=== design 1 ===
==> src/rtl/dong_ho_pkg.sv <==
// Shared types and constants for the clock / time-set controller.
// Holds the FSM state enum, BCD limits, display blank bit positions and
// two small helpers (next set-mode state, blank mask for a state/phase).
package dong_ho_pkg;

   localparam int unsigned BCD_W   = 8;
   localparam int unsigned BLANK_W = 6;

   localparam logic [BCD_W-1:0] BCD_ZERO   = 8'h00;
   localparam logic [BCD_W-1:0] GIO_MAX_24 = 8'h23;
   localparam logic [BCD_W-1:0] MS_MAX     = 8'h59;

   // Blank bit positions, left-most display digit is bit 5
   localparam int unsigned BLANK_GIO_CHUC  = 5;
   localparam int unsigned BLANK_GIO_DV    = 4;
   localparam int unsigned BLANK_PHUT_CHUC = 3;
   localparam int unsigned BLANK_PHUT_DV   = 2;
   localparam int unsigned BLANK_GIAY_CHUC = 1;
   localparam int unsigned BLANK_GIAY_DV   = 0;

   typedef enum logic [1:0] {
      RUN      = 2'd0,
      SET_GIO  = 2'd1,
      SET_PHUT = 2'd2,
      SET_GIAY = 2'd3
   } trang_thai_t;

   // Mode-button sequence: RUN -> SET_GIO -> SET_PHUT -> SET_GIAY -> RUN
   function automatic trang_thai_t trang_thai_ke(input trang_thai_t s);
      trang_thai_t k;
      k = RUN;
      case (s)
         RUN:      k = SET_GIO;
         SET_GIO:  k = SET_PHUT;
         SET_PHUT: k = SET_GIAY;
         SET_GIAY: k = RUN;
         default:  k = RUN;
      endcase
      return k;
   endfunction

   // Digit pair of the field being edited is blanked only in the "off" phase
   function automatic logic [BLANK_W-1:0] mat_na_blank(input trang_thai_t s,
                                                       input logic        pha);
      logic [BLANK_W-1:0] m;
      m = '0;
      if (pha) begin
         case (s)
            SET_GIO: begin
               m[BLANK_GIO_CHUC] = 1'b1;
               m[BLANK_GIO_DV]   = 1'b1;
            end
            SET_PHUT: begin
               m[BLANK_PHUT_CHUC] = 1'b1;
               m[BLANK_PHUT_DV]   = 1'b1;
            end
            SET_GIAY: begin
               m[BLANK_GIAY_CHUC] = 1'b1;
               m[BLANK_GIAY_DV]   = 1'b1;
            end
            default: m = '0;
         endcase
      end
      return m;
   endfunction

endpackage

==> src/rtl/dong_ho_bcd_dem2.sv <==
// Two-digit BCD counter with programmable wrap value.
// Ports: clk, rst (sync, active-high), inc (count enable), max (BCD wrap
// value), val (registered BCD count), carry_out (combinational: inc while
// val == max, i.e. this increment wraps to 00).
module bcd_dem2
   import dong_ho_pkg::*;
(
   input  logic             clk,
   input  logic             rst,
   input  logic             inc,
   input  logic [BCD_W-1:0] max,
   output logic [BCD_W-1:0] val,
   output logic             carry_out
);

   assign carry_out = inc && (val == max);

   // Wrap at max, otherwise units 9 rolls into the tens digit
   always_ff @(posedge clk) begin
      if (rst) begin
         val <= BCD_ZERO;
      end else if (inc) begin
         if (val == max) begin
            val <= BCD_ZERO;
         end else if (val[3:0] == 4'd9) begin
            val <= {val[7:4] + 4'd1, 4'd0};
         end else begin
            val <= {val[7:4], val[3:0] + 4'd1};
         end
      end
   end

endmodule

==> src/rtl/dieu_khien_dong_ho.sv <==
// Timekeeping and time-set controller for the six-digit clock display.
// Ports: clk, rst (sync, active-high), tick_1hz (1 s strobe), tick_blink
// (blink half-period strobe), btn_mode / btn_inc (debounced pulses),
// gio / phut / giay (BCD time), blank (per-digit blank, [5] = hour tens),
// set_active (high outside RUN). All outputs registered.
module dieu_khien_dong_ho
   import dong_ho_pkg::*;
#(
   parameter logic [BCD_W-1:0] GIO_MAX  = GIO_MAX_24,
   parameter logic [BCD_W-1:0] PHUT_MAX = MS_MAX,
   parameter logic [BCD_W-1:0] GIAY_MAX = MS_MAX
)(
   input  logic               clk,
   input  logic               rst,
   input  logic               tick_1hz,
   input  logic               tick_blink,
   input  logic               btn_mode,
   input  logic               btn_inc,
   output logic [BCD_W-1:0]   gio,
   output logic [BCD_W-1:0]   phut,
   output logic [BCD_W-1:0]   giay,
   output logic [BLANK_W-1:0] blank,
   output logic               set_active
);

   trang_thai_t trang_thai;
   logic        pha_blink;

   logic tick_chay;
   logic tang_sua;
   logic inc_gio, inc_phut, inc_giay;
   logic carry_gio, carry_phut, carry_giay;

   // Ticks only count in RUN; edits are dropped when mode is pressed too
   assign tick_chay = (trang_thai == RUN) && tick_1hz;
   assign tang_sua  = btn_inc && !btn_mode;

   assign inc_giay = tick_chay ||
                     ((trang_thai == SET_GIAY) && tang_sua);
   assign inc_phut = (tick_chay && carry_giay) ||
                     ((trang_thai == SET_PHUT) && tang_sua);
   assign inc_gio  = (tick_chay && carry_giay && carry_phut) ||
                     ((trang_thai == SET_GIO) && tang_sua);

   bcd_dem2 u_giay (
      .clk       (clk),
      .rst       (rst),
      .inc       (inc_giay),
      .max       (GIAY_MAX),
      .val       (giay),
      .carry_out (carry_giay)
   );

   bcd_dem2 u_phut (
      .clk       (clk),
      .rst       (rst),
      .inc       (inc_phut),
      .max       (PHUT_MAX),
      .val       (phut),
      .carry_out (carry_phut)
   );

   // Hour carry is unused: midnight simply wraps
   bcd_dem2 u_gio (
      .clk       (clk),
      .rst       (rst),
      .inc       (inc_gio),
      .max       (GIO_MAX),
      .val       (gio),
      .carry_out (carry_gio)
   );

   logic khong_dung;
   assign khong_dung = carry_gio;

   // Set-mode FSM, blink phase and registered blank/set_active.
   // blank and set_active are computed from the values being loaded so
   // they always match the state/phase registers of the same cycle.
   always_ff @(posedge clk) begin
      if (rst) begin
         trang_thai <= RUN;
         pha_blink  <= 1'b0;
         blank      <= '0;
         set_active <= 1'b0;
      end else if (btn_mode) begin
         trang_thai <= trang_thai_ke(trang_thai);
         set_active <= (trang_thai_ke(trang_thai) != RUN);
         blank      <= '0;
         if (trang_thai_ke(trang_thai) != RUN) begin
            // New field shows immediately on entry
            pha_blink <= 1'b0;
         end else begin
            pha_blink <= pha_blink ^ tick_blink;
         end
      end else begin
         pha_blink  <= pha_blink ^ tick_blink;
         set_active <= (trang_thai != RUN);
         blank      <= mat_na_blank(trang_thai, pha_blink ^ tick_blink);
      end
   end

endmodule

==> config.mk <==
export PLATFORM = sky130hd
export DESIGN_NAME = dieu_khien_dong_ho
export DESIGN_NICKNAME = d
export VERILOG_FILES = /design/src/rtl/dong_ho_pkg.sv /design/src/rtl/dong_ho_bcd_dem2.sv /design/src/rtl/dieu_khien_dong_ho.sv
export SDC_FILE = /design/constraint.sdc
export NUM_CORES = 1
export LEC_CHECK = 0
export CAP_MARGIN = 30
export CORE_MARGIN = 2
export CORE_UTILIZATION = 40
export DETAILED_ROUTE_END_ITERATION = 10
export PLACE_DENSITY = 0.69
export SETUP_SLACK_MARGIN = 0.5
export SLEW_MARGIN = 20
export SYNTH_ARGS = -nofsm -noshare
export SYNTH_HDL_FRONTEND = slang
export SYNTH_HIERARCHICAL = 1
export SYNTH_SLANG_ARGS = --single-unit
==> constraint.sdc <==
create_clock -name clk -period 3.8 [get_ports clk]
set_input_delay 0.95 -clock clk [delete_from_list [all_inputs] [get_ports clk]]
set_output_delay 0.95 -clock clk [all_outputs]
set_load 0.02 [all_outputs]
Figure 1. Routed clock nets over the placement (design 1).
Bar = 20 µm.
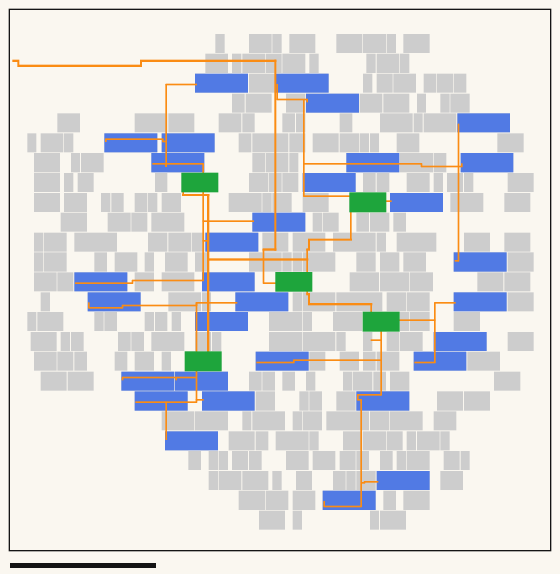
Key: cells driving clock nets = green [count 5]; flip-flops = blue [count 31]; clock wires = orange [length 436 µm]
There are 6 routed clock nets.

==> results.yml <==
# implementation run metrics
final_layout:
  seq_area_frac: 0.236
  flop-count: 31
power:
  seq_power_mw: 0.341
  vdd_drop_max_mv: 0.112
  p_leak_nw: 0.991
drt:
  wl_per_cell_um: 12.1
  antenna_left: 0
global_routing:
  grt_pass1_vias: 1643
  use_met3: 0.0407
clocking:
  ctsResizeCount: 0
  cts_setup_buffers: 1
die:
  placementRows: 25
status:
  outcome: "completed"
worst_setup_path:
  cp_max_fo: 7
synth:
  mux_share: 0.00512
  ff_type: "dfxtp_1"
  yosysWarnings: 6
  syn-cell-area_um2: 1960
job:
  drv_cap: 0
  warning_count: 34
worst_hold_path:
  hp-class: "register to register"
Figure 2. Power grid (design 1).
Pins as bars on the die edge.
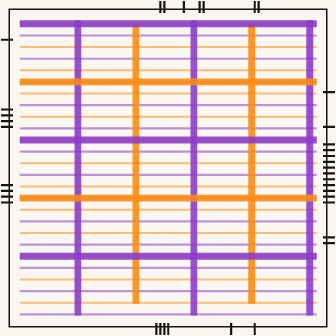
Key: VSS = purple; VDD = orange
5 straps on met5. 37 signal pins sit on the boundary.


=== design 2 ===
Figure 3. Power grid (design 2).
Pins as bars on the die edge.
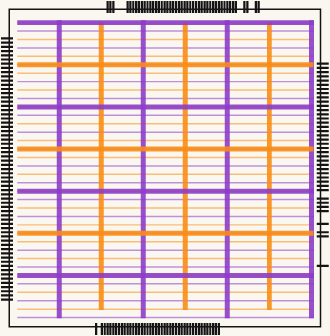
Figure 4. Placement by cell class (design 2).
Bar = 20 µm.
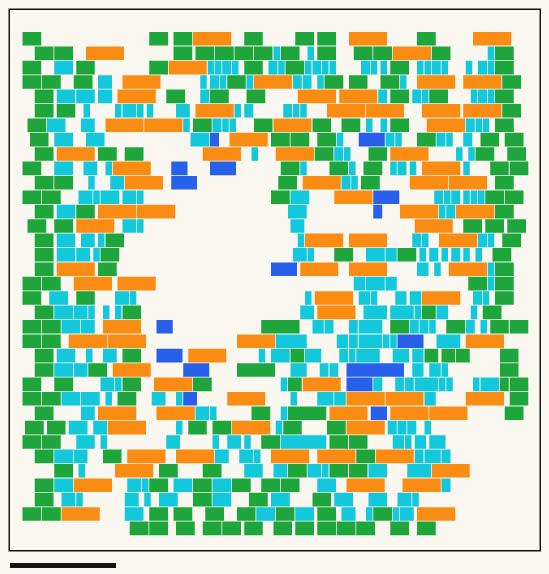
[src/rtl/apb_pkg.sv]
// Shared types for the round-robin APB master.
package apb_pkg;

  typedef enum logic [1:0] {
    IDLE,
    SETUP,
    ACCESS
  } apb_state_t;

  localparam int APB_AW = 5;
  localparam int APB_DW = 32;

  function automatic int idx_w(input int n);
    return (n > 1) ? $clog2(n) : 1;
  endfunction

endpackage

[src/rtl/apb_rr_master_if.sv]
// APB bus between the shared master and the memory slave.
interface apb_rr_master_if
  import apb_pkg::*;
#(
  parameter int AW = APB_AW,
  parameter int DW = APB_DW
);

  logic [AW-1:0] Paddr;
  logic          Pselx;
  logic          Penable;
  logic          Pwrite;
  logic [DW-1:0] Pwdata;
  logic          Pready;
  logic [DW-1:0] Prdata;
  logic          Pslverr;

  modport master (
    output Paddr, Pselx, Penable,
    output Pwrite, Pwdata,
    input  Pready, Prdata, Pslverr
  );

  modport slave (
    input  Paddr, Pselx, Penable,
    input  Pwrite, Pwdata,
    output Pready, Prdata, Pslverr
  );

endinterface

[src/rtl/rr_arbiter.sv]
// Combinational round-robin pick: first pending request at or after ptr.
module rr_arbiter
  import apb_pkg::*;
#(
  parameter  int NREQ = 2,
  localparam int IW   = idx_w(NREQ)
) (
  input  logic [NREQ-1:0] req,
  input  logic [IW-1:0]   ptr,
  output logic [NREQ-1:0] gnt,
  output logic [IW-1:0]   idx,
  output logic            any
);

  logic [IW-1:0] j;

  always_comb begin
    gnt = '0;
    idx = '0;
    any = 1'b0;
    j   = ptr;
    for (int k = 0; k < NREQ; k++) begin
      if (!any && req[j]) begin
        any    = 1'b1;
        gnt[j] = 1'b1;
        idx    = j;
      end
      j = (j == IW'(NREQ - 1)) ? '0 : j + 1'b1;
    end
  end

endmodule

[src/rtl/apb_rr_master.sv]
// Round-robin APB master sharing one APB slave among NREQ requesters.
module apb_rr_master
  import apb_pkg::*;
#(
  parameter int NREQ    = 2,
  parameter int AW      = APB_AW,
  parameter int DW      = APB_DW,
  parameter int TIMEOUT = 16
) (
  input  logic             Pclk,
  input  logic             Prst,
  input  logic [NREQ-1:0]  req,
  input  logic [NREQ-1:0]  req_write,
  input  logic [NREQ*AW-1:0] req_addr,
  input  logic [NREQ*DW-1:0] req_wdata,
  output logic [NREQ-1:0]  gnt,
  output logic [NREQ-1:0]  done,
  output logic [DW-1:0]    rdata,
  output logic             err,
  apb_rr_master_if.master  apb
);

  localparam int IW = idx_w(NREQ);
  localparam int CW = $clog2(TIMEOUT + 1);

  apb_state_t      state;
  logic [IW-1:0]   ptr;
  logic [CW-1:0]   cnt;
  logic [NREQ-1:0] arb_gnt;
  logic [IW-1:0]   arb_idx;
  logic            arb_any;

  rr_arbiter #(
    .NREQ(NREQ)
  ) u_arb (
    .req(req),
    .ptr(ptr),
    .gnt(arb_gnt),
    .idx(arb_idx),
    .any(arb_any)
  );

  always_ff @(posedge Pclk) begin
    if (Prst) begin
      state       <= IDLE;
      ptr         <= '0;
      cnt         <= '0;
      gnt         <= '0;
      done        <= '0;
      err         <= 1'b0;
      rdata       <= '0;
      apb.Paddr   <= '0;
      apb.Pselx   <= 1'b0;
      apb.Penable <= 1'b0;
      apb.Pwrite  <= 1'b0;
      apb.Pwdata  <= '0;
    end else begin
      done <= '0;
      err  <= 1'b0;
      unique case (state)
        IDLE: begin
          // a done pulse this cycle makes it the cooldown slot
          if (done == '0 && arb_any) begin
            gnt        <= arb_gnt;
            apb.Pwrite <= req_write[arb_idx];
            apb.Paddr  <= req_addr[arb_idx*AW +: AW];
            apb.Pwdata <= req_wdata[arb_idx*DW +: DW];
            apb.Pselx  <= 1'b1;
            ptr        <= (arb_idx == IW'(NREQ - 1)) ?
                          '0 : arb_idx + 1'b1;
            state      <= SETUP;
          end
        end
        SETUP: begin
          apb.Penable <= 1'b1;
          cnt         <= '0;
          state       <= ACCESS;
        end
        ACCESS: begin
          if (apb.Pready) begin
            if (!apb.Pwrite) rdata <= apb.Prdata;
            err         <= apb.Pslverr;
            done        <= gnt;
            gnt         <= '0;
            apb.Pselx   <= 1'b0;
            apb.Penable <= 1'b0;
            state       <= IDLE;
          end else if (cnt == CW'(TIMEOUT - 1)) begin
            err         <= 1'b1;
            done        <= gnt;
            gnt         <= '0;
            apb.Pselx   <= 1'b0;
            apb.Penable <= 1'b0;
            state       <= IDLE;
          end else begin
            cnt <= cnt + 1'b1;
          end
        end
        default: state <= IDLE;
      endcase
    end
  end

endmodule

[src/flat_wrapper.sv]
// flat-port wrapper written by rule: the top's interface ports become plain ports
module apb_rr_master_flat import apb_pkg::*;
#(
  parameter int NREQ    = 2,
  parameter int AW      = APB_AW,
  parameter int DW      = APB_DW,
  parameter int TIMEOUT = 16
)
  (Pclk, Prst, req, req_write, req_addr, req_wdata, gnt, done, rdata, err, apb_Paddr, apb_Pselx, apb_Penable, apb_Pwrite, apb_Pwdata, apb_Pready, apb_Prdata, apb_Pslverr);
  apb_rr_master_if #(.AW(AW), .DW(DW)) apb_i ();
  input  logic Pclk;
  input  logic Prst;
  input  logic [NREQ-1:0] req;
  input  logic [NREQ-1:0] req_write;
  input  logic [NREQ*AW-1:0] req_addr;
  input  logic [NREQ*DW-1:0] req_wdata;
  output logic [NREQ-1:0] gnt;
  output logic [NREQ-1:0] done;
  output logic [DW-1:0] rdata;
  output logic err;
  output wire logic [$bits(apb_i.Paddr)-1:0] apb_Paddr;
  output wire logic [$bits(apb_i.Pselx)-1:0] apb_Pselx;
  output wire logic [$bits(apb_i.Penable)-1:0] apb_Penable;
  output wire logic [$bits(apb_i.Pwrite)-1:0] apb_Pwrite;
  output wire logic [$bits(apb_i.Pwdata)-1:0] apb_Pwdata;
  input wire logic [$bits(apb_i.Pready)-1:0] apb_Pready;
  input wire logic [$bits(apb_i.Prdata)-1:0] apb_Prdata;
  input wire logic [$bits(apb_i.Pslverr)-1:0] apb_Pslverr;
  assign apb_Paddr = apb_i.Paddr;
  assign apb_Pselx = apb_i.Pselx;
  assign apb_Penable = apb_i.Penable;
  assign apb_Pwrite = apb_i.Pwrite;
  assign apb_Pwdata = apb_i.Pwdata;
  assign apb_i.Pready = apb_Pready;
  assign apb_i.Prdata = apb_Prdata;
  assign apb_i.Pslverr = apb_Pslverr;
  apb_rr_master #(.NREQ(NREQ), .AW(AW), .DW(DW), .TIMEOUT(TIMEOUT)) u_core (.Pclk(Pclk), .Prst(Prst), .req(req), .req_write(req_write), .req_addr(req_addr), .req_wdata(req_wdata), .gnt(gnt), .done(done), .rdata(rdata), .err(err), .apb(apb_i));
endmodule
[config.mk]
export PLATFORM = sky130hd
export DESIGN_NAME = apb_rr_master_flat
export DESIGN_NICKNAME = d
export VERILOG_FILES = /design/src/rtl/apb_pkg.sv /design/src/rtl/apb_rr_master_if.sv /design/src/rtl/rr_arbiter.sv /design/src/rtl/apb_rr_master.sv /design/src/flat_wrapper.sv
export SDC_FILE = /design/constraint.sdc
export NUM_CORES = 1
export LEC_CHECK = 0
export CORE_AREA = 2 2 98 100
export CTS_CLUSTER_SIZE = 20
export DETAILED_ROUTE_END_ITERATION = 16
export DIE_AREA = 0 0 100 102
export PLACE_DENSITY = 0.79
export SETUP_SLACK_MARGIN = 0.05
export SYNTH_ARGS = -nofsm -noshare
export SYNTH_HDL_FRONTEND = slang
export SYNTH_SLANG_ARGS = --single-unit
[constraint.sdc]
create_clock -name Pclk -period 2.35 [get_ports Pclk]
set_input_delay 0.47 -clock Pclk [delete_from_list [all_inputs] [get_ports Pclk]]
set_output_delay 0.47 -clock Pclk [all_outputs]
set_load 0.01 [all_outputs]
==> results.yml <==
# implementation run metrics
final_layout:
  comb_share: 0.293
  clk_share: 0.0345
  drive_gt1_frac: 0.0552
  final_cells: 691
synth:
  yosys.area_share.adder: 0.0250
  edf_count: 0
  syn-cell-area_um2: 3500
  top_cells_by_count: "85 x dfxtp_1, 69 x nand2_1, 46 x nor2_1, 42 x mux2i_1, 39 x a21oi_1"
clocking:
  root_buffer: "clkbuf_8"
  cts_buffers: 9
timing:
  setup_viol: 0
  fin_crit_ns: 2.01
drt:
  drcViolationCount: 0
  antenna_left: 0
  vias: 3365
power:
  fin_total_pwr_mw: 4.18
  power-top-group: "registers"
status:
  outcome: "completed"
place:
  placed_area_um2: 5540
worst_setup_path:
  crit_slowest_cell: "or3b_2"
Notes on Figure 3 above:
Key: VSS = purple; VDD = orange
36 met1 rails follow the rows. 191 signal pins sit on the boundary. 7 straps on met4.

Notes on Figure 4 above:
Key: other buffers and delay cells = green [cells 199, share of their area 36%]; clock drivers and dummy loads = blue [cells 16, share of their area 3.5%]; flops = orange [cells 85, share of their area 30%]; all other logic = cyan [cells 280, share of their area 30%]


=== design 3 ===
--- src/rtl/display_ctrl.sv ---
// display_ctrl: shares the 4-digit BCD display between keypad entry and calculator results,
// enforces a minimum result hold and blinks an error glyph. Define LZB_EN for leading-zero blanking.
module display_ctrl #(
    parameter int unsigned HOLD_CYCLES  = 2**26 - 1,
    parameter int unsigned BLINK_PERIOD = 2**24 - 1
) (
    input  logic        clk,
    input  logic        reset,
    input  logic        clear,
    input  logic        entry_valid,
    input  logic [15:0] entry_digits,
    input  logic        res_valid,
    output logic        res_ready,
    input  logic [15:0] res_digits,
    input  logic        res_error,
    output logic [3:0]  number_0,
    output logic [3:0]  number_1,
    output logic [3:0]  number_2,
    output logic [3:0]  number_3,
    output logic        showing_result
);

    localparam int HOLD_W  = (HOLD_CYCLES  > 0) ? $clog2(HOLD_CYCLES + 1)  : 1;
    localparam int BLINK_W = (BLINK_PERIOD > 0) ? $clog2(BLINK_PERIOD + 1) : 1;
    localparam logic [HOLD_W-1:0]  HOLD_LAST  = HOLD_W'(HOLD_CYCLES);
    localparam logic [BLINK_W-1:0] BLINK_LAST = BLINK_W'(BLINK_PERIOD);

    typedef enum logic [1:0] {
        IDLE,
        SHOW_ENTRY,
        SHOW_RESULT,
        SHOW_ERROR
    } state_t;

`ifdef LZB_EN
    function automatic logic [15:0] format_digits(input logic [15:0] v);
        logic [15:0] r;
        r = v;
        if (v[15:12] == 4'h0)  r[15:12] = 4'hF;
        if (v[15:8]  == 8'h00) r[11:8]  = 4'hF;
        if (v[15:4]  == 12'h0) r[7:4]   = 4'hF;
        return r;
    endfunction
    localparam logic [15:0] RESET_DISP = 16'hFFF0;
`else
    function automatic logic [15:0] format_digits(input logic [15:0] v);
        return v;
    endfunction
    localparam logic [15:0] RESET_DISP = 16'h0000;
`endif

    state_t              state, state_nx;
    logic [15:0]         value, value_nx;
    logic [HOLD_W-1:0]   hold_cnt, hold_cnt_nx;
    logic                hold_expired, hold_expired_nx;
    logic [BLINK_W-1:0]  blink_cnt, blink_cnt_nx;
    logic                blink_phase, blink_phase_nx;
    logic                accept;
    logic [15:0]         disp_nx, disp_p1;
    logic                showing_nx;

    always_comb begin
        state_nx        = state;
        value_nx        = value;
        hold_cnt_nx     = hold_cnt;
        hold_expired_nx = hold_expired;
        blink_cnt_nx    = blink_cnt;
        blink_phase_nx  = blink_phase;
        res_ready       = 1'b1;

        case (state)
            SHOW_RESULT: res_ready = hold_expired;
            SHOW_ERROR:  res_ready = 1'b0;
            default:     res_ready = 1'b1;
        endcase
        accept = res_valid && res_ready;

        // free-running timers, overridden below by accept/clear
        if (state == SHOW_RESULT && !hold_expired) begin
            if (hold_cnt == HOLD_LAST) hold_expired_nx = 1'b1;
            else                       hold_cnt_nx     = hold_cnt + HOLD_W'(1);
        end
        if (state == SHOW_ERROR) begin
            if (blink_cnt == BLINK_LAST) begin
                blink_cnt_nx   = '0;
                blink_phase_nx = ~blink_phase;
            end else begin
                blink_cnt_nx = blink_cnt + BLINK_W'(1);
            end
        end

        if (clear) begin
            state_nx        = IDLE;
            value_nx        = 16'h0000;
            hold_cnt_nx     = '0;
            hold_expired_nx = 1'b0;
            blink_cnt_nx    = '0;
            blink_phase_nx  = 1'b0;
        end else if (accept && !res_error) begin
            state_nx        = SHOW_RESULT;
            value_nx        = res_digits;
            hold_cnt_nx     = '0;
            hold_expired_nx = 1'b0;
        end else if (accept) begin
            state_nx       = SHOW_ERROR;
            blink_cnt_nx   = '0;
            blink_phase_nx = 1'b0;
        end else begin
            case (state)
                IDLE, SHOW_ENTRY: begin
                    if (entry_valid) begin
                        state_nx = SHOW_ENTRY;
                        value_nx = entry_digits;
                    end
                end
                SHOW_RESULT: begin
                    if (hold_expired && entry_valid) begin
                        state_nx = SHOW_ENTRY;
                        value_nx = entry_digits;
                    end
                end
                default: state_nx = state;
            endcase
        end

        if (state == SHOW_ERROR) disp_nx = blink_phase ? 16'hFFFF : 16'hFFFE;
        else                     disp_nx = format_digits(value);
        showing_nx = (state == SHOW_RESULT) || (state == SHOW_ERROR);
    end

    always_ff @(posedge clk) begin
        if (reset) begin
            state          <= IDLE;
            value          <= 16'h0000;
            hold_cnt       <= '0;
            hold_expired   <= 1'b0;
            blink_cnt      <= '0;
            blink_phase    <= 1'b0;
            disp_p1        <= RESET_DISP;
            showing_result <= 1'b0;
        end else begin
            state          <= state_nx;
            value          <= value_nx;
            hold_cnt       <= hold_cnt_nx;
            hold_expired   <= hold_expired_nx;
            blink_cnt      <= blink_cnt_nx;
            blink_phase    <= blink_phase_nx;
            // output stage: one clock behind state/value
            disp_p1        <= disp_nx;
            showing_result <= showing_nx;
        end
    end

    assign number_0 = disp_p1[3:0];
    assign number_1 = disp_p1[7:4];
    assign number_2 = disp_p1[11:8];
    assign number_3 = disp_p1[15:12];

endmodule

--- config.mk ---
export PLATFORM = sky130hd
export DESIGN_NAME = display_ctrl
export DESIGN_NICKNAME = d
export VERILOG_FILES = /design/src/rtl/display_ctrl.sv
export SDC_FILE = /design/constraint.sdc
export NUM_CORES = 1
export LEC_CHECK = 0
export CORE_MARGIN = 5
export CORE_UTILIZATION = 55
export CTS_CLUSTER_SIZE = 28
export DETAILED_ROUTE_END_ITERATION = 12
export PLACE_DENSITY = 0.81
export REMOVE_ABC_BUFFERS = 1
export SYNTH_ARGS = -nofsm -noshare
export SYNTH_HDL_FRONTEND = slang
export SYNTH_SLANG_ARGS = --single-unit
--- constraint.sdc ---
create_clock -name clk -period 6.4 [get_ports clk]
set_input_delay 1.92 -clock clk [delete_from_list [all_inputs] [get_ports clk]]
set_output_delay 1.92 -clock clk [all_outputs]
set_load 0.03 [all_outputs]
Figure 5. Power grid (design 3).
Pins as bars on the die edge.
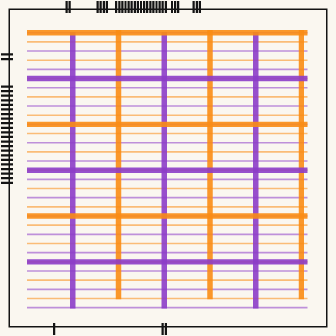
Key: VSS = purple; VDD = orange
6 straps on met5. 31 met1 rails follow the rows. 56 signal pins sit on the boundary. The core has 30 rows.

==> results.yml <==
# implementation run metrics
final_layout:
  synthToLayoutAreaGrowth_pct: 20.8
  drive_gt1_frac: 0.0637
  flop-count: 87
  inv_count: 4
  top_register: "hold_cnt"
  bufAreaShareNonClock: 0.120
worst_setup_path:
  crit_family: "simple AND/OR/NAND/NOR gates"
  worstSetupPathType: "primary input to register"
place:
  dp_hpwl_um: 5940
synth:
  xor_area_frac: 0.0703
  ys_ff: 87
  ys_sh_simple: 0.289
power:
  power-top-group: "registers"
die:
  dieHeight_um: 93.8
status:
  outcome: "completed"
timing:
  fin_crit_sh: 0.679

=== design 4 ===
### config.mk
export PLATFORM = sky130hd
export DESIGN_NAME = stream_scheduler_rr_flat
export DESIGN_NICKNAME = d
export VERILOG_FILES = /design/src/rtl/stream_scheduler_rr_if.sv /design/src/rtl/stream_scheduler_rr.sv /design/src/flat_wrapper.sv
export SDC_FILE = /design/constraint.sdc
export NUM_CORES = 1
export LEC_CHECK = 0
export ABC_AREA = 1
export CAP_MARGIN = 10
export CORE_MARGIN = 10
export CORE_UTILIZATION = 28
export CTS_BUF_LIST = sky130_fd_sc_hd__clkbuf_4
export CTS_CLUSTER_DIAMETER = 120
export CTS_CLUSTER_SIZE = 25
export DETAILED_ROUTE_END_ITERATION = 10
export PLACE_DENSITY = 0.47
export SLEW_MARGIN = 10
export SYNTH_ARGS = -nofsm -noshare
export SYNTH_HDL_FRONTEND = slang
export SYNTH_SLANG_ARGS = --single-unit
export TNS_END_PERCENT = 50
### constraint.sdc
create_clock -name clock -period 1.6 [get_ports clock]
set_input_delay 0.32 -clock clock [delete_from_list [all_inputs] [get_ports clock]]
set_output_delay 0.32 -clock clock [all_outputs]
set_load 0.01 [all_outputs]
### src/rtl/stream_scheduler_rr_if.sv
// Stream scheduler handshake bundle: FIFO status and host controls in,
// mux select and status strobes out.
interface stream_scheduler_rr_if #(
  parameter int unsigned NUM_STREAMS = 8,
  parameter int unsigned SEL_W       = 3
);
  logic                   sending_flag;
  logic                   packet_sent;
  logic [NUM_STREAMS-1:0] empty_fifo_flags;
  logic [NUM_STREAMS-1:0] selected_streams;
  logic [SEL_W-1:0]       mux_select;
  logic                   select_ready;
  logic                   grant_pulse;
  logic                   no_data;

  // Host / FIFO-bank side: drives controls, observes the grant.
  modport master (
    output sending_flag, packet_sent, empty_fifo_flags, selected_streams,
    input  mux_select, select_ready, grant_pulse, no_data
  );

  // Scheduler side.
  modport slave (
    input  sending_flag, packet_sent, empty_fifo_flags, selected_streams,
    output mux_select, select_ready, grant_pulse, no_data
  );
endinterface

### src/rtl/stream_scheduler_rr.sv
// Round-robin scheduler choosing which datastream FIFO feeds the shared
// transmit path. Grants are bounded by a cycle timer and a packet burst
// limit; a packet in flight is never cut off.
module stream_scheduler_rr #(
  parameter int unsigned NUM_STREAMS = 8,
  parameter int unsigned SEL_W       = 3,
  parameter int unsigned TIMER_W     = 32,
  parameter int unsigned TIMER_CAP   = 35000,
  parameter int unsigned MAX_PACKETS = 4
) (
  input  logic                 clock,
  input  logic                 resetn,
  stream_scheduler_rr_if.slave bus
);

  localparam int unsigned CNT_W = $clog2(NUM_STREAMS + 1);
  localparam int unsigned PKT_W = 8;

  typedef enum logic [2:0] {
    S_IDLE,
    S_LOAD,
    S_FIND,
    S_RUN,
    S_CHECK
  } state_t;

  state_t                 state, state_nx;
  logic [NUM_STREAMS-1:0] mask;
  logic [SEL_W-1:0]       ptr;
  logic [CNT_W-1:0]       scan_cnt;
  logic [TIMER_W-1:0]     timer;
  logic [PKT_W-1:0]       pkt_cnt;
  logic                   fresh;

  logic                   hit;
  logic                   timer_done;
  logic                   burst_done;
  logic                   leave;
  logic [SEL_W-1:0]       ptr_adv;

  assign hit        = mask[ptr] & ~bus.empty_fifo_flags[ptr];
  assign timer_done = (timer == TIMER_W'(TIMER_CAP));
  assign burst_done = (MAX_PACKETS != 0) && (pkt_cnt == PKT_W'(MAX_PACKETS));
  assign leave      = bus.empty_fifo_flags[ptr] | timer_done | burst_done;
  // Explicit wrap keeps ptr in range when NUM_STREAMS is not a power of two.
  assign ptr_adv    = (ptr == SEL_W'(NUM_STREAMS - 1)) ? '0 : ptr + 1'b1;

  // State register.
  always_ff @(posedge clock or negedge resetn) begin
    if (!resetn) state <= S_IDLE;
    else         state <= state_nx;
  end

  // Next-state decision.
  always_comb begin
    state_nx = state;
    case (state)
      S_IDLE:  if (bus.sending_flag) state_nx = S_LOAD;
      S_LOAD:  state_nx = S_FIND;
      S_FIND: begin
        if (!bus.sending_flag) state_nx = S_IDLE;
        else if (hit)          state_nx = S_RUN;
      end
      S_RUN:   if (bus.packet_sent) state_nx = S_CHECK;
      S_CHECK: begin
        if (!bus.sending_flag) state_nx = S_IDLE;
        else if (leave)        state_nx = S_FIND;
        else                   state_nx = S_RUN;
      end
      default: state_nx = S_IDLE;
    endcase
  end

  // Pointer, scan counter, grant timer and packet counter.
  always_ff @(posedge clock or negedge resetn) begin
    if (!resetn) begin
      mask     <= '0;
      ptr      <= '0;
      scan_cnt <= '0;
      timer    <= '0;
      pkt_cnt  <= '0;
      fresh    <= 1'b0;
    end else begin
      case (state)
        S_IDLE: begin
          mask     <= '0;
          ptr      <= '0;
          scan_cnt <= '0;
          timer    <= '0;
          pkt_cnt  <= '0;
          fresh    <= 1'b0;
        end
        S_LOAD: begin
          mask     <= bus.selected_streams;
          ptr      <= '0;
          scan_cnt <= '0;
        end
        S_FIND: begin
          if (bus.sending_flag) begin
            if (hit) begin
              timer    <= '0;
              pkt_cnt  <= '0;
              scan_cnt <= '0;
              fresh    <= 1'b1;
            end else begin
              ptr <= ptr_adv;
              if (scan_cnt != CNT_W'(NUM_STREAMS)) scan_cnt <= scan_cnt + 1'b1;
            end
          end
        end
        S_RUN: begin
          fresh <= 1'b0;
          if (!timer_done) timer <= timer + 1'b1;
          if (bus.packet_sent && (pkt_cnt != '1)) pkt_cnt <= pkt_cnt + 1'b1;
        end
        S_CHECK: begin
          if (bus.sending_flag && leave) ptr <= ptr_adv;
        end
        default: ;
      endcase
    end
  end

  // Outputs are pure functions of registered state.
  assign bus.select_ready = (state == S_RUN);
  assign bus.mux_select   = (state == S_RUN) ? ptr : '0;
  assign bus.grant_pulse  = (state == S_RUN) & fresh;
  assign bus.no_data      = (state == S_FIND) && (scan_cnt == CNT_W'(NUM_STREAMS));

endmodule

### src/flat_wrapper.sv
// flat-port wrapper written by rule: the top's interface ports become plain ports
module stream_scheduler_rr_flat 
#(
  parameter int unsigned NUM_STREAMS = 8,
  parameter int unsigned SEL_W       = 3,
  parameter int unsigned TIMER_W     = 32,
  parameter int unsigned TIMER_CAP   = 35000,
  parameter int unsigned MAX_PACKETS = 4
)
  (clock, resetn, bus_sending_flag, bus_packet_sent, bus_empty_fifo_flags, bus_selected_streams, bus_mux_select, bus_select_ready, bus_grant_pulse, bus_no_data);
  stream_scheduler_rr_if #(.NUM_STREAMS(NUM_STREAMS), .SEL_W(SEL_W)) bus_i ();
  input  logic clock;
  input  logic resetn;
  input wire logic [$bits(bus_i.sending_flag)-1:0] bus_sending_flag;
  input wire logic [$bits(bus_i.packet_sent)-1:0] bus_packet_sent;
  input wire logic [$bits(bus_i.empty_fifo_flags)-1:0] bus_empty_fifo_flags;
  input wire logic [$bits(bus_i.selected_streams)-1:0] bus_selected_streams;
  output wire logic [$bits(bus_i.mux_select)-1:0] bus_mux_select;
  output wire logic [$bits(bus_i.select_ready)-1:0] bus_select_ready;
  output wire logic [$bits(bus_i.grant_pulse)-1:0] bus_grant_pulse;
  output wire logic [$bits(bus_i.no_data)-1:0] bus_no_data;
  assign bus_i.sending_flag = bus_sending_flag;
  assign bus_i.packet_sent = bus_packet_sent;
  assign bus_i.empty_fifo_flags = bus_empty_fifo_flags;
  assign bus_i.selected_streams = bus_selected_streams;
  assign bus_mux_select = bus_i.mux_select;
  assign bus_select_ready = bus_i.select_ready;
  assign bus_grant_pulse = bus_i.grant_pulse;
  assign bus_no_data = bus_i.no_data;
  stream_scheduler_rr #(.NUM_STREAMS(NUM_STREAMS), .SEL_W(SEL_W), .TIMER_W(TIMER_W), .TIMER_CAP(TIMER_CAP), .MAX_PACKETS(MAX_PACKETS)) u_core (.clock(clock), .resetn(resetn), .bus(bus_i));
endmodule
Figure 6. Power grid (design 4).
Pins as bars on the die edge.
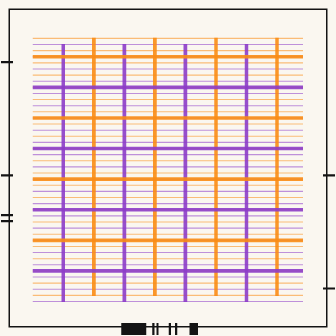
Key: VDD = orange; VSS = purple
The core has 43 rows. 26 signal pins sit on the boundary. 8 straps on met4. 44 met1 rails follow the rows.

Figure 7. Placement by cell class (design 4).
Bar = 50 µm.
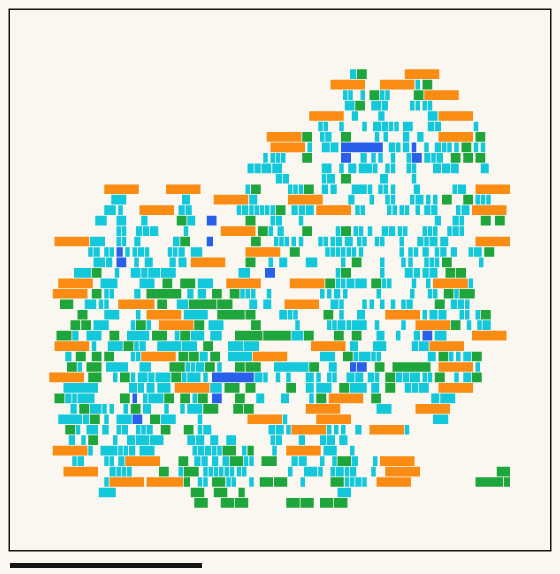
Key: all other logic = cyan [cells 542, share of their area 50%]; other buffers and delay cells = green [cells 148, share of their area 22%]; clock drivers and dummy loads = blue [cells 16, share of their area 2.6%]; flops = orange [cells 59, share of their area 25%]

==> results.yml <==
# implementation run metrics
die:
  placementRows: 43
status:
  outcome: "finished, violations left"
  violations: "setup timing"
drt:
  met3WireLength_um: 401
  vias: 4429
  wl_per_cell_um: 13.5
timing:
  fin_crit_ns: 1.74
  setup_ws_ns: -0.143
  setup_viol: 56
final_layout:
  fin_util: 0.431
  final_common_cell: "nand2_1"
  combGateArea_um2: 2610
  seq_area_frac: 0.244
  final_cell_area_um2: 6050
  flop-count: 59
  logic_gates: 466
worst_setup_path:
  r2r_end: "u_core.pkt_cnt[4]$_DFFE_PN0P_"
  critical_path_buf_inv_count: 3
  cp-end-kind: "register"
  r2r_cells: 13
synth:
  syn_area_per_cell_um2: 6.64
  yosysCellCount: 612
  yosysWarnings: 0
clocking:
  cts_setup_buffers: 17
  clock_sinks: 59
  cts_buffers: 9
power:
  p_clk_frac: 0.172
place:
  pre_cts_ws_ns: -0.209
global_routing:
  met2_usage: 0.210

=== design 5 ===
File: src/rtl/adder_error_monitor_pkg.sv
// Shared types and width helpers for the approximate-adder error monitor.
// The optional squared-error output is enabled by defining ADDER_ERR_MSE_EN.
package adder_err_pkg;

    typedef enum logic [1:0] {
        IDLE  = 2'd0,
        RUN   = 2'd1,
        DRAIN = 2'd2,
        DONE  = 2'd3
    } state_t;

    localparam int DEF_W     = 16;
    localparam int DEF_CNT_W = 20;

    // Error distance carries one more bit than the operands (the carry-out).
    function automatic int edWidth(input int w);
        return w + 1;
    endfunction

    function automatic int edSumWidth(input int w, input int cntW);
        return w + 1 + cntW;
    endfunction

    function automatic int edSqSumWidth(input int w, input int cntW);
        return 2 * (w + 1) + cntW;
    endfunction

endpackage

File: src/rtl/adder_error_monitor_abs_diff.sv
// Combinational unsigned magnitude difference |x - y| for N-bit operands.
module abs_diff #(
    parameter int N = 17
) (
    input  logic [N-1:0] x,
    input  logic [N-1:0] y,
    output logic [N-1:0] diff
);

    // Subtract the smaller operand from the larger so the result never wraps.
    always_comb begin
        diff = {N{1'b0}};
        if (x >= y) begin
            diff = x - y;
        end else begin
            diff = y - x;
        end
    end

endmodule

File: src/rtl/adder_error_monitor.sv
// On-chip error metrics (count, summed and max distance) for a W-bit approximate adder.
// Define ADDER_ERR_MSE_EN to add the ed_sq_sum (sum of squared distances) output.
module adder_error_monitor
    import adder_err_pkg::*;
#(
    parameter int W     = DEF_W,
    parameter int CNT_W = DEF_CNT_W
) (
    input  logic                               clk,
    input  logic                               rst_n,
    input  logic                               start,
    input  logic [CNT_W-1:0]                   n_samples,
    input  logic                               in_valid,
    output logic                               in_ready,
    input  logic [W-1:0]                       op_a,
    input  logic [W-1:0]                       op_b,
    input  logic [W:0]                         approx_s,
    output logic                               busy,
    output logic                               done,
    output logic [CNT_W-1:0]                   err_count,
    output logic [edSumWidth(W, CNT_W)-1:0]    ed_sum,
    output logic [W:0]                         ed_max,
    output logic [CNT_W-1:0]                   sample_cnt
`ifdef ADDER_ERR_MSE_EN
    ,
    output logic [edSqSumWidth(W, CNT_W)-1:0]  ed_sq_sum
`endif
);

    localparam int ED_W     = edWidth(W);
    localparam int ED_SUM_W = edSumWidth(W, CNT_W);

    state_t           state_r, nextState_s;
    logic [CNT_W-1:0] nTarget_r, nTargetNext_s;
    logic [CNT_W-1:0] acceptCnt_r, acceptNext_s;
    logic             accept_s, lastAccept_s, startRun_s, pipeEmpty_s, inReadyNext_s;

    logic             s1Valid_r, s2Valid_r;
    logic [ED_W-1:0]  exact_r, approx_r;
    logic [ED_W-1:0]  edComb_s, ed_r;
    logic             err_r;

`ifdef ADDER_ERR_MSE_EN
    localparam int SQ_W     = 2 * ED_W;
    localparam int SQ_SUM_W = edSqSumWidth(W, CNT_W);
    logic [SQ_W-1:0]  edSq_r;
`endif

    assign accept_s     = in_valid && in_ready;
    assign lastAccept_s = accept_s && (acceptCnt_r == (nTarget_r - CNT_W'(1)));
    assign startRun_s   = start && ((state_r == IDLE) || (state_r == DONE));
    assign pipeEmpty_s  = !s1Valid_r && !s2Valid_r;

    // Next-state, run-length and accept-count logic; in_ready is precomputed for registering.
    always_comb begin
        nextState_s   = state_r;
        nTargetNext_s = nTarget_r;
        acceptNext_s  = acceptCnt_r;
        case (state_r)
            IDLE: begin
                if (startRun_s) nextState_s = RUN;
                else            nextState_s = IDLE;
            end
            RUN: begin
                if (nTarget_r == {CNT_W{1'b0}}) nextState_s = DONE;
                else if (lastAccept_s)          nextState_s = DRAIN;
                else                            nextState_s = RUN;
            end
            DRAIN: begin
                if (pipeEmpty_s) nextState_s = DONE;
                else             nextState_s = DRAIN;
            end
            DONE: begin
                if (startRun_s) nextState_s = RUN;
                else            nextState_s = DONE;
            end
            default: nextState_s = IDLE;
        endcase
        if (startRun_s) begin
            nTargetNext_s = n_samples;
            acceptNext_s  = {CNT_W{1'b0}};
        end else if (accept_s) begin
            acceptNext_s  = acceptCnt_r + CNT_W'(1);
        end else begin
            acceptNext_s  = acceptCnt_r;
        end
        inReadyNext_s = (nextState_s == RUN) && (acceptNext_s < nTargetNext_s);
    end

    // FSM state, run bookkeeping and registered handshake/status outputs.
    always_ff @(posedge clk) begin
        if (!rst_n) begin
            state_r     <= IDLE;
            nTarget_r   <= {CNT_W{1'b0}};
            acceptCnt_r <= {CNT_W{1'b0}};
            in_ready    <= 1'b0;
            busy        <= 1'b0;
            done        <= 1'b0;
        end else begin
            state_r     <= nextState_s;
            nTarget_r   <= nTargetNext_s;
            acceptCnt_r <= acceptNext_s;
            in_ready    <= inReadyNext_s;
            busy        <= (nextState_s == RUN) || (nextState_s == DRAIN);
            done        <= (nextState_s == DONE);
        end
    end

    abs_diff #(.N(ED_W)) u_absDiff (
        .x    (exact_r),
        .y    (approx_r),
        .diff (edComb_s)
    );

    // Two-stage datapath: S1 exact sum, S2 error distance (and its square).
    always_ff @(posedge clk) begin
        if (!rst_n) begin
            s1Valid_r <= 1'b0;
            s2Valid_r <= 1'b0;
            exact_r   <= {ED_W{1'b0}};
            approx_r  <= {ED_W{1'b0}};
            ed_r      <= {ED_W{1'b0}};
            err_r     <= 1'b0;
`ifdef ADDER_ERR_MSE_EN
            edSq_r    <= {SQ_W{1'b0}};
`endif
        end else begin
            s1Valid_r <= accept_s;
            s2Valid_r <= s1Valid_r;
            if (accept_s) begin
                exact_r  <= {1'b0, op_a} + {1'b0, op_b};
                approx_r <= approx_s;
            end
            if (s1Valid_r) begin
                ed_r   <= edComb_s;
                err_r  <= (edComb_s != {ED_W{1'b0}});
`ifdef ADDER_ERR_MSE_EN
                edSq_r <= SQ_W'(edComb_s) * SQ_W'(edComb_s);
`endif
            end
        end
    end

    // Metric accumulators; cleared on reset and on every accepted start.
    always_ff @(posedge clk) begin
        if (!rst_n || startRun_s) begin
            err_count  <= {CNT_W{1'b0}};
            ed_sum     <= {ED_SUM_W{1'b0}};
            ed_max     <= {ED_W{1'b0}};
            sample_cnt <= {CNT_W{1'b0}};
`ifdef ADDER_ERR_MSE_EN
            ed_sq_sum  <= {SQ_SUM_W{1'b0}};
`endif
        end else if (s2Valid_r) begin
            err_count  <= err_count + CNT_W'(err_r);
            ed_sum     <= ed_sum + ED_SUM_W'(ed_r);
            sample_cnt <= sample_cnt + CNT_W'(1);
            if (ed_r > ed_max) ed_max <= ed_r;
`ifdef ADDER_ERR_MSE_EN
            ed_sq_sum  <= ed_sq_sum + SQ_SUM_W'(edSq_r);
`endif
        end
    end

endmodule

File: config.mk
export PLATFORM = sky130hd
export DESIGN_NAME = adder_error_monitor
export DESIGN_NICKNAME = d
export VERILOG_FILES = /design/src/rtl/adder_error_monitor_pkg.sv /design/src/rtl/adder_error_monitor_abs_diff.sv /design/src/rtl/adder_error_monitor.sv
export SDC_FILE = /design/constraint.sdc
export NUM_CORES = 1
export LEC_CHECK = 0
export CAP_MARGIN = 20
export CORE_MARGIN = 2
export CORE_UTILIZATION = 50
export CTS_CLUSTER_DIAMETER = 120
export DETAILED_ROUTE_END_ITERATION = 10
export MAX_ROUTING_LAYER = met4
export PLACE_DENSITY = 0.73
export SLEW_MARGIN = 40
export SYNTH_ARGS = -nofsm -noshare
export SYNTH_HDL_FRONTEND = slang
export SYNTH_SLANG_ARGS = --single-unit
File: constraint.sdc
create_clock -name clk -period 3.28 [get_ports clk]
set_input_delay 0.656 -clock clk [delete_from_list [all_inputs] [get_ports clk]]
set_output_delay 0.656 -clock clk [all_outputs]
set_load 0.05 [all_outputs]
Figure 8. Power grid (design 5).
Pins as bars on the die edge.
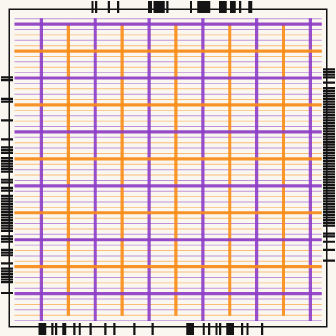
Key: VDD = orange; VSS = purple
170 signal pins sit on the boundary. 11 straps on met4.

==> results.yml <==
# implementation run metrics
status:
  outcome: "completed"
synth:
  syn_nets: 1674
  synth.logic.top_family: "simple AND/OR/NAND/NOR gates"
  yosysCellCount: 1484
final_layout:
  combGateArea_um2: 7790
  final_common_cell: "dfxtp_1"
  flop-count: 193
  nNonClkBuffers: 283
  drive_gt1_frac: 0.116
place:
  gp_congestion: 0.882
  dp_cells: 2010
worst_setup_path:
  crit_arrival_ns: 3.59
  crit_slowest_cell: "or4_4"
power:
  fin_total_pwr_mw: 6.56
global_routing:
  grt.total_usage: 0.239
clocking:
  clk_pin_slew_ns: 0.09

=== design 6 ===
Figure 9. Power grid (design 6).
Pins as bars on the die edge.
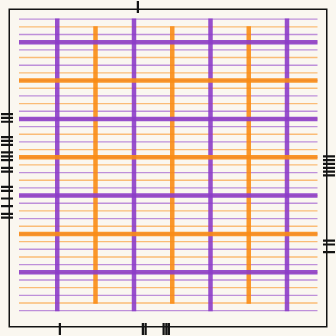
--- src/rtl/hv_pkg.sv ---
// hv_pkg: shared types and default timing units for the HV fault controller.
// The optional fault counter is enabled by defining HV_FAULT_CNT_EN.
package hv_pkg;

    localparam int BLANK_UNIT_DEF = 16;
    localparam int DGL_UNIT_DEF   = 4;
    localparam int TLT_UNIT_DEF   = 32;
    localparam int CNT_W_DEF      = 10;

    typedef enum logic [2:0] {
        ST_OFF   = 3'd0,
        ST_BLANK = 3'd1,
        ST_ON    = 3'd2,
        ST_TLT   = 3'd3,
        ST_FAULT = 3'd4
    } hv_fault_st_e;

    typedef enum logic [1:0] {
        GATE_OFF = 2'b00,
        GATE_ON  = 2'b01,
        GATE_TLT = 2'b10
    } hv_gate_cmd_e;

    typedef enum logic [1:0] {
        FT_NONE  = 2'd0,
        FT_OCP   = 2'd1,
        FT_DESAT = 2'd2,
        FT_SCP   = 2'd3
    } hv_fault_type_e;

    // Register fields encode "value minus one", so a select of 0 is one unit.
    function automatic int hv_units(input int sel, input int unit);
        return (sel + 1) * unit;
    endfunction

endpackage

--- src/rtl/hv_flt_dgl.sv ---
// hv_flt_dgl: two-flop synchronizer plus deglitch counter for one analog
// comparator. qual_o is asserted while the synced input has been high for at
// least (sel_i+1)*DGL_UNIT consecutive cycles with en_i and run_i both set.
module hv_flt_dgl
    import hv_pkg::*;
#(
    parameter int DGL_UNIT = DGL_UNIT_DEF,
    parameter int CNT_W    = CNT_W_DEF
) (
    input  logic       clk,
    input  logic       rst,
    input  logic       cmp_i,
    input  logic       en_i,
    input  logic       run_i,
    input  logic [2:0] sel_i,
    output logic       qual_o
);

    logic             sync1_q;
    logic             sync2_q;
    logic [CNT_W-1:0] cnt_q;
    logic [CNT_W-1:0] cnt_d;
    logic [CNT_W-1:0] lim;

    // Threshold follows sel_i live; a count already past a lowered
    // threshold qualifies straight away.
    assign lim = CNT_W'(hv_units(int'(sel_i), DGL_UNIT));

    // Bring the asynchronous comparator into the clk domain.
    always_ff @(posedge clk) begin
        if (rst) begin
            sync1_q <= 1'b0;
            sync2_q <= 1'b0;
        end else begin
            sync1_q <= cmp_i;
            sync2_q <= sync1_q;
        end
    end

    // Count consecutive high cycles, clear when idle, saturate at threshold.
    always_comb begin
        cnt_d = cnt_q;
        if (!sync2_q || !en_i || !run_i) begin
            cnt_d = '0;
        end else if (cnt_q < lim) begin
            cnt_d = cnt_q + 1'b1;
        end
    end

    // Deglitch counter register.
    always_ff @(posedge clk) begin
        if (rst) begin
            cnt_q <= '0;
        end else begin
            cnt_q <= cnt_d;
        end
    end

    assign qual_o = sync2_q && en_i && run_i && (cnt_q >= lim);

endmodule

--- src/rtl/hv_fault_ctrl.sv ---
// hv_fault_ctrl: HV-side gate-drive sequencer. Walks the gate through
// OFF -> BLANK -> ON, and on a qualified SCP/DESAT/OCP fault either goes
// straight to a latched FAULT or through a timed two-level turn-off (TLT).
// Optional: define HV_FAULT_CNT_EN to add the saturating fault_cnt output.
module hv_fault_ctrl
    import hv_pkg::*;
#(
    parameter int BLANK_UNIT = BLANK_UNIT_DEF,
    parameter int DGL_UNIT   = DGL_UNIT_DEF,
    parameter int TLT_UNIT   = TLT_UNIT_DEF,
    parameter int CNT_W      = CNT_W_DEF
) (
    input  logic         clk,
    input  logic         rst,
    input  logic         pwm_in,
    input  logic         scp_cmp,
    input  logic         desat_cmp,
    input  logic         ocp_cmp,
    input  logic         desat_dig_en,
    input  logic         ocp_dig_en,
    input  logic         scp_dig_en,
    input  logic [2:0]   desat_blanking,
    input  logic [2:0]   desat_deglitch_sel,
    input  logic [2:0]   ocp_deglitch_sel,
    input  logic [2:0]   scp_deglitch_sel,
    input  logic         tlt_sof_sel,
    input  logic [1:0]   t_tltoff,
    input  logic         fault_clr,
    output logic [1:0]   gate_cmd,
    output logic         fault_flag,
    output logic [1:0]   fault_type,
    output hv_fault_st_e fsm_state
`ifdef HV_FAULT_CNT_EN
    ,
    output logic [7:0]   fault_cnt
`endif
);

    hv_fault_st_e   state_q;
    hv_gate_cmd_e   gate_q;
    hv_fault_type_e type_q;
    logic           flag_q;
    logic [CNT_W-1:0] timer_q;

    logic           scp_qual;
    logic           desat_qual;
    logic           ocp_qual;
    logic           run_gate;
    logic           run_desat;
    logic           fault_hit;
    logic           fault_enter;
    hv_fault_type_e hit_type;
    logic [CNT_W-1:0] blank_len;
    logic [CNT_W-1:0] tlt_len;

    // SCP/OCP watch the whole conducting interval; DESAT only after blanking.
    assign run_gate  = (gate_q == GATE_ON);
    assign run_desat = (state_q == ST_ON);

    hv_flt_dgl #(.DGL_UNIT(DGL_UNIT), .CNT_W(CNT_W)) u_scp_dgl (
        .clk(clk), .rst(rst), .cmp_i(scp_cmp), .en_i(scp_dig_en),
        .run_i(run_gate), .sel_i(scp_deglitch_sel), .qual_o(scp_qual)
    );

    hv_flt_dgl #(.DGL_UNIT(DGL_UNIT), .CNT_W(CNT_W)) u_desat_dgl (
        .clk(clk), .rst(rst), .cmp_i(desat_cmp), .en_i(desat_dig_en),
        .run_i(run_desat), .sel_i(desat_deglitch_sel), .qual_o(desat_qual)
    );

    hv_flt_dgl #(.DGL_UNIT(DGL_UNIT), .CNT_W(CNT_W)) u_ocp_dgl (
        .clk(clk), .rst(rst), .cmp_i(ocp_cmp), .en_i(ocp_dig_en),
        .run_i(run_gate), .sel_i(ocp_deglitch_sel), .qual_o(ocp_qual)
    );

    assign fault_hit   = scp_qual || desat_qual || ocp_qual;
    assign fault_enter = fault_hit && ((state_q == ST_BLANK) || (state_q == ST_ON));
    assign blank_len   = CNT_W'(hv_units(int'(desat_blanking), BLANK_UNIT));
    assign tlt_len     = CNT_W'(hv_units(int'(t_tltoff), TLT_UNIT));

    // Resolve simultaneous qualifications: SCP over DESAT over OCP.
    always_comb begin
        hit_type = FT_OCP;
        if (scp_qual) begin
            hit_type = FT_SCP;
        end else if (desat_qual) begin
            hit_type = FT_DESAT;
        end
    end

    // Gate sequencing FSM with registered gate command and fault status.
    // Timed states end on the edge where the timer would hit zero, so a load
    // of L keeps the state for exactly L cycles.
    always_ff @(posedge clk) begin
        if (rst) begin
            state_q <= ST_OFF;
            gate_q  <= GATE_OFF;
            type_q  <= FT_NONE;
            flag_q  <= 1'b0;
            timer_q <= '0;
        end else begin
            unique case (state_q)
                ST_OFF: begin
                    if (pwm_in) begin
                        state_q <= ST_BLANK;
                        gate_q  <= GATE_ON;
                        timer_q <= blank_len;
                    end
                end
                ST_BLANK, ST_ON: begin
                    // A fault beats a falling pwm_in in the same cycle.
                    if (fault_hit) begin
                        flag_q <= 1'b1;
                        type_q <= hit_type;
                        if (tlt_sof_sel) begin
                            state_q <= ST_TLT;
                            gate_q  <= GATE_TLT;
                            timer_q <= tlt_len;
                        end else begin
                            state_q <= ST_FAULT;
                            gate_q  <= GATE_OFF;
                            timer_q <= '0;
                        end
                    end else if (!pwm_in) begin
                        state_q <= ST_OFF;
                        gate_q  <= GATE_OFF;
                        timer_q <= '0;
                    end else if (state_q == ST_BLANK) begin
                        if (timer_q <= CNT_W'(1)) begin
                            state_q <= ST_ON;
                            timer_q <= '0;
                        end else begin
                            timer_q <= timer_q - 1'b1;
                        end
                    end
                end
                ST_TLT: begin
                    if (timer_q <= CNT_W'(1)) begin
                        state_q <= ST_FAULT;
                        gate_q  <= GATE_OFF;
                        timer_q <= '0;
                    end else begin
                        timer_q <= timer_q - 1'b1;
                    end
                end
                ST_FAULT: begin
                    // Clearing is refused while the LV side still requests on.
                    if (fault_clr && !pwm_in) begin
                        state_q <= ST_OFF;
                        flag_q  <= 1'b0;
                        type_q  <= FT_NONE;
                    end
                end
                default: begin
                    state_q <= ST_OFF;
                    gate_q  <= GATE_OFF;
                    timer_q <= '0;
                end
            endcase
        end
    end

    assign gate_cmd   = gate_q;
    assign fault_flag = flag_q;
    assign fault_type = type_q;
    assign fsm_state  = state_q;

`ifdef HV_FAULT_CNT_EN
    logic [7:0] fcnt_q;

    // Saturating count of fault entries; only reset clears it.
    always_ff @(posedge clk) begin
        if (rst) begin
            fcnt_q <= '0;
        end else if (fault_enter && (fcnt_q != 8'hFF)) begin
            fcnt_q <= fcnt_q + 1'b1;
        end
    end

    assign fault_cnt = fcnt_q;
`endif

endmodule

--- config.mk ---
export PLATFORM = sky130hd
export DESIGN_NAME = hv_fault_ctrl
export DESIGN_NICKNAME = d
export VERILOG_FILES = /design/src/rtl/hv_pkg.sv /design/src/rtl/hv_flt_dgl.sv /design/src/rtl/hv_fault_ctrl.sv
export SDC_FILE = /design/constraint.sdc
export NUM_CORES = 1
export LEC_CHECK = 0
export ABC_AREA = 1
export CAP_MARGIN = 30
export CORE_MARGIN = 3
export CORE_UTILIZATION = 30
export CTS_BUF_LIST = sky130_fd_sc_hd__clkbuf_2
export DETAILED_ROUTE_END_ITERATION = 16
export SETUP_SLACK_MARGIN = 0.3
export SLEW_MARGIN = 20
export SYNTH_ARGS = -nofsm -noshare
export SYNTH_HDL_FRONTEND = slang
export SYNTH_SLANG_ARGS = --single-unit
--- constraint.sdc ---
create_clock -name clk -period 3.99 [get_ports clk]
set_clock_uncertainty 0.2 [all_clocks]
set_input_delay 0.798 -clock clk [delete_from_list [all_inputs] [get_ports clk]]
set_output_delay 0.798 -clock clk [all_outputs]
set_load 0.03 [all_outputs]
==> results.yml <==
# implementation run metrics
status:
  outcome: "completed"
timing:
  fin_crit_ns: 3.05
  worst_pin_slew_ns: 0.480
synth:
  synth_cell_type_count: 36
  async_flop_share: 0
  syn_nets: 541
  ys_ff: 54
  yosysWarnings: 0
power:
  power-top-group: "combinational logic"
worst_hold_path:
  min_to: "u_ocp_dgl.sync2_q$_SDFF_PP0_"
drt:
  first_pass_iters: 4
  antenna_left: 0
  routed_wirelength_um: 7150
final_layout:
  fillers: 1194
  final_common_cell: "nand2_1"
  antenna_cells: 0
die:
  die-width_um: 112
  n_tap_cell: 140
worst_setup_path:
  r2r_cells: 12
  cpMostUsedCell: "nand2_1"
job:
  drv_cap: 0
clocking:
  htree_levels: 2
About Figure 9:
Key: VSS = purple; VDD = orange
33 signal pins sit on the boundary. 7 straps on met4. 7 straps on met5. The core has 38 rows.


=== design 7 ===
Figure 10. Power grid (design 7).
Pins as bars on the die edge.
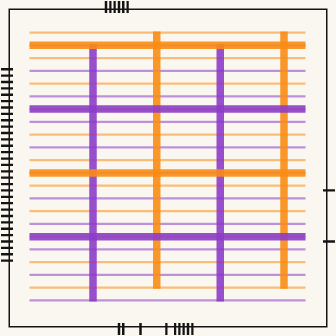
Figure 11. Placement by cell class (design 7).
Bar = 20 µm.
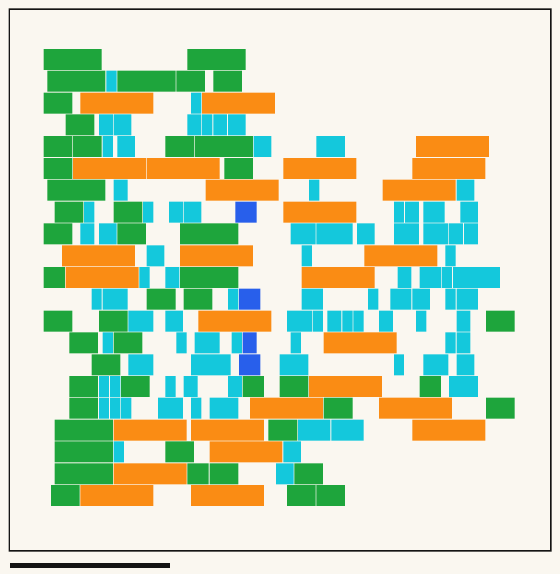
Figure 12. Routed clock nets over the placement (design 7).
Bar = 20 µm.
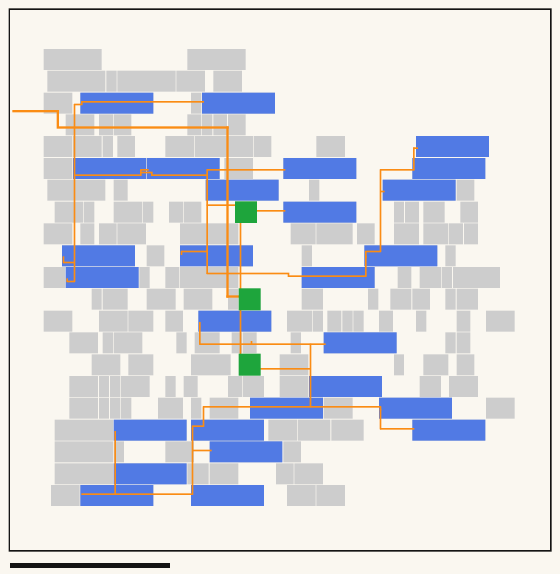
**src/rtl/maze_map_arbiter.sv**
```systemverilog
`default_nettype none
// ============================================================================
//  Module   : maze_map_arbiter
//  Purpose  : Shares the single-port maze map memory between the VGA cell
//             renderer (REN) and the game move/collision logic (GM).
//             The renderer has priority during active video and the game has
//             priority during vertical blank. The block also produces the
//             per-frame o_DrawDone pulse that gates game-state MOVE commits.
//  Revision : 1.0 - initial release
// ----------------------------------------------------------------------------
//  Ports
//    i_Clk        system clock
//    i_Rst        asynchronous, active-low reset
//    i_vBlank     vertical blank level from the sync generator
//    i_Ren_Req    renderer read request, one address per cycle
//    i_Ren_Addr   renderer cell address
//    o_Ren_Valid  renderer read data valid (one cycle)
//    o_Ren_Data   renderer read data (holds between valids)
//    o_Ren_Miss   renderer request lost to GM this cycle (blank only)
//    i_Gm_Req     game read request, held with stable address until ack
//    i_Gm_Addr    game cell address
//    o_Gm_Ack     game request issued to memory this cycle
//    o_Gm_Valid   game read data valid (one cycle)
//    o_Gm_Data    game read data (holds between valids)
//    o_Mem_En     map memory read enable
//    o_Mem_Addr   map memory address (held when idle)
//    i_Mem_Data   map memory data, MEM_LAT cycles after o_Mem_En
//    o_DrawDone   one-cycle pulse in the first cycle of each vertical blank
//    o_Starve     game has waited STARVE_MAX or more cycles
// ============================================================================
module maze_map_arbiter #(
    parameter int ADDR_W     = 11,
    parameter int DATA_W     = 1,
    parameter int MEM_LAT    = 1,
    parameter int STARVE_MAX = 1023
) (
    input  logic              i_Clk,
    input  logic              i_Rst,
    input  logic              i_vBlank,
    input  logic              i_Ren_Req,
    input  logic [ADDR_W-1:0] i_Ren_Addr,
    output logic              o_Ren_Valid,
    output logic [DATA_W-1:0] o_Ren_Data,
    output logic              o_Ren_Miss,
    input  logic              i_Gm_Req,
    input  logic [ADDR_W-1:0] i_Gm_Addr,
    output logic              o_Gm_Ack,
    output logic              o_Gm_Valid,
    output logic [DATA_W-1:0] o_Gm_Data,
    output logic              o_Mem_En,
    output logic [ADDR_W-1:0] o_Mem_Addr,
    input  logic [DATA_W-1:0] i_Mem_Data,
    output logic              o_DrawDone,
    output logic              o_Starve
);

    localparam int CNT_W = $clog2(STARVE_MAX + 1);
    localparam logic [CNT_W-1:0] c_starve_max = CNT_W'(STARVE_MAX);
    localparam logic [CNT_W-1:0] c_cnt_one    = CNT_W'(1);

    // ACTIVE/BLANK doubles as the registered sample of i_vBlank.
    typedef enum logic [0:0] {
        ST_ACTIVE = 1'b0,
        ST_BLANK  = 1'b1
    } state_t;

    // ------------------------------------------------------------------
    // State
    // ------------------------------------------------------------------
    state_t              state_q,     state_d;
    logic                draw_done_q, draw_done_d;
    logic [ADDR_W-1:0]   mem_addr_q,  mem_addr_d;
    logic [CNT_W-1:0]    wait_cnt_q,  wait_cnt_d;
    logic [DATA_W-1:0]   ren_data_q,  ren_data_d;
    logic [DATA_W-1:0]   gm_data_q,   gm_data_d;

    // Owner pipeline: one slot per cycle of memory latency. tag_vld marks an
    // issued read, tag_gm records whether GM (1) or REN (0) owns it.
    logic [MEM_LAT-1:0]  tag_vld_q,   tag_vld_d;
    logic [MEM_LAT-1:0]  tag_gm_q,    tag_gm_d;

    // ------------------------------------------------------------------
    // Combinational grant and routing
    // ------------------------------------------------------------------
    logic                w_gm_grant;
    logic                w_ren_grant;
    logic                w_exit_vld;
    logic                w_exit_gm;
    logic [ADDR_W-1:0]   w_mem_addr;

    always_comb begin
        // Grants are qualified with reset so that every output reads 0
        // while the block is held in reset, even with requests pending.
        w_gm_grant  = i_Rst && i_Gm_Req && ((state_q == ST_BLANK) || !i_Ren_Req);
        w_ren_grant = i_Rst && i_Ren_Req && !w_gm_grant;

        if (w_gm_grant) begin
            w_mem_addr = i_Gm_Addr;
        end else if (w_ren_grant) begin
            w_mem_addr = i_Ren_Addr;
        end else begin
            w_mem_addr = mem_addr_q;
        end

        w_exit_vld = tag_vld_q[MEM_LAT-1];
        w_exit_gm  = tag_gm_q[MEM_LAT-1];
    end

    assign o_Mem_En    = w_gm_grant || w_ren_grant;
    assign o_Mem_Addr  = w_mem_addr;
    assign o_Gm_Ack    = w_gm_grant;
    // REN can only lose while GM holds priority, i.e. during blank.
    assign o_Ren_Miss  = i_Ren_Req && w_gm_grant;

    assign o_Ren_Valid = w_exit_vld && !w_exit_gm;
    assign o_Gm_Valid  = w_exit_vld &&  w_exit_gm;
    assign o_Ren_Data  = o_Ren_Valid ? i_Mem_Data : ren_data_q;
    assign o_Gm_Data   = o_Gm_Valid  ? i_Mem_Data : gm_data_q;

    assign o_DrawDone  = draw_done_q;
    assign o_Starve    = (wait_cnt_q == c_starve_max);

    // ------------------------------------------------------------------
    // Next-state logic
    // ------------------------------------------------------------------
    always_comb begin
        state_d     = i_vBlank ? ST_BLANK : ST_ACTIVE;
        // Pulse coincides with the first BLANK cycle.
        draw_done_d = (state_q == ST_ACTIVE) && i_vBlank;
        mem_addr_d  = w_mem_addr;
        ren_data_d  = o_Ren_Data;
        gm_data_d   = o_Gm_Data;

        tag_vld_d    = '0;
        tag_gm_d     = '0;
        tag_vld_d[0] = w_gm_grant || w_ren_grant;
        tag_gm_d[0]  = w_gm_grant;
        for (int i = 1; i < MEM_LAT; i++) begin
            tag_vld_d[i] = tag_vld_q[i-1];
            tag_gm_d[i]  = tag_gm_q[i-1];
        end

        // A dropped request or a grant restarts the wait measurement.
        if (!i_Gm_Req || w_gm_grant) begin
            wait_cnt_d = '0;
        end else if (wait_cnt_q != c_starve_max) begin
            wait_cnt_d = wait_cnt_q + c_cnt_one;
        end else begin
            wait_cnt_d = wait_cnt_q;
        end
    end

    // ------------------------------------------------------------------
    // Registers
    // ------------------------------------------------------------------
    always_ff @(posedge i_Clk or negedge i_Rst) begin
        if (!i_Rst) begin
            state_q     <= ST_ACTIVE;
            draw_done_q <= 1'b0;
            mem_addr_q  <= '0;
            wait_cnt_q  <= '0;
            ren_data_q  <= '0;
            gm_data_q   <= '0;
            tag_vld_q   <= '0;
            tag_gm_q    <= '0;
        end else begin
            state_q     <= state_d;
            draw_done_q <= draw_done_d;
            mem_addr_q  <= mem_addr_d;
            wait_cnt_q  <= wait_cnt_d;
            ren_data_q  <= ren_data_d;
            gm_data_q   <= gm_data_d;
            tag_vld_q   <= tag_vld_d;
            tag_gm_q    <= tag_gm_d;
        end
    end

endmodule
`default_nettype wire

```
**config.mk**
```make
export PLATFORM = sky130hd
export DESIGN_NAME = maze_map_arbiter
export DESIGN_NICKNAME = d
export VERILOG_FILES = /design/src/rtl/maze_map_arbiter.sv
export SDC_FILE = /design/constraint.sdc
export NUM_CORES = 1
export LEC_CHECK = 0
export CAP_MARGIN = 20
export CORE_MARGIN = 4
export CORE_UTILIZATION = 35
export DETAILED_ROUTE_END_ITERATION = 10
export PLACE_DENSITY = 0.66
export SYNTH_ARGS = -nofsm -noshare
export SYNTH_HDL_FRONTEND = slang
export SYNTH_SLANG_ARGS = --single-unit
```
**constraint.sdc**
```tcl
create_clock -name i_Clk -period 3.8 [get_ports i_Clk]
set_input_delay 0.38 -clock i_Clk [delete_from_list [all_inputs] [get_ports i_Clk]]
set_output_delay 0.38 -clock i_Clk [all_outputs]
set_load 0.05 [all_outputs]
```
==> results.yml <==
# implementation run metrics
synth:
  yosys-top-cells-area: "dfrtp_1 55%, nand2_1 6.4%, o22ai_1 3.5%"
  syn_inst: 120
  synth_top_area_share: 0.548
worst_setup_path:
  r2r_cells: 4
  crit_arrival_ns: 2.47
clocking:
  cts_setup_buffers: 0
  cts_buffers: 3
  clkLatencyLatePin_ns: 0.32
drt:
  routed_wirelength_um: 2980
  drt-initial-drc-count: 30
place:
  dp_hpwl_um: 2350
  gp_congestion: 0.783
timing:
  holdWs_ns: 0.447
  max_freq_ghz: 0.351
  fin_crit_sh: 0.750
final_layout:
  final_cell_area_um2: 1890
  fin_util: 0.561
power:
  p_leak_nw: 0.811
  vdd_drop_max_mv: 0.218
  p_comb_mw: 0.280
die:
  n_tap_cell: 46
global_routing:
  grt_pass1_vias: 1131
status:
  outcome: "completed"
## Picture notes: Figure 10
Key: VDD = orange; VSS = purple
4 straps on met5. 48 signal pins sit on the boundary. 4 straps on met4.

## Picture notes: Figure 11
Key: other buffers and delay cells = green [cells 49, share of their area 32%]; clock drivers and dummy loads = blue [cells 4, share of their area 1.5%]; all other logic = cyan [cells 90, share of their area 29%]; flops = orange [cells 27, share of their area 37%]

## Picture notes: Figure 12
Key: flip-flops = blue [count 27]; cells driving clock nets = green [count 3]; clock wires = orange [length 311 µm]
There are 4 routed clock nets.


=== design 8 ===
Figure 13. Routed clock nets over the placement (design 8).
Bar = 20 µm.
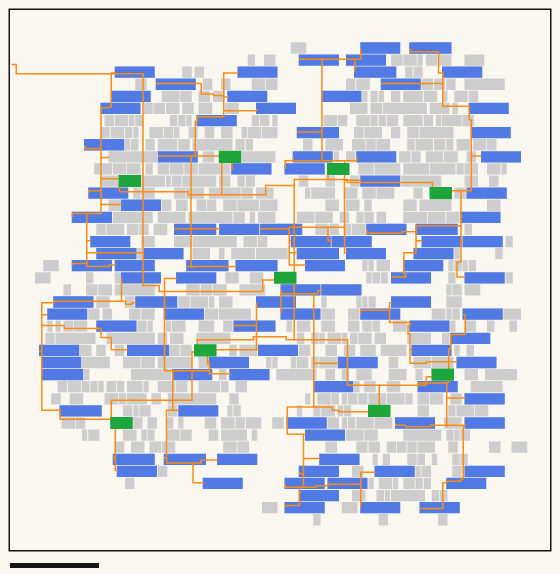
[src/rtl/switch_led_pkg.sv]
// rtl/switch_led_pkg.sv - shared display-mode encoding for switch_led_ctrl
package switch_led_pkg;

  localparam int LED_MODE_W = 2;

  typedef enum logic [LED_MODE_W-1:0] {
    MODE_DIRECT = 2'b00,
    MODE_TOGGLE = 2'b01,
    MODE_BLINK  = 2'b10,
    MODE_INVERT = 2'b11
  } led_mode_e;

endpackage

[src/rtl/switch_debouncer.sv]
// rtl/switch_debouncer.sv - one switch channel: 2-FF synchroniser, debounce counter, rise pulse
module switch_debouncer #(
  parameter int DEBOUNCE_CYCLES = 1_000_000
) (
  input  logic clk,
  input  logic rst_n,
  input  logic sw_in,
  output logic sw_stable,
  output logic sw_rise
);

  localparam int CW = $clog2(DEBOUNCE_CYCLES + 1);
  localparam logic [CW-1:0] CNT_MAX = CW'(DEBOUNCE_CYCLES - 1);

  logic          meta;
  logic          sync;
  logic          stable_q;
  logic [CW-1:0] cnt;

  always_ff @(posedge clk or negedge rst_n) begin
    if (!rst_n) begin
      meta      <= 1'b0;
      sync      <= 1'b0;
      cnt       <= '0;
      sw_stable <= 1'b0;
      stable_q  <= 1'b0;
      sw_rise   <= 1'b0;
    end else begin
      meta <= sw_in;
      sync <= meta;
      // Any cycle that agrees with the accepted level restarts the count.
      if (sync != sw_stable) begin
        if (cnt == CNT_MAX) begin
          sw_stable <= sync;
          cnt       <= '0;
        end else begin
          cnt <= cnt + 1'b1;
        end
      end else begin
        cnt <= '0;
      end
      stable_q <= sw_stable;
      sw_rise  <= sw_stable & ~stable_q;
    end
  end

endmodule

[src/rtl/switch_led_ctrl.sv]
// rtl/switch_led_ctrl.sv - multi-channel debounced switch to LED controller
// Optional blink phase generator built when SWITCH_LED_BLINK_EN is defined.
module switch_led_ctrl
  import switch_led_pkg::*;
#(
  parameter int NUM_CH            = 4,
  parameter int DEBOUNCE_CYCLES   = 1_000_000,
  parameter int BLINK_HALF_PERIOD = 25_000_000
) (
  input  logic                  clk,
  input  logic                  rst_n,
  input  logic [NUM_CH-1:0]     sw_in,
  input  logic [LED_MODE_W-1:0] mode,
  output logic [NUM_CH-1:0]     sw_stable,
  output logic [NUM_CH-1:0]     sw_rise,
  output logic [NUM_CH-1:0]     led
);

  logic [NUM_CH-1:0] stable_q;
  logic [NUM_CH-1:0] tog;
  logic [NUM_CH-1:0] led_next;

  for (genvar i = 0; i < NUM_CH; i++) begin : g_ch
    switch_debouncer #(
      .DEBOUNCE_CYCLES(DEBOUNCE_CYCLES)
    ) u_deb (
      .clk      (clk),
      .rst_n    (rst_n),
      .sw_in    (sw_in[i]),
      .sw_stable(sw_stable[i]),
      .sw_rise  (sw_rise[i])
    );
  end

  // tog flips on the same edge that the debouncer registers its rise pulse.
  always_ff @(posedge clk or negedge rst_n) begin
    if (!rst_n) begin
      stable_q <= '0;
      tog      <= '0;
    end else begin
      stable_q <= sw_stable;
      tog      <= tog ^ (sw_stable & ~stable_q);
    end
  end

`ifdef SWITCH_LED_BLINK_EN
  localparam int BW = $clog2(BLINK_HALF_PERIOD + 1);
  localparam logic [BW-1:0] BLINK_MAX = BW'(BLINK_HALF_PERIOD - 1);

  logic [BW-1:0] blink_cnt;
  logic          phase;

  always_ff @(posedge clk or negedge rst_n) begin
    if (!rst_n) begin
      blink_cnt <= '0;
      phase     <= 1'b0;
    end else if (blink_cnt == BLINK_MAX) begin
      blink_cnt <= '0;
      phase     <= ~phase;
    end else begin
      blink_cnt <= blink_cnt + 1'b1;
    end
  end
`endif

  always_comb begin
    led_next = sw_stable;
    case (led_mode_e'(mode))
      MODE_DIRECT: led_next = sw_stable;
      MODE_TOGGLE: led_next = tog;
`ifdef SWITCH_LED_BLINK_EN
      MODE_BLINK:  led_next = sw_stable & {NUM_CH{phase}};
`else
      MODE_BLINK:  led_next = sw_stable;
`endif
      MODE_INVERT: led_next = ~sw_stable;
      default:     led_next = sw_stable;
    endcase
  end

  always_ff @(posedge clk or negedge rst_n) begin
    if (!rst_n) begin
      led <= '0;
    end else begin
      led <= led_next;
    end
  end

endmodule

[config.mk]
export PLATFORM = sky130hd
export DESIGN_NAME = switch_led_ctrl
export DESIGN_NICKNAME = d
export VERILOG_FILES = /design/src/rtl/switch_led_pkg.sv /design/src/rtl/switch_debouncer.sv /design/src/rtl/switch_led_ctrl.sv
export SDC_FILE = /design/constraint.sdc
export NUM_CORES = 1
export LEC_CHECK = 0
export CORE_MARGIN = 5
export CORE_UTILIZATION = 40
export CTS_BUF_LIST = sky130_fd_sc_hd__clkbuf_8
export DETAILED_ROUTE_END_ITERATION = 10
export SETUP_SLACK_MARGIN = 0.4
export SYNTH_ARGS = -nofsm -noshare
export SYNTH_HDL_FRONTEND = slang
export SYNTH_SLANG_ARGS = --single-unit
[constraint.sdc]
create_clock -name clk -period 2.05 [get_ports clk]
set_clock_uncertainty 0.2 [all_clocks]
set_input_delay 0.41 -clock clk [delete_from_list [all_inputs] [get_ports clk]]
set_output_delay 0.41 -clock clk [all_outputs]
set_load 0.02 [all_outputs]
==> results.yml <==
# implementation run metrics
status:
  outcome: "completed"
global_routing:
  grtUsageMet1: 0.184
  met2_usage: 0.247
worst_setup_path:
  r2r-start: "g_ch[2].u_deb.cnt[4]$_DFF_PN0_"
  cp.required_ns: 2.17
  cp_max_fo: 5
  cpMostUsedCell: "or4_4"
  crit_family: "simple AND/OR/NAND/NOR gates"
power:
  p_int_mw: 3.15
synth:
  ys_seq_frac: 0.544
  edf_count: 0
  ys_ff: 108
  syn-cell-area_um2: 4970
  aoi_share: 0.0577
drt:
  wl_met1_um: 5190
  drcViolationCount: 0
final_layout:
  clk_share: 0.0344
## Picture notes: Figure 13
Key: clock wires = orange [length 1,320 µm]; flip-flops = blue [count 108]; cells driving clock nets = green [count 9]
Position of the flops: all over the die.


=== design 9 ===
### config.mk
export PLATFORM = sky130hd
export DESIGN_NAME = monster_direction_sensor
export DESIGN_NICKNAME = d
export VERILOG_FILES = /design/src/rtl/monster_direction_sensor.sv
export SDC_FILE = /design/constraint.sdc
export NUM_CORES = 1
export LEC_CHECK = 0
export CELL_PAD_IN_SITES_DETAIL_PLACEMENT = 1
export CELL_PAD_IN_SITES_GLOBAL_PLACEMENT = 1
export CORE_ASPECT_RATIO = 1.25
export CORE_UTILIZATION = 43
export DETAILED_ROUTE_END_ITERATION = 10
export GPL_ROUTABILITY_DRIVEN = 0
export GPL_TIMING_DRIVEN = 0
export PLACE_DENSITY = 0.83
export SLEW_MARGIN = 25
export SYNTH_ARGS = -nofsm -noshare
export SYNTH_HDL_FRONTEND = slang
export SYNTH_SLANG_ARGS = --single-unit
export TNS_END_PERCENT = 50
### constraint.sdc
create_clock -name clk -period 5.25 [get_ports clk]
set_input_delay 0.525 -clock clk [delete_from_list [all_inputs] [get_ports clk]]
set_output_delay 0.525 -clock clk [all_outputs]
set_load 0.1 [all_outputs]
### src/rtl/monster_direction_sensor.sv
// Wall-aware monster direction picker: probes one SPACE outside the sprite on each side,
// latches a per-side blocked mask every frame and selects a held, non-reversing direction.
module monster_direction_sensor #(
    parameter int unsigned COORD_W     = 11,
    parameter int unsigned OBJ_W       = 32,
    parameter int unsigned OBJ_H       = 32,
    parameter int unsigned SPACE       = 2,
    parameter int unsigned HOLD_FRAMES = 4
) (
    input  logic               clk,
    input  logic               reset,
    input  logic               startOfFrame,
    input  logic [COORD_W-1:0] topLeftX,
    input  logic [COORD_W-1:0] topLeftY,
    input  logic [COORD_W-1:0] pixelX,
    input  logic [COORD_W-1:0] pixelY,
    input  logic               wallDrawReq,
    input  logic [1:0]         random_move,
    output logic [1:0]         direction,
    output logic               dirValid,
    output logic               turnPulse,
    output logic [3:0]         blockedMask,
    output logic               anyCollision
);

    localparam int unsigned CW     = COORD_W + 1;
    localparam int unsigned HOLD_W = $clog2(HOLD_FRAMES + 1);

    typedef enum logic [2:0] {
        S_IDLE,
        S_DECIDE,
        S_MOVE,
        S_SEARCH,
        S_STUCK
    } state_t;

    logic [CW-1:0] px, py, tx, ty;
    logic          in_x, in_y;
    logic [3:0]    probe;
    logic [3:0]    hits;
    logic [3:0]    hit_acc;

    state_t            state;
    logic [1:0]        cand;
    logic [1:0]        srch_cnt;
    logic [HOLD_W-1:0] hold_cnt;
    logic [1:0]        rev;
    logic              cand_ok;

    // Probe lines, evaluated one bit wider than the coordinates so nothing wraps
    always_comb begin
        px   = {1'b0, pixelX};
        py   = {1'b0, pixelY};
        tx   = {1'b0, topLeftX};
        ty   = {1'b0, topLeftY};
        in_x = (px > tx) && (px < tx + CW'(OBJ_W));
        in_y = (py > ty) && (py < ty + CW'(OBJ_H));
        probe[0] = (px == tx + CW'(OBJ_W + SPACE)) && in_y;
        probe[1] = (tx >= CW'(SPACE)) && (px == tx - CW'(SPACE)) && in_y;
        probe[2] = (py == ty + CW'(OBJ_H + SPACE)) && in_x;
        probe[3] = (ty >= CW'(SPACE)) && (py == ty - CW'(SPACE)) && in_x;
        hits     = probe & {4{wallDrawReq}};
    end

    // A hit on the startOfFrame cycle still belongs to the frame being closed
    always_ff @(posedge clk or posedge reset) begin
        if (reset) begin
            hit_acc      <= 4'b0000;
            blockedMask  <= 4'b0000;
            anyCollision <= 1'b0;
        end else if (startOfFrame) begin
            hit_acc      <= 4'b0000;
            blockedMask  <= hit_acc | hits;
            anyCollision <= |(hit_acc | hits);
        end else begin
            hit_acc <= hit_acc | hits;
        end
    end

    always_comb begin
        rev     = direction ^ 2'b01;
        cand_ok = !blockedMask[cand] && !(dirValid && (cand == rev));
    end

    always_ff @(posedge clk or posedge reset) begin
        if (reset) begin
            state     <= S_IDLE;
            direction <= 2'b00;
            dirValid  <= 1'b0;
            turnPulse <= 1'b0;
            cand      <= 2'b00;
            srch_cnt  <= 2'b00;
            hold_cnt  <= '0;
        end else begin
            turnPulse <= 1'b0;
            case (state)
                S_IDLE: begin
                    if (startOfFrame) state <= S_DECIDE;
                end
                S_MOVE, S_STUCK: begin
                    if (startOfFrame) begin
                        state <= S_DECIDE;
                        if (hold_cnt < HOLD_W'(HOLD_FRAMES)) hold_cnt <= hold_cnt + HOLD_W'(1);
                    end
                end
                S_DECIDE: begin
                    if (dirValid && !blockedMask[direction] && (hold_cnt < HOLD_W'(HOLD_FRAMES))) begin
                        state <= S_MOVE;
                    end else begin
                        cand     <= random_move;
                        srch_cnt <= 2'b00;
                        state    <= S_SEARCH;
                    end
                end
                S_SEARCH: begin
                    if (startOfFrame) begin
                        state <= S_DECIDE;
                    end else if (cand_ok) begin
                        direction <= cand;
                        dirValid  <= 1'b1;
                        turnPulse <= (cand != direction);
                        hold_cnt  <= '0;
                        state     <= S_MOVE;
                    end else if (srch_cnt == 2'd3) begin
                        // Every forward option rejected: reversing beats standing still
                        if (dirValid && !blockedMask[rev]) begin
                            direction <= rev;
                            turnPulse <= 1'b1;
                            hold_cnt  <= '0;
                            state     <= S_MOVE;
                        end else begin
                            dirValid <= 1'b0;
                            state    <= S_STUCK;
                        end
                    end else begin
                        cand     <= cand + 2'd1;
                        srch_cnt <= srch_cnt + 2'd1;
                    end
                end
                default: state <= S_IDLE;
            endcase
        end
    end

endmodule

Figure 14. Power grid (design 9).
Pins as bars on the die edge.
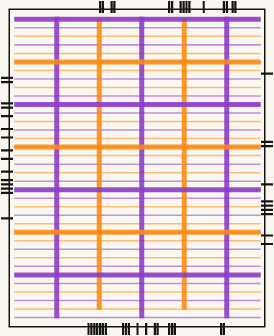
Key: VDD = orange; VSS = purple
59 signal pins sit on the boundary. 36 met1 rails follow the rows. The core has 35 rows.

Figure 15. Placement by cell class (design 9).
Bar = 20 µm.
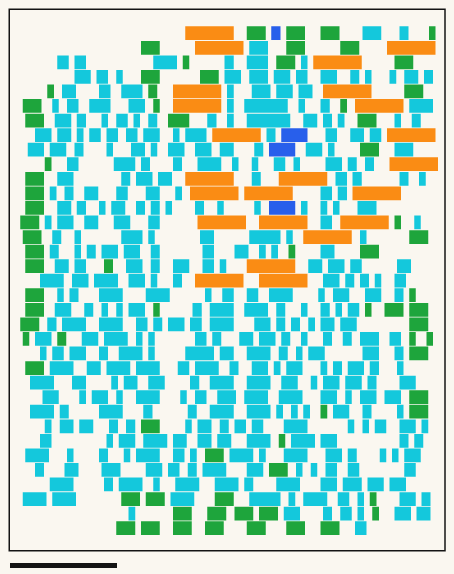
Key: flops = orange [cells 23, share of their area 15%]; clock drivers and dummy loads = blue [cells 4, share of their area 1.2%]; all other logic = cyan [cells 379, share of their area 69%]; other buffers and delay cells = green [cells 73, share of their area 15%]

Figure 16. Routed clock nets over the placement (design 9).
Bar = 20 µm.
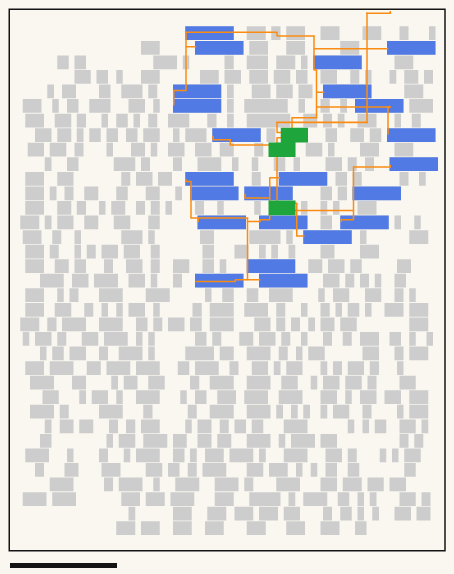
Key: flip-flops = blue [count 23]; cells driving clock nets = green [count 3]; clock wires = orange [length 293 µm]
There are 4 routed clock nets.

==> results.yml <==
# implementation run metrics
global_routing:
  use_met3: 0.0217
  grt.total_usage: 0.258
timing:
  holdWs_ns: 0.490
  fin_crit_ns: 3.59
synth:
  syn_inst: 424
  ys_ff: 23
  ys_sh_simple: 0.216
  yosysTopAreaCell: "dfrtp_1"
  synth.logic.top_family: "AND-OR/OR-AND gates"
  aoi_share: 0.222
drt:
  first_pass_iters: 6
  wl_per_cell_um: 17.6
  dr_wl_met2_um: 5410
clocking:
  hold_buffers: 0
  clock_sinks: 23
final_layout:
  drive_gt1_frac: 0.0459
  largestRegisters: "blockedMask x4, hit_acc x4"
  bufAreaShareNonClock: 0.150
  final_cells: 571
  final_cell_mix: "51 x clkdlybuf4s50_1, 46 x ha_1, 30 x nand2_1, 28 x nor2_1, 28 x inv_1"
  logic_gates: 348
  seqCellArea_um2: 576
status:
  outcome: "completed"
worst_setup_path:
  endpoint: "anyCollision$_DFFE_PP0P_"
  rrSetupSlack_ns: 2.87
die:
  initial_core_util: 0.449
power:
  power-top-group: "combinational logic"
  swShare: 0.486
  p_leak_nw: 1.68

=== design 10 ===
Figure 17. Power grid (design 10).
Pins as bars on the die edge.
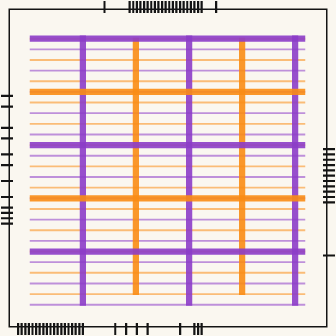
Figure 18. Placement by cell class (design 10).
Bar = 20 µm.
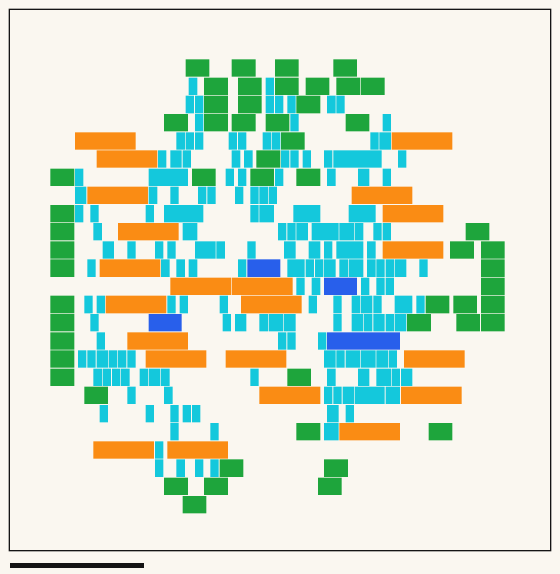
Figure 19. Routed clock nets over the placement (design 10).
Bar = 20 µm.
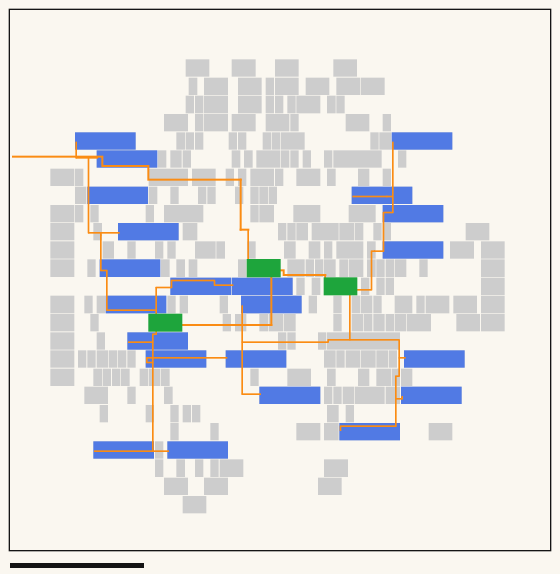
==> src/rtl/mul_div_control_sequencer_pkg.sv <==
// Shared definitions for the MUL/DIV control sequencer: state encoding,
// opcode constants and instruction-register field positions.
package mul_div_control_sequencer_pkg;

    typedef enum logic [3:0] {
        IDLE,
        T0,
        T1,
        T2,
        DEC,
        T3,
        T4,
        T5,
        T6,
        DONE
    } state_t;

    localparam logic [4:0] OP_MUL = 5'b01111;
    localparam logic [4:0] OP_DIV = 5'b10000;

    localparam int NUM_REGS  = 16;
    localparam int REG_IDX_W = 4;

    localparam int OPC_MSB = 31;
    localparam int OPC_LSB = 27;
    localparam int RA_MSB  = 22;
    localparam int RA_LSB  = 19;
    localparam int RB_MSB  = 18;
    localparam int RB_LSB  = 15;

    typedef struct packed {
        logic [4:0]           opc;
        logic [REG_IDX_W-1:0] ra;
        logic [REG_IDX_W-1:0] rb;
    } ir_fields_t;

    function automatic ir_fields_t decode_ir(input logic [31:0] ir);
        ir_fields_t f;
        f.opc = ir[OPC_MSB:OPC_LSB];
        f.ra  = ir[RA_MSB:RA_LSB];
        f.rb  = ir[RB_MSB:RB_LSB];
        return f;
    endfunction

    function automatic logic is_mul_div(input logic [4:0] opc);
        return (opc == OP_MUL) || (opc == OP_DIV);
    endfunction

endpackage

==> src/rtl/mul_div_control_sequencer_if.sv <==
// Run-control handshake, memory handshake, IR input and DataPath control strobes.
// The master modport is the sequencer; the slave modport is run logic plus DataPath.
interface mul_div_control_sequencer_if;

    logic        start;
    logic        mem_ready;
    logic [31:0] ir_value;

    logic        busy;
    logic        done;
    logic        error;

    logic        PCout;
    logic        IncPC;
    logic        MARin;
    logic        Zin;
    logic        Zlo_out;
    logic        Zhi_out;
    logic        PCin;
    logic        Read;
    logic        MDRin;
    logic        MDRout;
    logic        IRin;
    logic        Yin;
    logic        LOin;
    logic        HIin;
    logic [15:0] Rout;
    logic [4:0]  alu_op;

    modport master (
        input  start, mem_ready, ir_value,
        output busy, done, error,
        output PCout, IncPC, MARin, Zin, Zlo_out, Zhi_out, PCin, Read,
        output MDRin, MDRout, IRin, Yin, LOin, HIin, Rout, alu_op
    );

    modport slave (
        output start, mem_ready, ir_value,
        input  busy, done, error,
        input  PCout, IncPC, MARin, Zin, Zlo_out, Zhi_out, PCin, Read,
        input  MDRin, MDRout, IRin, Yin, LOin, HIin, Rout, alu_op
    );

endinterface

==> src/rtl/mul_div_control_sequencer_reg_select_decoder.sv <==
// Register-out select: a 4-bit register index plus enable becomes a one-hot
// RnOut vector, all zero when disabled.
module reg_select_decoder
    import mul_div_control_sequencer_pkg::*;
(
    input  logic [REG_IDX_W-1:0] index,
    input  logic                 en,
    output logic [NUM_REGS-1:0]  sel
);

    assign sel = en ? (NUM_REGS'(1) << index) : '0;

endmodule

==> src/rtl/mul_div_control_sequencer.sv <==
// Hardwired fetch/decode/execute/write-back sequencer for MUL and DIV.
// Outputs are decoded from the registered state and the captured IR fields.
module mul_div_control_sequencer
    import mul_div_control_sequencer_pkg::*;
#(
    parameter int MEM_TIMEOUT = 8
)
(
    input logic                        clock,
    input logic                        clear,
    mul_div_control_sequencer_if.master bus
);

    localparam int CNT_W = $clog2(MEM_TIMEOUT + 1);

    state_t               state;
    logic [CNT_W-1:0]     wait_cnt;
    logic [CNT_W-1:0]     wait_nxt;
    logic                 error_q;
    ir_fields_t           dec_q;
    ir_fields_t           ir_dec;

    logic                 rsel_en;
    logic [REG_IDX_W-1:0] rsel_idx;
    logic [NUM_REGS-1:0]  rout_sel;

    assign wait_nxt = wait_cnt + CNT_W'(1);
    assign ir_dec   = decode_ir(bus.ir_value);

    always_ff @(posedge clock or negedge clear) begin
        if (!clear) begin
            state    <= IDLE;
            wait_cnt <= '0;
            error_q  <= 1'b0;
            // NOTE: the decoded-IR register is a handful of flops, so it is reset
            // like the rest of the state to keep outputs deterministic after reset.
            dec_q    <= '0;
        end else begin
            // NOTE: every register here uses <= so all of them update from the
            // same pre-edge values; a blocking = would leak new values into later lines.
            case (state)
                IDLE: begin
                    if (bus.start) begin
                        error_q <= 1'b0;
                        state   <= T0;
                    end
                end
                T0: begin
                    wait_cnt <= '0;
                    state    <= T1;
                end
                T1: begin
                    if (bus.mem_ready) begin
                        state <= T2;
                    end else begin
                        wait_cnt <= wait_nxt;
                        // Abort before PCin ever fires, so PC keeps its old value.
                        if (wait_nxt == CNT_W'(MEM_TIMEOUT)) begin
                            error_q <= 1'b1;
                            state   <= IDLE;
                        end
                    end
                end
                T2:  state <= DEC;
                DEC: begin
                    dec_q <= ir_dec;
                    if (is_mul_div(ir_dec.opc)) begin
                        state <= T3;
                    end else begin
                        error_q <= 1'b1;
                        state   <= DONE;
                    end
                end
                T3:      state <= T4;
                T4:      state <= T5;
                T5:      state <= T6;
                T6:      state <= DONE;
                DONE:    state <= IDLE;
                default: state <= IDLE;
            endcase
        end
    end

    reg_select_decoder u_reg_select (
        .index (rsel_idx),
        .en    (rsel_en),
        .sel   (rout_sel)
    );

    assign bus.Rout = rout_sel;

    always_comb begin
        // NOTE: every output gets a default before the case so no state leaves
        // one unassigned, which would otherwise infer a latch.
        bus.PCout   = 1'b0;
        bus.IncPC   = 1'b0;
        bus.MARin   = 1'b0;
        bus.Zin     = 1'b0;
        bus.Zlo_out = 1'b0;
        bus.Zhi_out = 1'b0;
        bus.PCin    = 1'b0;
        bus.Read    = 1'b0;
        bus.MDRin   = 1'b0;
        bus.MDRout  = 1'b0;
        bus.IRin    = 1'b0;
        bus.Yin     = 1'b0;
        bus.LOin    = 1'b0;
        bus.HIin    = 1'b0;
        bus.alu_op  = 5'd0;
        bus.done    = 1'b0;
        rsel_en     = 1'b0;
        rsel_idx    = '0;

        case (state)
            T0: begin
                bus.PCout = 1'b1;
                bus.IncPC = 1'b1;
                bus.MARin = 1'b1;
                bus.Zin   = 1'b1;
            end
            T1: begin
                bus.Zlo_out = 1'b1;
                bus.Read    = 1'b1;
                bus.MDRin   = 1'b1;
                bus.PCin    = bus.mem_ready;
            end
            T2: begin
                bus.MDRout = 1'b1;
                bus.IRin   = 1'b1;
            end
            T3: begin
                rsel_en  = 1'b1;
                rsel_idx = dec_q.ra;
                bus.Yin  = 1'b1;
            end
            T4: begin
                rsel_en    = 1'b1;
                rsel_idx   = dec_q.rb;
                bus.Zin    = 1'b1;
                bus.alu_op = dec_q.opc;
            end
            T5: begin
                bus.Zlo_out = 1'b1;
                bus.LOin    = 1'b1;
                bus.alu_op  = dec_q.opc;
            end
            T6: begin
                bus.Zhi_out = 1'b1;
                bus.HIin    = 1'b1;
                bus.alu_op  = dec_q.opc;
            end
            DONE:    bus.done = 1'b1;
            default: ;
        endcase

        bus.busy  = (state != IDLE);
        bus.error = error_q;
    end

endmodule

==> src/flat_wrapper.sv <==
// flat-port wrapper written by rule: the top's interface ports become plain ports
module mul_div_control_sequencer_flat import mul_div_control_sequencer_pkg::*;
#(
    parameter int MEM_TIMEOUT = 8
)
  (clock, clear, bus_start, bus_mem_ready, bus_ir_value, bus_busy, bus_done, bus_error, bus_PCout, bus_IncPC, bus_MARin, bus_Zin, bus_Zlo_out, bus_Zhi_out, bus_PCin, bus_Read, bus_MDRin, bus_MDRout, bus_IRin, bus_Yin, bus_LOin, bus_HIin, bus_Rout, bus_alu_op);
  mul_div_control_sequencer_if bus_i ();
  input logic clock;
  input logic clear;
  input wire logic [$bits(bus_i.start)-1:0] bus_start;
  input wire logic [$bits(bus_i.mem_ready)-1:0] bus_mem_ready;
  input wire logic [$bits(bus_i.ir_value)-1:0] bus_ir_value;
  output wire logic [$bits(bus_i.busy)-1:0] bus_busy;
  output wire logic [$bits(bus_i.done)-1:0] bus_done;
  output wire logic [$bits(bus_i.error)-1:0] bus_error;
  output wire logic [$bits(bus_i.PCout)-1:0] bus_PCout;
  output wire logic [$bits(bus_i.IncPC)-1:0] bus_IncPC;
  output wire logic [$bits(bus_i.MARin)-1:0] bus_MARin;
  output wire logic [$bits(bus_i.Zin)-1:0] bus_Zin;
  output wire logic [$bits(bus_i.Zlo_out)-1:0] bus_Zlo_out;
  output wire logic [$bits(bus_i.Zhi_out)-1:0] bus_Zhi_out;
  output wire logic [$bits(bus_i.PCin)-1:0] bus_PCin;
  output wire logic [$bits(bus_i.Read)-1:0] bus_Read;
  output wire logic [$bits(bus_i.MDRin)-1:0] bus_MDRin;
  output wire logic [$bits(bus_i.MDRout)-1:0] bus_MDRout;
  output wire logic [$bits(bus_i.IRin)-1:0] bus_IRin;
  output wire logic [$bits(bus_i.Yin)-1:0] bus_Yin;
  output wire logic [$bits(bus_i.LOin)-1:0] bus_LOin;
  output wire logic [$bits(bus_i.HIin)-1:0] bus_HIin;
  output wire logic [$bits(bus_i.Rout)-1:0] bus_Rout;
  output wire logic [$bits(bus_i.alu_op)-1:0] bus_alu_op;
  assign bus_i.start = bus_start;
  assign bus_i.mem_ready = bus_mem_ready;
  assign bus_i.ir_value = bus_ir_value;
  assign bus_busy = bus_i.busy;
  assign bus_done = bus_i.done;
  assign bus_error = bus_i.error;
  assign bus_PCout = bus_i.PCout;
  assign bus_IncPC = bus_i.IncPC;
  assign bus_MARin = bus_i.MARin;
  assign bus_Zin = bus_i.Zin;
  assign bus_Zlo_out = bus_i.Zlo_out;
  assign bus_Zhi_out = bus_i.Zhi_out;
  assign bus_PCin = bus_i.PCin;
  assign bus_Read = bus_i.Read;
  assign bus_MDRin = bus_i.MDRin;
  assign bus_MDRout = bus_i.MDRout;
  assign bus_IRin = bus_i.IRin;
  assign bus_Yin = bus_i.Yin;
  assign bus_LOin = bus_i.LOin;
  assign bus_HIin = bus_i.HIin;
  assign bus_Rout = bus_i.Rout;
  assign bus_alu_op = bus_i.alu_op;
  mul_div_control_sequencer #(.MEM_TIMEOUT(MEM_TIMEOUT)) u_core (.clock(clock), .clear(clear), .bus(bus_i));
endmodule
==> config.mk <==
export PLATFORM = sky130hd
export DESIGN_NAME = mul_div_control_sequencer_flat
export DESIGN_NICKNAME = d
export VERILOG_FILES = /design/src/rtl/mul_div_control_sequencer_pkg.sv /design/src/rtl/mul_div_control_sequencer_if.sv /design/src/rtl/mul_div_control_sequencer_reg_select_decoder.sv /design/src/rtl/mul_div_control_sequencer.sv /design/src/flat_wrapper.sv
export SDC_FILE = /design/constraint.sdc
export NUM_CORES = 1
export LEC_CHECK = 0
export ABC_AREA = 1
export CORE_MARGIN = 5
export CORE_UTILIZATION = 28
export CTS_CLUSTER_DIAMETER = 30
export DETAILED_ROUTE_END_ITERATION = 7
export PLACE_DENSITY = 0.65
export SLEW_MARGIN = 5
export SYNTH_ARGS = -nofsm -noshare
export SYNTH_HDL_FRONTEND = slang
export SYNTH_SLANG_ARGS = --single-unit
==> constraint.sdc <==
create_clock -name clock -period 3.5 [get_ports clock]
set_input_delay 0.525 -clock clock [delete_from_list [all_inputs] [get_ports clock]]
set_output_delay 0.525 -clock clock [all_outputs]
set_load 0.02 [all_outputs]
==> results.yml <==
# implementation run metrics
synth:
  syn_area_per_cell_um2: 6.88
  yosysWarnings: 0
place:
  dp_hpwl_um: 2820
final_layout:
  seqCellArea_um2: 551
  seq_area_frac: 0.268
  drive_gt1_frac: 0.0824
global_routing:
  grt_first_pass_wirelength_um: 5710
job:
  warning_count: 45
worst_setup_path:
  crit_family: "simple AND/OR/NAND/NOR gates"
  crit_slowest_cell: "clkdlybuf4s50_1"
clocking:
  clock_sinks: 22
  ctsResizeCount: 0
  cts_tree: "built"
status:
  outcome: "completed"
worst_hold_path:
  hold_depth: 2
die:
  n_tap_cell: 67
timing:
  worst_pin_slew_ns: 0.969
## Picture notes: Figure 17
Key: VSS = purple; VDD = orange
26 met1 rails follow the rows. 74 signal pins sit on the boundary. The core has 25 rows.

## Picture notes: Figure 18
Key: other buffers and delay cells = green [cells 54, share of their area 27%]; all other logic = cyan [cells 175, share of their area 41%]; clock drivers and dummy loads = blue [cells 4, share of their area 3.6%]; flops = orange [cells 22, share of their area 28%]

## Picture notes: Figure 19
Key: flip-flops = blue [count 22]; cells driving clock nets = green [count 3]; clock wires = orange [length 306 µm]
There are 4 routed clock nets.


=== design 11 ===
Figure 20. Power grid (design 11).
Pins as bars on the die edge.
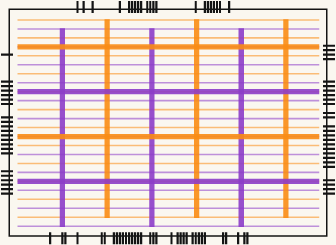
Figure 21. Placement by cell class (design 11).
Bar = 20 µm.
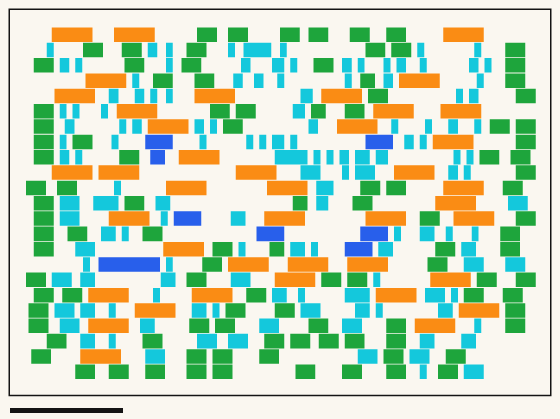
File: src/rtl/shift_arbiter.sv
// Round-robin arbiter and two-stage pipeline controller for a shared 16-bit left shifter.
// Latency: a request accepted at edge N returns its result after edge N+1 (2 cycles), with no stall.
// Backpressure: S2 holds while its owner is not ready; S1 holds when full and S2 stalls; req ready drops combinationally.
//
// Ports:
//   clk, rst                  clock, synchronous active-high reset
//   reqK_valid/in/cnt/ready   request port K (0 = execute, 1 = load/store align)
//   respK_valid/ready         result handshake for port K; resp_data is shared
//   sh_in/sh_cnt/sh_out       drive to and result from the external combinational shifter
//   busy                      any stage holds a valid entry
module shift_arbiter (
  input  logic        clk,
  input  logic        rst,
  input  logic        req0_valid,
  input  logic [15:0] req0_in,
  input  logic [3:0]  req0_cnt,
  output logic        req0_ready,
  input  logic        req1_valid,
  input  logic [15:0] req1_in,
  input  logic [3:0]  req1_cnt,
  output logic        req1_ready,
  output logic        resp0_valid,
  input  logic        resp0_ready,
  output logic        resp1_valid,
  input  logic        resp1_ready,
  output logic [15:0] resp_data,
  output logic [15:0] sh_in,
  output logic [3:0]  sh_cnt,
  input  logic [15:0] sh_out,
  output logic        busy
);

  logic        r_s1_valid;
  logic        r_s1_owner;
  logic [15:0] r_s1_in;
  logic [3:0]  r_s1_cnt;
  logic        r_s2_valid;
  logic        r_s2_owner;
  logic [15:0] r_s2_data;
  logic        r_last_grant;

  logic        w_owner_rdy;
  logic        w_stall;
  logic        w_s1_adv;
  logic        w_win0;
  logic        w_win1;

  // Only the ready of the port that owns S2 matters; the other one is ignored.
  assign w_owner_rdy = r_s2_owner ? resp1_ready : resp0_ready;
  assign w_stall     = r_s2_valid & ~w_owner_rdy;
  assign w_s1_adv    = ~r_s1_valid | ~w_stall;

  // On a tie the port that did not win last time gets the grant.
  assign w_win0 = req0_valid & (~req1_valid | r_last_grant);
  assign w_win1 = req1_valid & (~req0_valid | ~r_last_grant);

  assign req0_ready = w_s1_adv & w_win0;
  assign req1_ready = w_s1_adv & w_win1;

  assign resp0_valid = r_s2_valid & ~r_s2_owner;
  assign resp1_valid = r_s2_valid &  r_s2_owner;
  assign resp_data   = r_s2_data;

  assign sh_in  = r_s1_in;
  assign sh_cnt = r_s1_cnt;
  assign busy   = r_s1_valid | r_s2_valid;

  always_ff @(posedge clk) begin
    if (rst) begin
      r_s1_valid   <= 1'b0;
      r_s1_owner   <= 1'b0;
      r_s1_in      <= 16'h0000;
      r_s1_cnt     <= 4'h0;
      r_s2_valid   <= 1'b0;
      r_s2_owner   <= 1'b0;
      r_s2_data    <= 16'h0000;
      r_last_grant <= 1'b1;
    end else begin
      if (w_s1_adv) begin
        if (w_win0) begin
          r_s1_valid   <= 1'b1;
          r_s1_owner   <= 1'b0;
          r_s1_in      <= req0_in;
          r_s1_cnt     <= req0_cnt;
          r_last_grant <= 1'b0;
        end else if (w_win1) begin
          r_s1_valid   <= 1'b1;
          r_s1_owner   <= 1'b1;
          r_s1_in      <= req1_in;
          r_s1_cnt     <= req1_cnt;
          r_last_grant <= 1'b1;
        end else begin
          r_s1_valid <= 1'b0;
        end
      end
      if (!w_stall) begin
        r_s2_valid <= r_s1_valid;
        r_s2_owner <= r_s1_owner;
        r_s2_data  <= sh_out;
      end
    end
  end

endmodule

File: config.mk
export PLATFORM = sky130hd
export DESIGN_NAME = shift_arbiter
export DESIGN_NICKNAME = d
export VERILOG_FILES = /design/src/rtl/shift_arbiter.sv
export SDC_FILE = /design/constraint.sdc
export NUM_CORES = 1
export LEC_CHECK = 0
export CELL_PAD_IN_SITES_DETAIL_PLACEMENT = 1
export CELL_PAD_IN_SITES_GLOBAL_PLACEMENT = 1
export CORE_ASPECT_RATIO = 0.7
export CORE_MARGIN = 2
export CORE_UTILIZATION = 29
export CTS_BUF_LIST = sky130_fd_sc_hd__clkbuf_4 sky130_fd_sc_hd__clkbuf_8
export DETAILED_ROUTE_END_ITERATION = 6
export PLACE_DENSITY_LB_ADDON = 0.08
export SYNTH_ARGS = -nofsm -noshare
export SYNTH_HDL_FRONTEND = slang
export SYNTH_SLANG_ARGS = --single-unit
File: constraint.sdc
create_clock -name clk -period 3.45 [get_ports clk]
set_input_delay 0.345 -clock clk [delete_from_list [all_inputs] [get_ports clk]]
set_output_delay 0.345 -clock clk [all_outputs]
set_load 0.005 [all_outputs]
==> results.yml <==
# implementation run metrics
status:
  outcome: "completed"
synth:
  mux_share: 0.125
  ys_sh_simple: 0.161
  yosys.area_share.adder: 0
place:
  placed_area_um2: 2770
final_layout:
  drive_gt1_frac: 0.0655
  clockBufferCount: 7
  comb_share: 0.276
  final_cell_area_um2: 2890
  final_cells: 365
  seq_area_frac: 0.284
worst_setup_path:
  startpoint_type: "primary input"
drt:
  antenna_left: 0
  wl_per_cell_um: 13.4
  drt-initial-drc-count: 28
timing:
  setup_viol: 0
  rsz0062_at_grt: "false"
power:
  p_int_mw: 0.920
  p_clk_frac: 0.338
  p_leak_nw: 1.18
clocking:
  clkLatencyLatePin_ns: 0.29
job:
  drv_cap: 0
worst_hold_path:
  hold_depth: 2
## Picture notes: Figure 20
Key: VSS = purple; VDD = orange
103 signal pins sit on the boundary. 4 straps on met5. 6 straps on met4.

## Picture notes: Figure 21
Key: other buffers and delay cells = green [cells 106, share of their area 38%]; all other logic = cyan [cells 135, share of their area 29%]; clock drivers and dummy loads = blue [cells 8, share of their area 4.3%]; flops = orange [cells 41, share of their area 29%]


=== design 12 ===
--- config.mk ---
export PLATFORM = sky130hd
export DESIGN_NAME = fpu_issue_arbiter
export DESIGN_NICKNAME = d
export VERILOG_FILES = /design/src/rtl/fpu_issue_arbiter.sv
export SDC_FILE = /design/constraint.sdc
export NUM_CORES = 1
export LEC_CHECK = 0
export CORE_AREA = 2 2 230 232
export DETAILED_ROUTE_END_ITERATION = 10
export DIE_AREA = 0 0 232 234
export DONT_BUFFER_PORTS = 1
export PLACE_DENSITY = 0.3
export RECOVER_POWER = 100
export SLEW_MARGIN = 20
export SYNTH_ARGS = -nofsm -noshare
export SYNTH_HDL_FRONTEND = slang
export SYNTH_SLANG_ARGS = --single-unit
--- constraint.sdc ---
create_clock -name clk -period 3.8 [get_ports clk]
set_input_delay 0.38 -clock clk [delete_from_list [all_inputs] [get_ports clk]]
set_output_delay 0.38 -clock clk [all_outputs]
set_load 0.03 [all_outputs]
--- src/rtl/fpu_issue_arbiter.sv ---
// Shared-FPU issue arbiter: round-robin selection of one lane request per cycle,
// result tagged with the requester index and collected into a response FIFO.

package OpCodes;
  localparam int OPW = 2;
  typedef enum logic [OPW-1:0] {
    FMAD = 2'd0,
    FMUL = 2'd1,
    FADD = 2'd2,
    FSUB = 2'd3
  } opcode_e;
endpackage

module fpu_issue_arbiter #(
  parameter int NREQ   = 4,
  parameter int NSIG   = 32,
  parameter int W      = NSIG + 1,
  parameter int RDEPTH = 2,
  parameter int IDW    = $clog2(NREQ)
) (
  input  logic                                clk,
  input  logic                                rst_n,
  input  logic [NREQ-1:0]                     req_valid,
  output logic [NREQ-1:0]                     req_ready,
  input  logic [NREQ-1:0][W-1:0]              req_a,
  input  logic [NREQ-1:0][W-1:0]              req_b,
  input  logic [NREQ-1:0][W-1:0]              req_c,
  input  logic [NREQ-1:0][OpCodes::OPW-1:0]   req_op,
  output logic [W-1:0]                        fpu_a,
  output logic [W-1:0]                        fpu_b,
  output logic [W-1:0]                        fpu_c,
  output logic [OpCodes::OPW-1:0]             fpu_op,
  input  logic [W-1:0]                        fpu_out,
  output logic                                resp_valid,
  input  logic                                resp_ready,
  output logic [W-1:0]                        resp_data,
  output logic [IDW-1:0]                      resp_id
);

  localparam int PW = (RDEPTH > 1) ? $clog2(RDEPTH) : 1;
  localparam int CW = $clog2(RDEPTH + 1);
  localparam logic [CW:0] L_DEPTH = (CW + 1)'(RDEPTH);

  logic [IDW-1:0] r_ptr;
  logic           r_infl;
  logic [IDW-1:0] r_inflId;
  logic [CW-1:0]  r_cnt;
  logic [PW-1:0]  r_wrPtr;
  logic [PW-1:0]  r_rdPtr;
  logic [W-1:0]   r_memData [RDEPTH];
  logic [IDW-1:0] r_memId   [RDEPTH];

  logic           w_pop;
  logic [CW:0]    w_occ;
  logic           w_en;
  logic           w_found;
  logic [IDW-1:0] w_grant;
  logic           w_xfer;

  // Requester index base+off, wrapped into 0..NREQ-1.
  function automatic logic [IDW-1:0] wrapIdx(input int base, input int off);
    int s;
    s = base + off;
    if (s >= NREQ) s = s - NREQ;
    return IDW'(s);
  endfunction

  // FIFO pointer increment with wrap at RDEPTH (depth need not be a power of two).
  function automatic logic [PW-1:0] nextPtr(input logic [PW-1:0] p);
    return (p == PW'(RDEPTH - 1)) ? '0 : p + PW'(1);
  endfunction

  // Response side is forced quiet while reset is held so no stale head leaks out.
  assign resp_valid = rst_n & (r_cnt != '0);
  assign resp_data  = r_memData[r_rdPtr];
  assign resp_id    = r_memId[r_rdPtr];
  assign w_pop      = resp_valid & resp_ready;

  // Slots already promised (stored + in flight) minus the one leaving this cycle.
  assign w_occ  = {1'b0, r_cnt} + {{CW{1'b0}}, r_infl} - {{CW{1'b0}}, w_pop};
  assign w_en   = (w_occ < L_DEPTH);
  assign w_xfer = rst_n & w_en & w_found;

  // Round-robin search: first valid requester at or after r_ptr, with wrap.
  always_comb begin
    w_found = 1'b0;
    w_grant = '0;
    for (int k = 0; k < NREQ; k++) begin
      if (!w_found && req_valid[wrapIdx(int'(r_ptr), k)]) begin
        w_found = 1'b1;
        w_grant = wrapIdx(int'(r_ptr), k);
      end
    end
  end

  // Grant and FPU operand steering; idle cycles present zeros and FMAD.
  always_comb begin
    req_ready = '0;
    fpu_a     = '0;
    fpu_b     = '0;
    fpu_c     = '0;
    fpu_op    = OpCodes::FMAD;
    if (w_xfer) begin
      req_ready = NREQ'(1) << w_grant;
      fpu_a     = req_a[w_grant];
      fpu_b     = req_b[w_grant];
      fpu_c     = req_c[w_grant];
      fpu_op    = req_op[w_grant];
    end
  end

  // Arbiter state: in-flight marker, its requester tag, and the round-robin pointer.
  always_ff @(posedge clk) begin
    if (!rst_n) begin
      r_ptr    <= '0;
      r_infl   <= 1'b0;
      r_inflId <= '0;
    end else begin
      r_infl <= w_xfer;
      if (w_xfer) begin
        r_inflId <= w_grant;
        r_ptr    <= wrapIdx(int'(w_grant), 1);
      end
    end
  end

  // FIFO bookkeeping: the result on fpu_out is pushed whenever an issue is in flight.
  always_ff @(posedge clk) begin
    if (!rst_n) begin
      r_wrPtr <= '0;
      r_rdPtr <= '0;
      r_cnt   <= '0;
    end else begin
      if (r_infl) r_wrPtr <= nextPtr(r_wrPtr);
      if (w_pop)  r_rdPtr <= nextPtr(r_rdPtr);
      if (r_infl && !w_pop)      r_cnt <= r_cnt + CW'(1);
      else if (!r_infl && w_pop) r_cnt <= r_cnt - CW'(1);
    end
  end

  // FIFO storage; contents need no reset because r_cnt gates visibility.
  always_ff @(posedge clk) begin
    if (rst_n && r_infl) begin
      r_memData[r_wrPtr] <= fpu_out;
      r_memId[r_wrPtr]   <= r_inflId;
    end
  end

  // The issue-enable rule must never let a push land on a full FIFO.
  assert property (@(posedge clk) disable iff (!rst_n)
    !(r_infl && !w_pop && (r_cnt == CW'(RDEPTH))));

endmodule

==> results.yml <==
# implementation run metrics
status:
  outcome: "completed"
final_layout:
  flop-count: 80
  largest_reg_flops: 66
  combGateArea_um2: 3610
global_routing:
  top_usage_layer: "met2"
  grtUsageMet1: 0.126
  grt.total_usage: 0.126
drt:
  vias: 5198
worst_hold_path:
  hold_depth: 0
timing:
  fin_crit_ns: 3.66
  slew_violations: 0
die:
  coreArea_um2: 52000
  num_io_pins: 585
place:
  gp_congestion: 0.829
  io_buffers: 0
worst_setup_path:
  critical_path_buf_inv_count: 5
  startpoint_type: "register"
  r2r_cells: 13
  endpoint: "fpu_a[31]"
  cp-end-kind: "output port"
synth:
  ff_type: "edfxtp_1"
  ys_seq_frac: 0.367
  yosysTopAreaCell: "edfxtp_1"
  ys_sh_simple: 0.0248
power:
  p_clk_mw: 0.853
clocking:
  clk_pin_slew_ns: 0.06
  cts_buffer_depth: 2
  clock_sinks: 80
Figure 22. Power grid (design 12).
Pins as bars on the die edge.
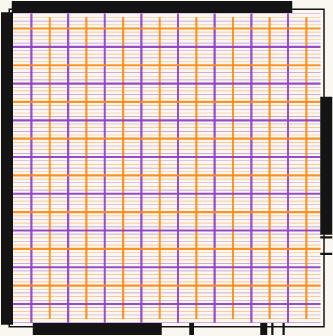
Key: VSS = purple; VDD = orange
85 met1 rails follow the rows. 585 signal pins sit on the boundary.

Figure 23. Placement by cell class (design 12).
Bar = 50 µm.
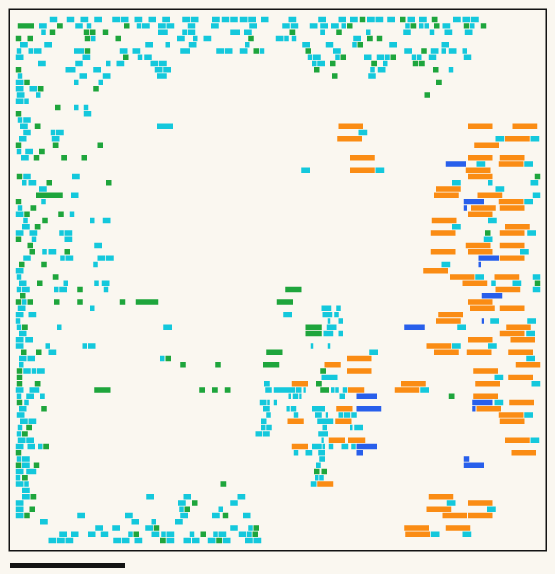
Key: all other logic = cyan [cells 403, share of their area 49%]; other buffers and delay cells = green [cells 133, share of their area 16%]; flops = orange [cells 80, share of their area 31%]; clock drivers and dummy loads = blue [cells 16, share of their area 3.9%]

Figure 24. Routed clock nets over the placement (design 12).
Bar = 50 µm.
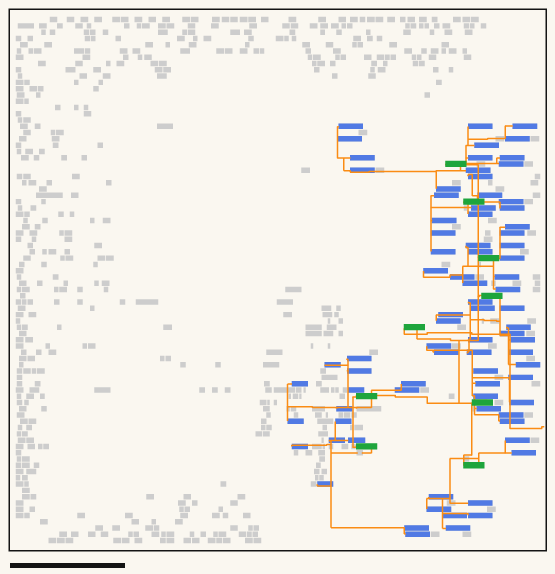
Key: cells driving clock nets = green [count 9]; clock wires = orange [length 1,230 µm]; flip-flops = blue [count 80]
There are 10 routed clock nets.


=== design 13 ===
Figure 25. Power grid (design 13).
Pins as bars on the die edge.
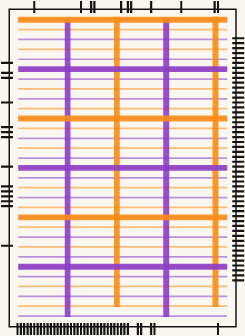
Figure 26. Placement by cell class (design 13).
Bar = 20 µm.
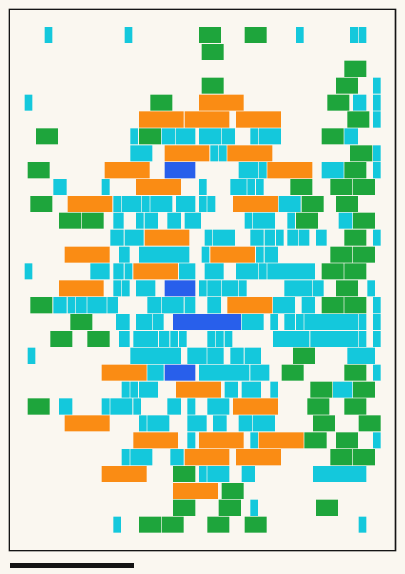
## config.mk

```make
export PLATFORM = sky130hd
export DESIGN_NAME = irq_sequencer
export DESIGN_NICKNAME = d
export VERILOG_FILES = /design/src/rtl/irq_sequencer.sv
export SDC_FILE = /design/constraint.sdc
export NUM_CORES = 1
export LEC_CHECK = 0
export CORE_AREA = 2 2 60 85
export CTS_CLUSTER_DIAMETER = 40
export DETAILED_ROUTE_END_ITERATION = 16
export DIE_AREA = 0 0 62 87
export MAX_ROUTING_LAYER = met4
export PLACE_DENSITY = 0.86
export SYNTH_ARGS = -nofsm -noshare
export SYNTH_HDL_FRONTEND = slang
export SYNTH_SLANG_ARGS = --single-unit
```

## constraint.sdc

```tcl
create_clock -name clk -period 4.9 [get_ports clk]
set_input_delay 0.735 -clock clk [delete_from_list [all_inputs] [get_ports clk]]
set_output_delay 0.735 -clock clk [all_outputs]
set_load 0.005 [all_outputs]
```

## src/rtl/irq_sequencer.sv

```systemverilog
// rtl/irq_sequencer.sv - edge/level interrupt capture, masking and priority gating in front of CP0
// Bridge-visible PEND/MASK/MODE/STAT window; VEC blocks the serviced source and everything below it.
module irq_sequencer #(
   parameter int          NIRQ = 6,
   parameter logic [31:0] BASE = 32'h0000_7F40
) (
   input  logic            clk,
   input  logic            reset,
   input  logic [NIRQ-1:0] IrqIn,
   input  logic [31:0]     Addr,
   input  logic [31:0]     WData,
   input  logic            WE,
   output logic [31:0]     RData,
   output logic [NIRQ-1:0] HWInt,
   input  logic            IntTaken,
   input  logic            EXLClr,
   output logic            InService
);

   localparam int VW = 3;

   typedef enum logic {S_IDLE, S_SERVICE} state_t;

   state_t          r_state, w_state_nxt;
   logic [VW-1:0]   r_vec, w_vec_nxt;
   logic [NIRQ-1:0] r_pend, r_mask, r_mode, r_prev;

   logic            w_hit;
   logic [1:0]      w_off;
   logic            w_wr_pend, w_wr_mask, w_wr_mode;
   logic [NIRQ-1:0] w_elig, w_visible, w_ack, w_w1c, w_rise;
   logic [VW-1:0]   w_top;
   logic            w_take;
   logic            w_unused;

   assign w_hit     = (Addr[31:4] == BASE[31:4]);
   assign w_off     = Addr[3:2];
   assign w_wr_pend = WE & w_hit & (w_off == 2'd0);
   assign w_wr_mask = WE & w_hit & (w_off == 2'd1);
   assign w_wr_mode = WE & w_hit & (w_off == 2'd2);
   assign w_unused  = ^{Addr[1:0], WData[31:NIRQ]};

   assign w_elig = r_pend & r_mask;
   assign w_w1c  = w_wr_pend ? WData[NIRQ-1:0] : '0;
   assign w_rise = IrqIn & ~r_prev;

   // While servicing, only sources strictly above VEC may reach CP0.
   always_comb begin
      w_visible = '1;
      if (r_state == S_SERVICE) begin
         for (int i = 0; i < NIRQ; i++) begin
            w_visible[i] = (VW'(i) > r_vec);
         end
      end
   end

   assign HWInt     = w_elig & w_visible;
   assign InService = (r_state == S_SERVICE);

   always_comb begin
      w_top = '0;
      for (int i = 0; i < NIRQ; i++) begin
         if (HWInt[i]) w_top = VW'(i);
      end
   end

   assign w_take = IntTaken & (|HWInt);

   always_comb begin
      w_ack = '0;
      for (int i = 0; i < NIRQ; i++) begin
         w_ack[i] = w_take & (w_top == VW'(i)) & r_mode[i];
      end
   end

   always_comb begin
      w_state_nxt = r_state;
      w_vec_nxt   = r_vec;
      case (r_state)
         S_IDLE: begin
            if (w_take) begin
               w_state_nxt = S_SERVICE;
               w_vec_nxt   = w_top;
            end
         end
         S_SERVICE: begin
            // A new take overrides eret in the same cycle; there is no nesting stack.
            if (w_take) begin
               w_vec_nxt = w_top;
            end else if (EXLClr) begin
               w_state_nxt = S_IDLE;
               w_vec_nxt   = '0;
            end
         end
         default: begin
            w_state_nxt = S_IDLE;
            w_vec_nxt   = '0;
         end
      endcase
   end

   always_ff @(posedge clk) begin
      if (reset) begin
         r_state <= S_IDLE;
         r_vec   <= '0;
      end else begin
         r_state <= w_state_nxt;
         r_vec   <= w_vec_nxt;
      end
   end

   always_ff @(posedge clk) begin
      if (reset) begin
         r_pend <= '0;
         r_mask <= '0;
         r_mode <= '0;
         r_prev <= '0;
      end else begin
         r_prev <= IrqIn;
         if (w_wr_mask) r_mask <= WData[NIRQ-1:0];
         if (w_wr_mode) r_mode <= WData[NIRQ-1:0];
         for (int i = 0; i < NIRQ; i++) begin
            if (r_mode[i]) begin
               if (w_rise[i])                 r_pend[i] <= 1'b1;
               else if (w_w1c[i] | w_ack[i])  r_pend[i] <= 1'b0;
            end else begin
               r_pend[i] <= IrqIn[i];
            end
         end
      end
   end

   always_comb begin
      RData = '0;
      if (w_hit) begin
         case (w_off)
            2'd0: RData[NIRQ-1:0] = r_pend;
            2'd1: RData[NIRQ-1:0] = r_mask;
            2'd2: RData[NIRQ-1:0] = r_mode;
            default: begin
               RData[31]     = InService;
               RData[VW-1:0] = r_vec;
            end
         endcase
      end
   end

endmodule
```

==> results.yml <==
# implementation run metrics
worst_setup_path:
  cp_max_fo: 7
  r2r_cells: 5
  startpoint_type: "primary input"
  cp.required_ns: 4.16
  crit_arrival_ns: 2.92
power:
  power.share.combinational: 0.141
timing:
  setup_ws_ns: 1.25
  setup_tns_ns: 0
  slew_violations: 0
clocking:
  clkLatencyLatePin_ns: 0.28
  root_buffer: "clkbuf_8"
  cts_buffers: 3
place:
  dp_hpwl_um: 3470
  io_buffers: 60
final_layout:
  final_common_cell: "clkdlybuf4s50_1"
  drive_gt1_frac: 0.0591
  synthToLayoutAreaGrowth_pct: 35.8
  dominant-cell-class: "logic gates"
synth:
  mux_share: 0.124
  synth_top_area_share: 0.319
die:
  dieHeight_um: 87
  placementRows: 30
global_routing:
  met2_usage: 0.295
  grt.total_usage: 0.171
  top_usage_layer: "met2"
job:
  drv_cap: 0
drt:
  wl_per_cell_um: 14.0
status:
  outcome: "completed"
## Picture notes: Figure 25
Key: VDD = orange; VSS = purple
The core has 30 rows. 4 straps on met4. 6 straps on met5. 114 signal pins sit on the boundary. 31 met1 rails follow the rows.

## Picture notes: Figure 26
Key: clock drivers and dummy loads = blue [cells 4, share of their area 3.1%]; flops = orange [cells 28, share of their area 24%]; all other logic = cyan [cells 162, share of their area 47%]; other buffers and delay cells = green [cells 60, share of their area 26%]



==> notes/layouts.md <==
Pictures saved along the way, in no particular order.

Wiring by layer.
Only two layers are drawn.
shot_01.png
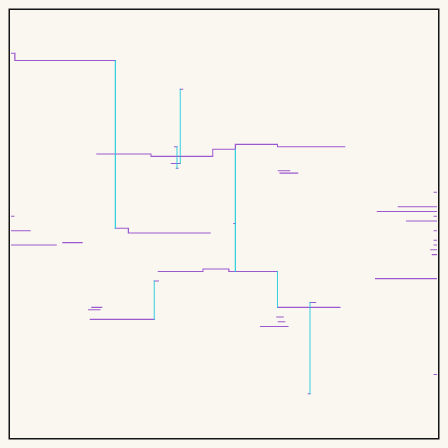
shot_02.png
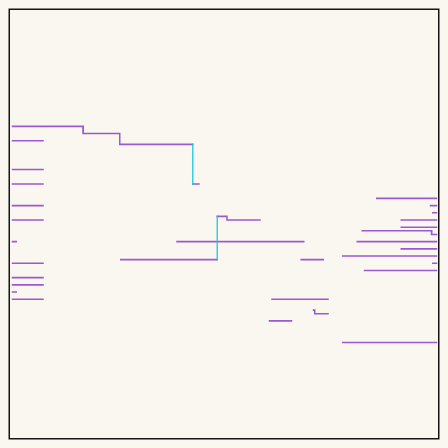
shot_03.png
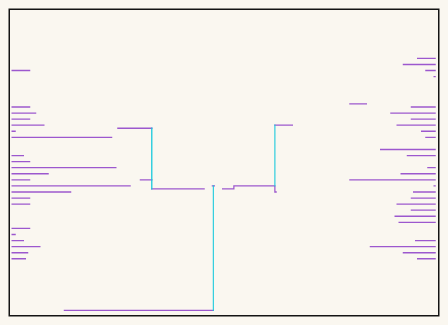
shot_04.png
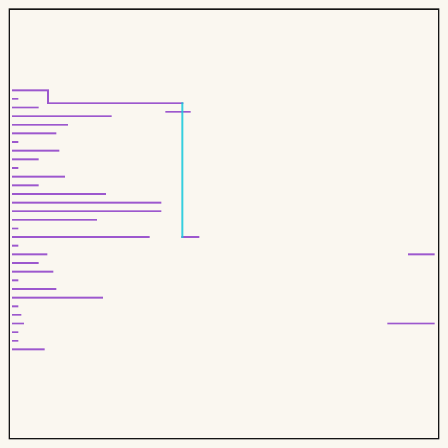
shot_05.png
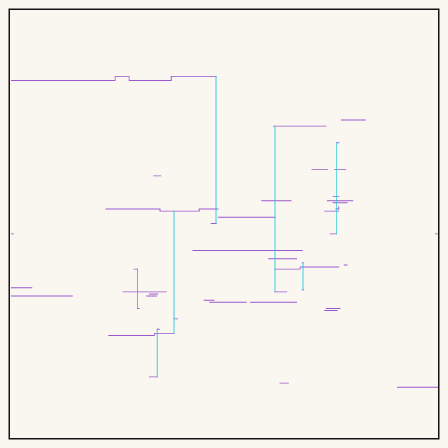
shot_06.png
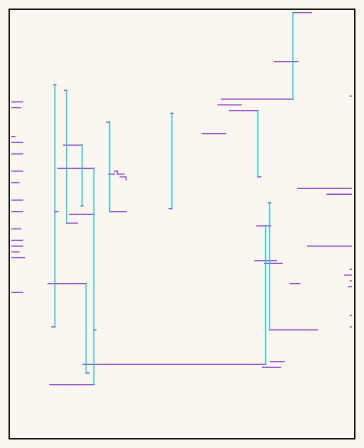
shot_02.png is design 10.
shot_04.png is design 7.
shot_03.png is design 11.
shot_06.png is design 9.
shot_01.png is design 8.
shot_05.png is design 4.
The one with the least wire is shot_04.png.

Key to shot_02.png:
Key: met4 = cyan [wire length 15.6 µm]; met3 = purple [wire length 277 µm]


==> layout pictures side by side <==
Routed clock nets over the placement.
(a)
Bar = 20 µm.
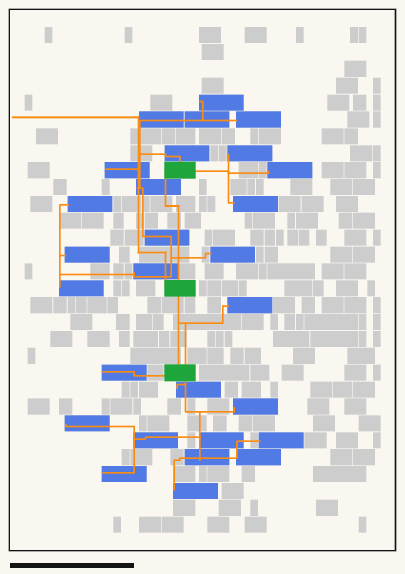
(b)
Bar = 20 µm.
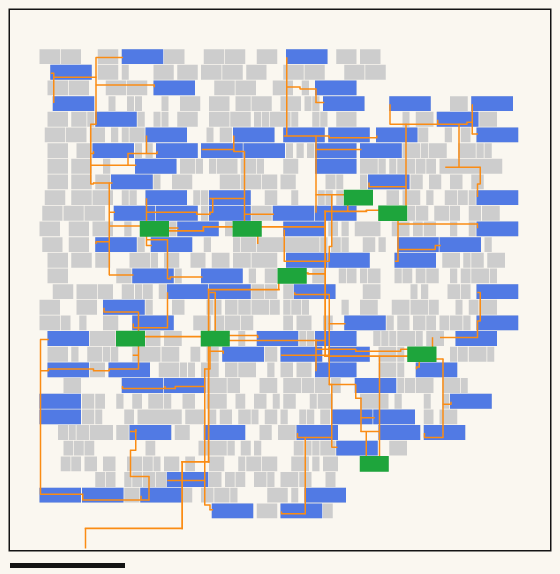
(c)
Bar = 50 µm.
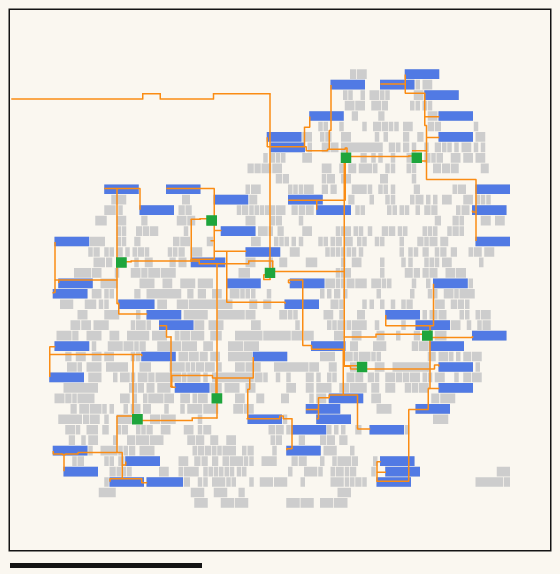
(d)
Bar = 20 µm.
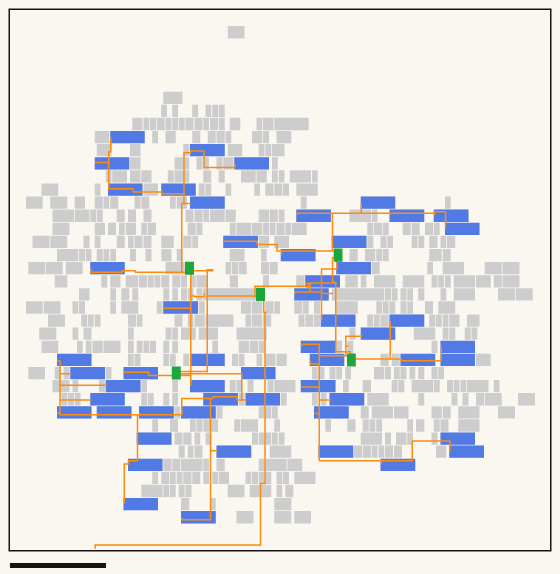
(e)
Bar = 50 µm.
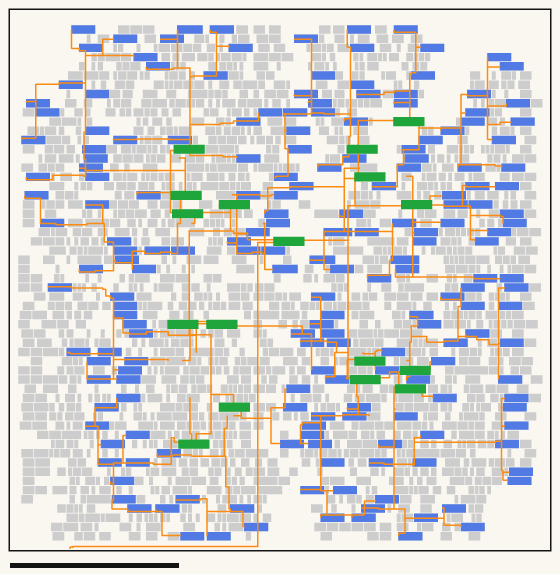
(f)
Bar = 20 µm.
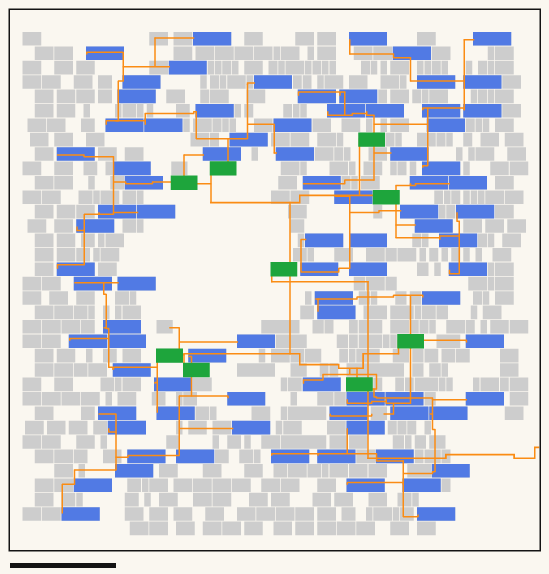
(b) is design 3.
(e) is design 5.
(c) is design 4.
(d) is design 6.
(f) is design 2.
(a) is design 13.
Of these, fewest sequential cells: (a)
Of these, largest die: (e)

Key to (d):
Key: flip-flops = blue [count 54]; clock wires = orange [length 688 µm]; cells driving clock nets = green [count 5]
There are 6 routed clock nets.

Power and IR drop assume default switching activity.
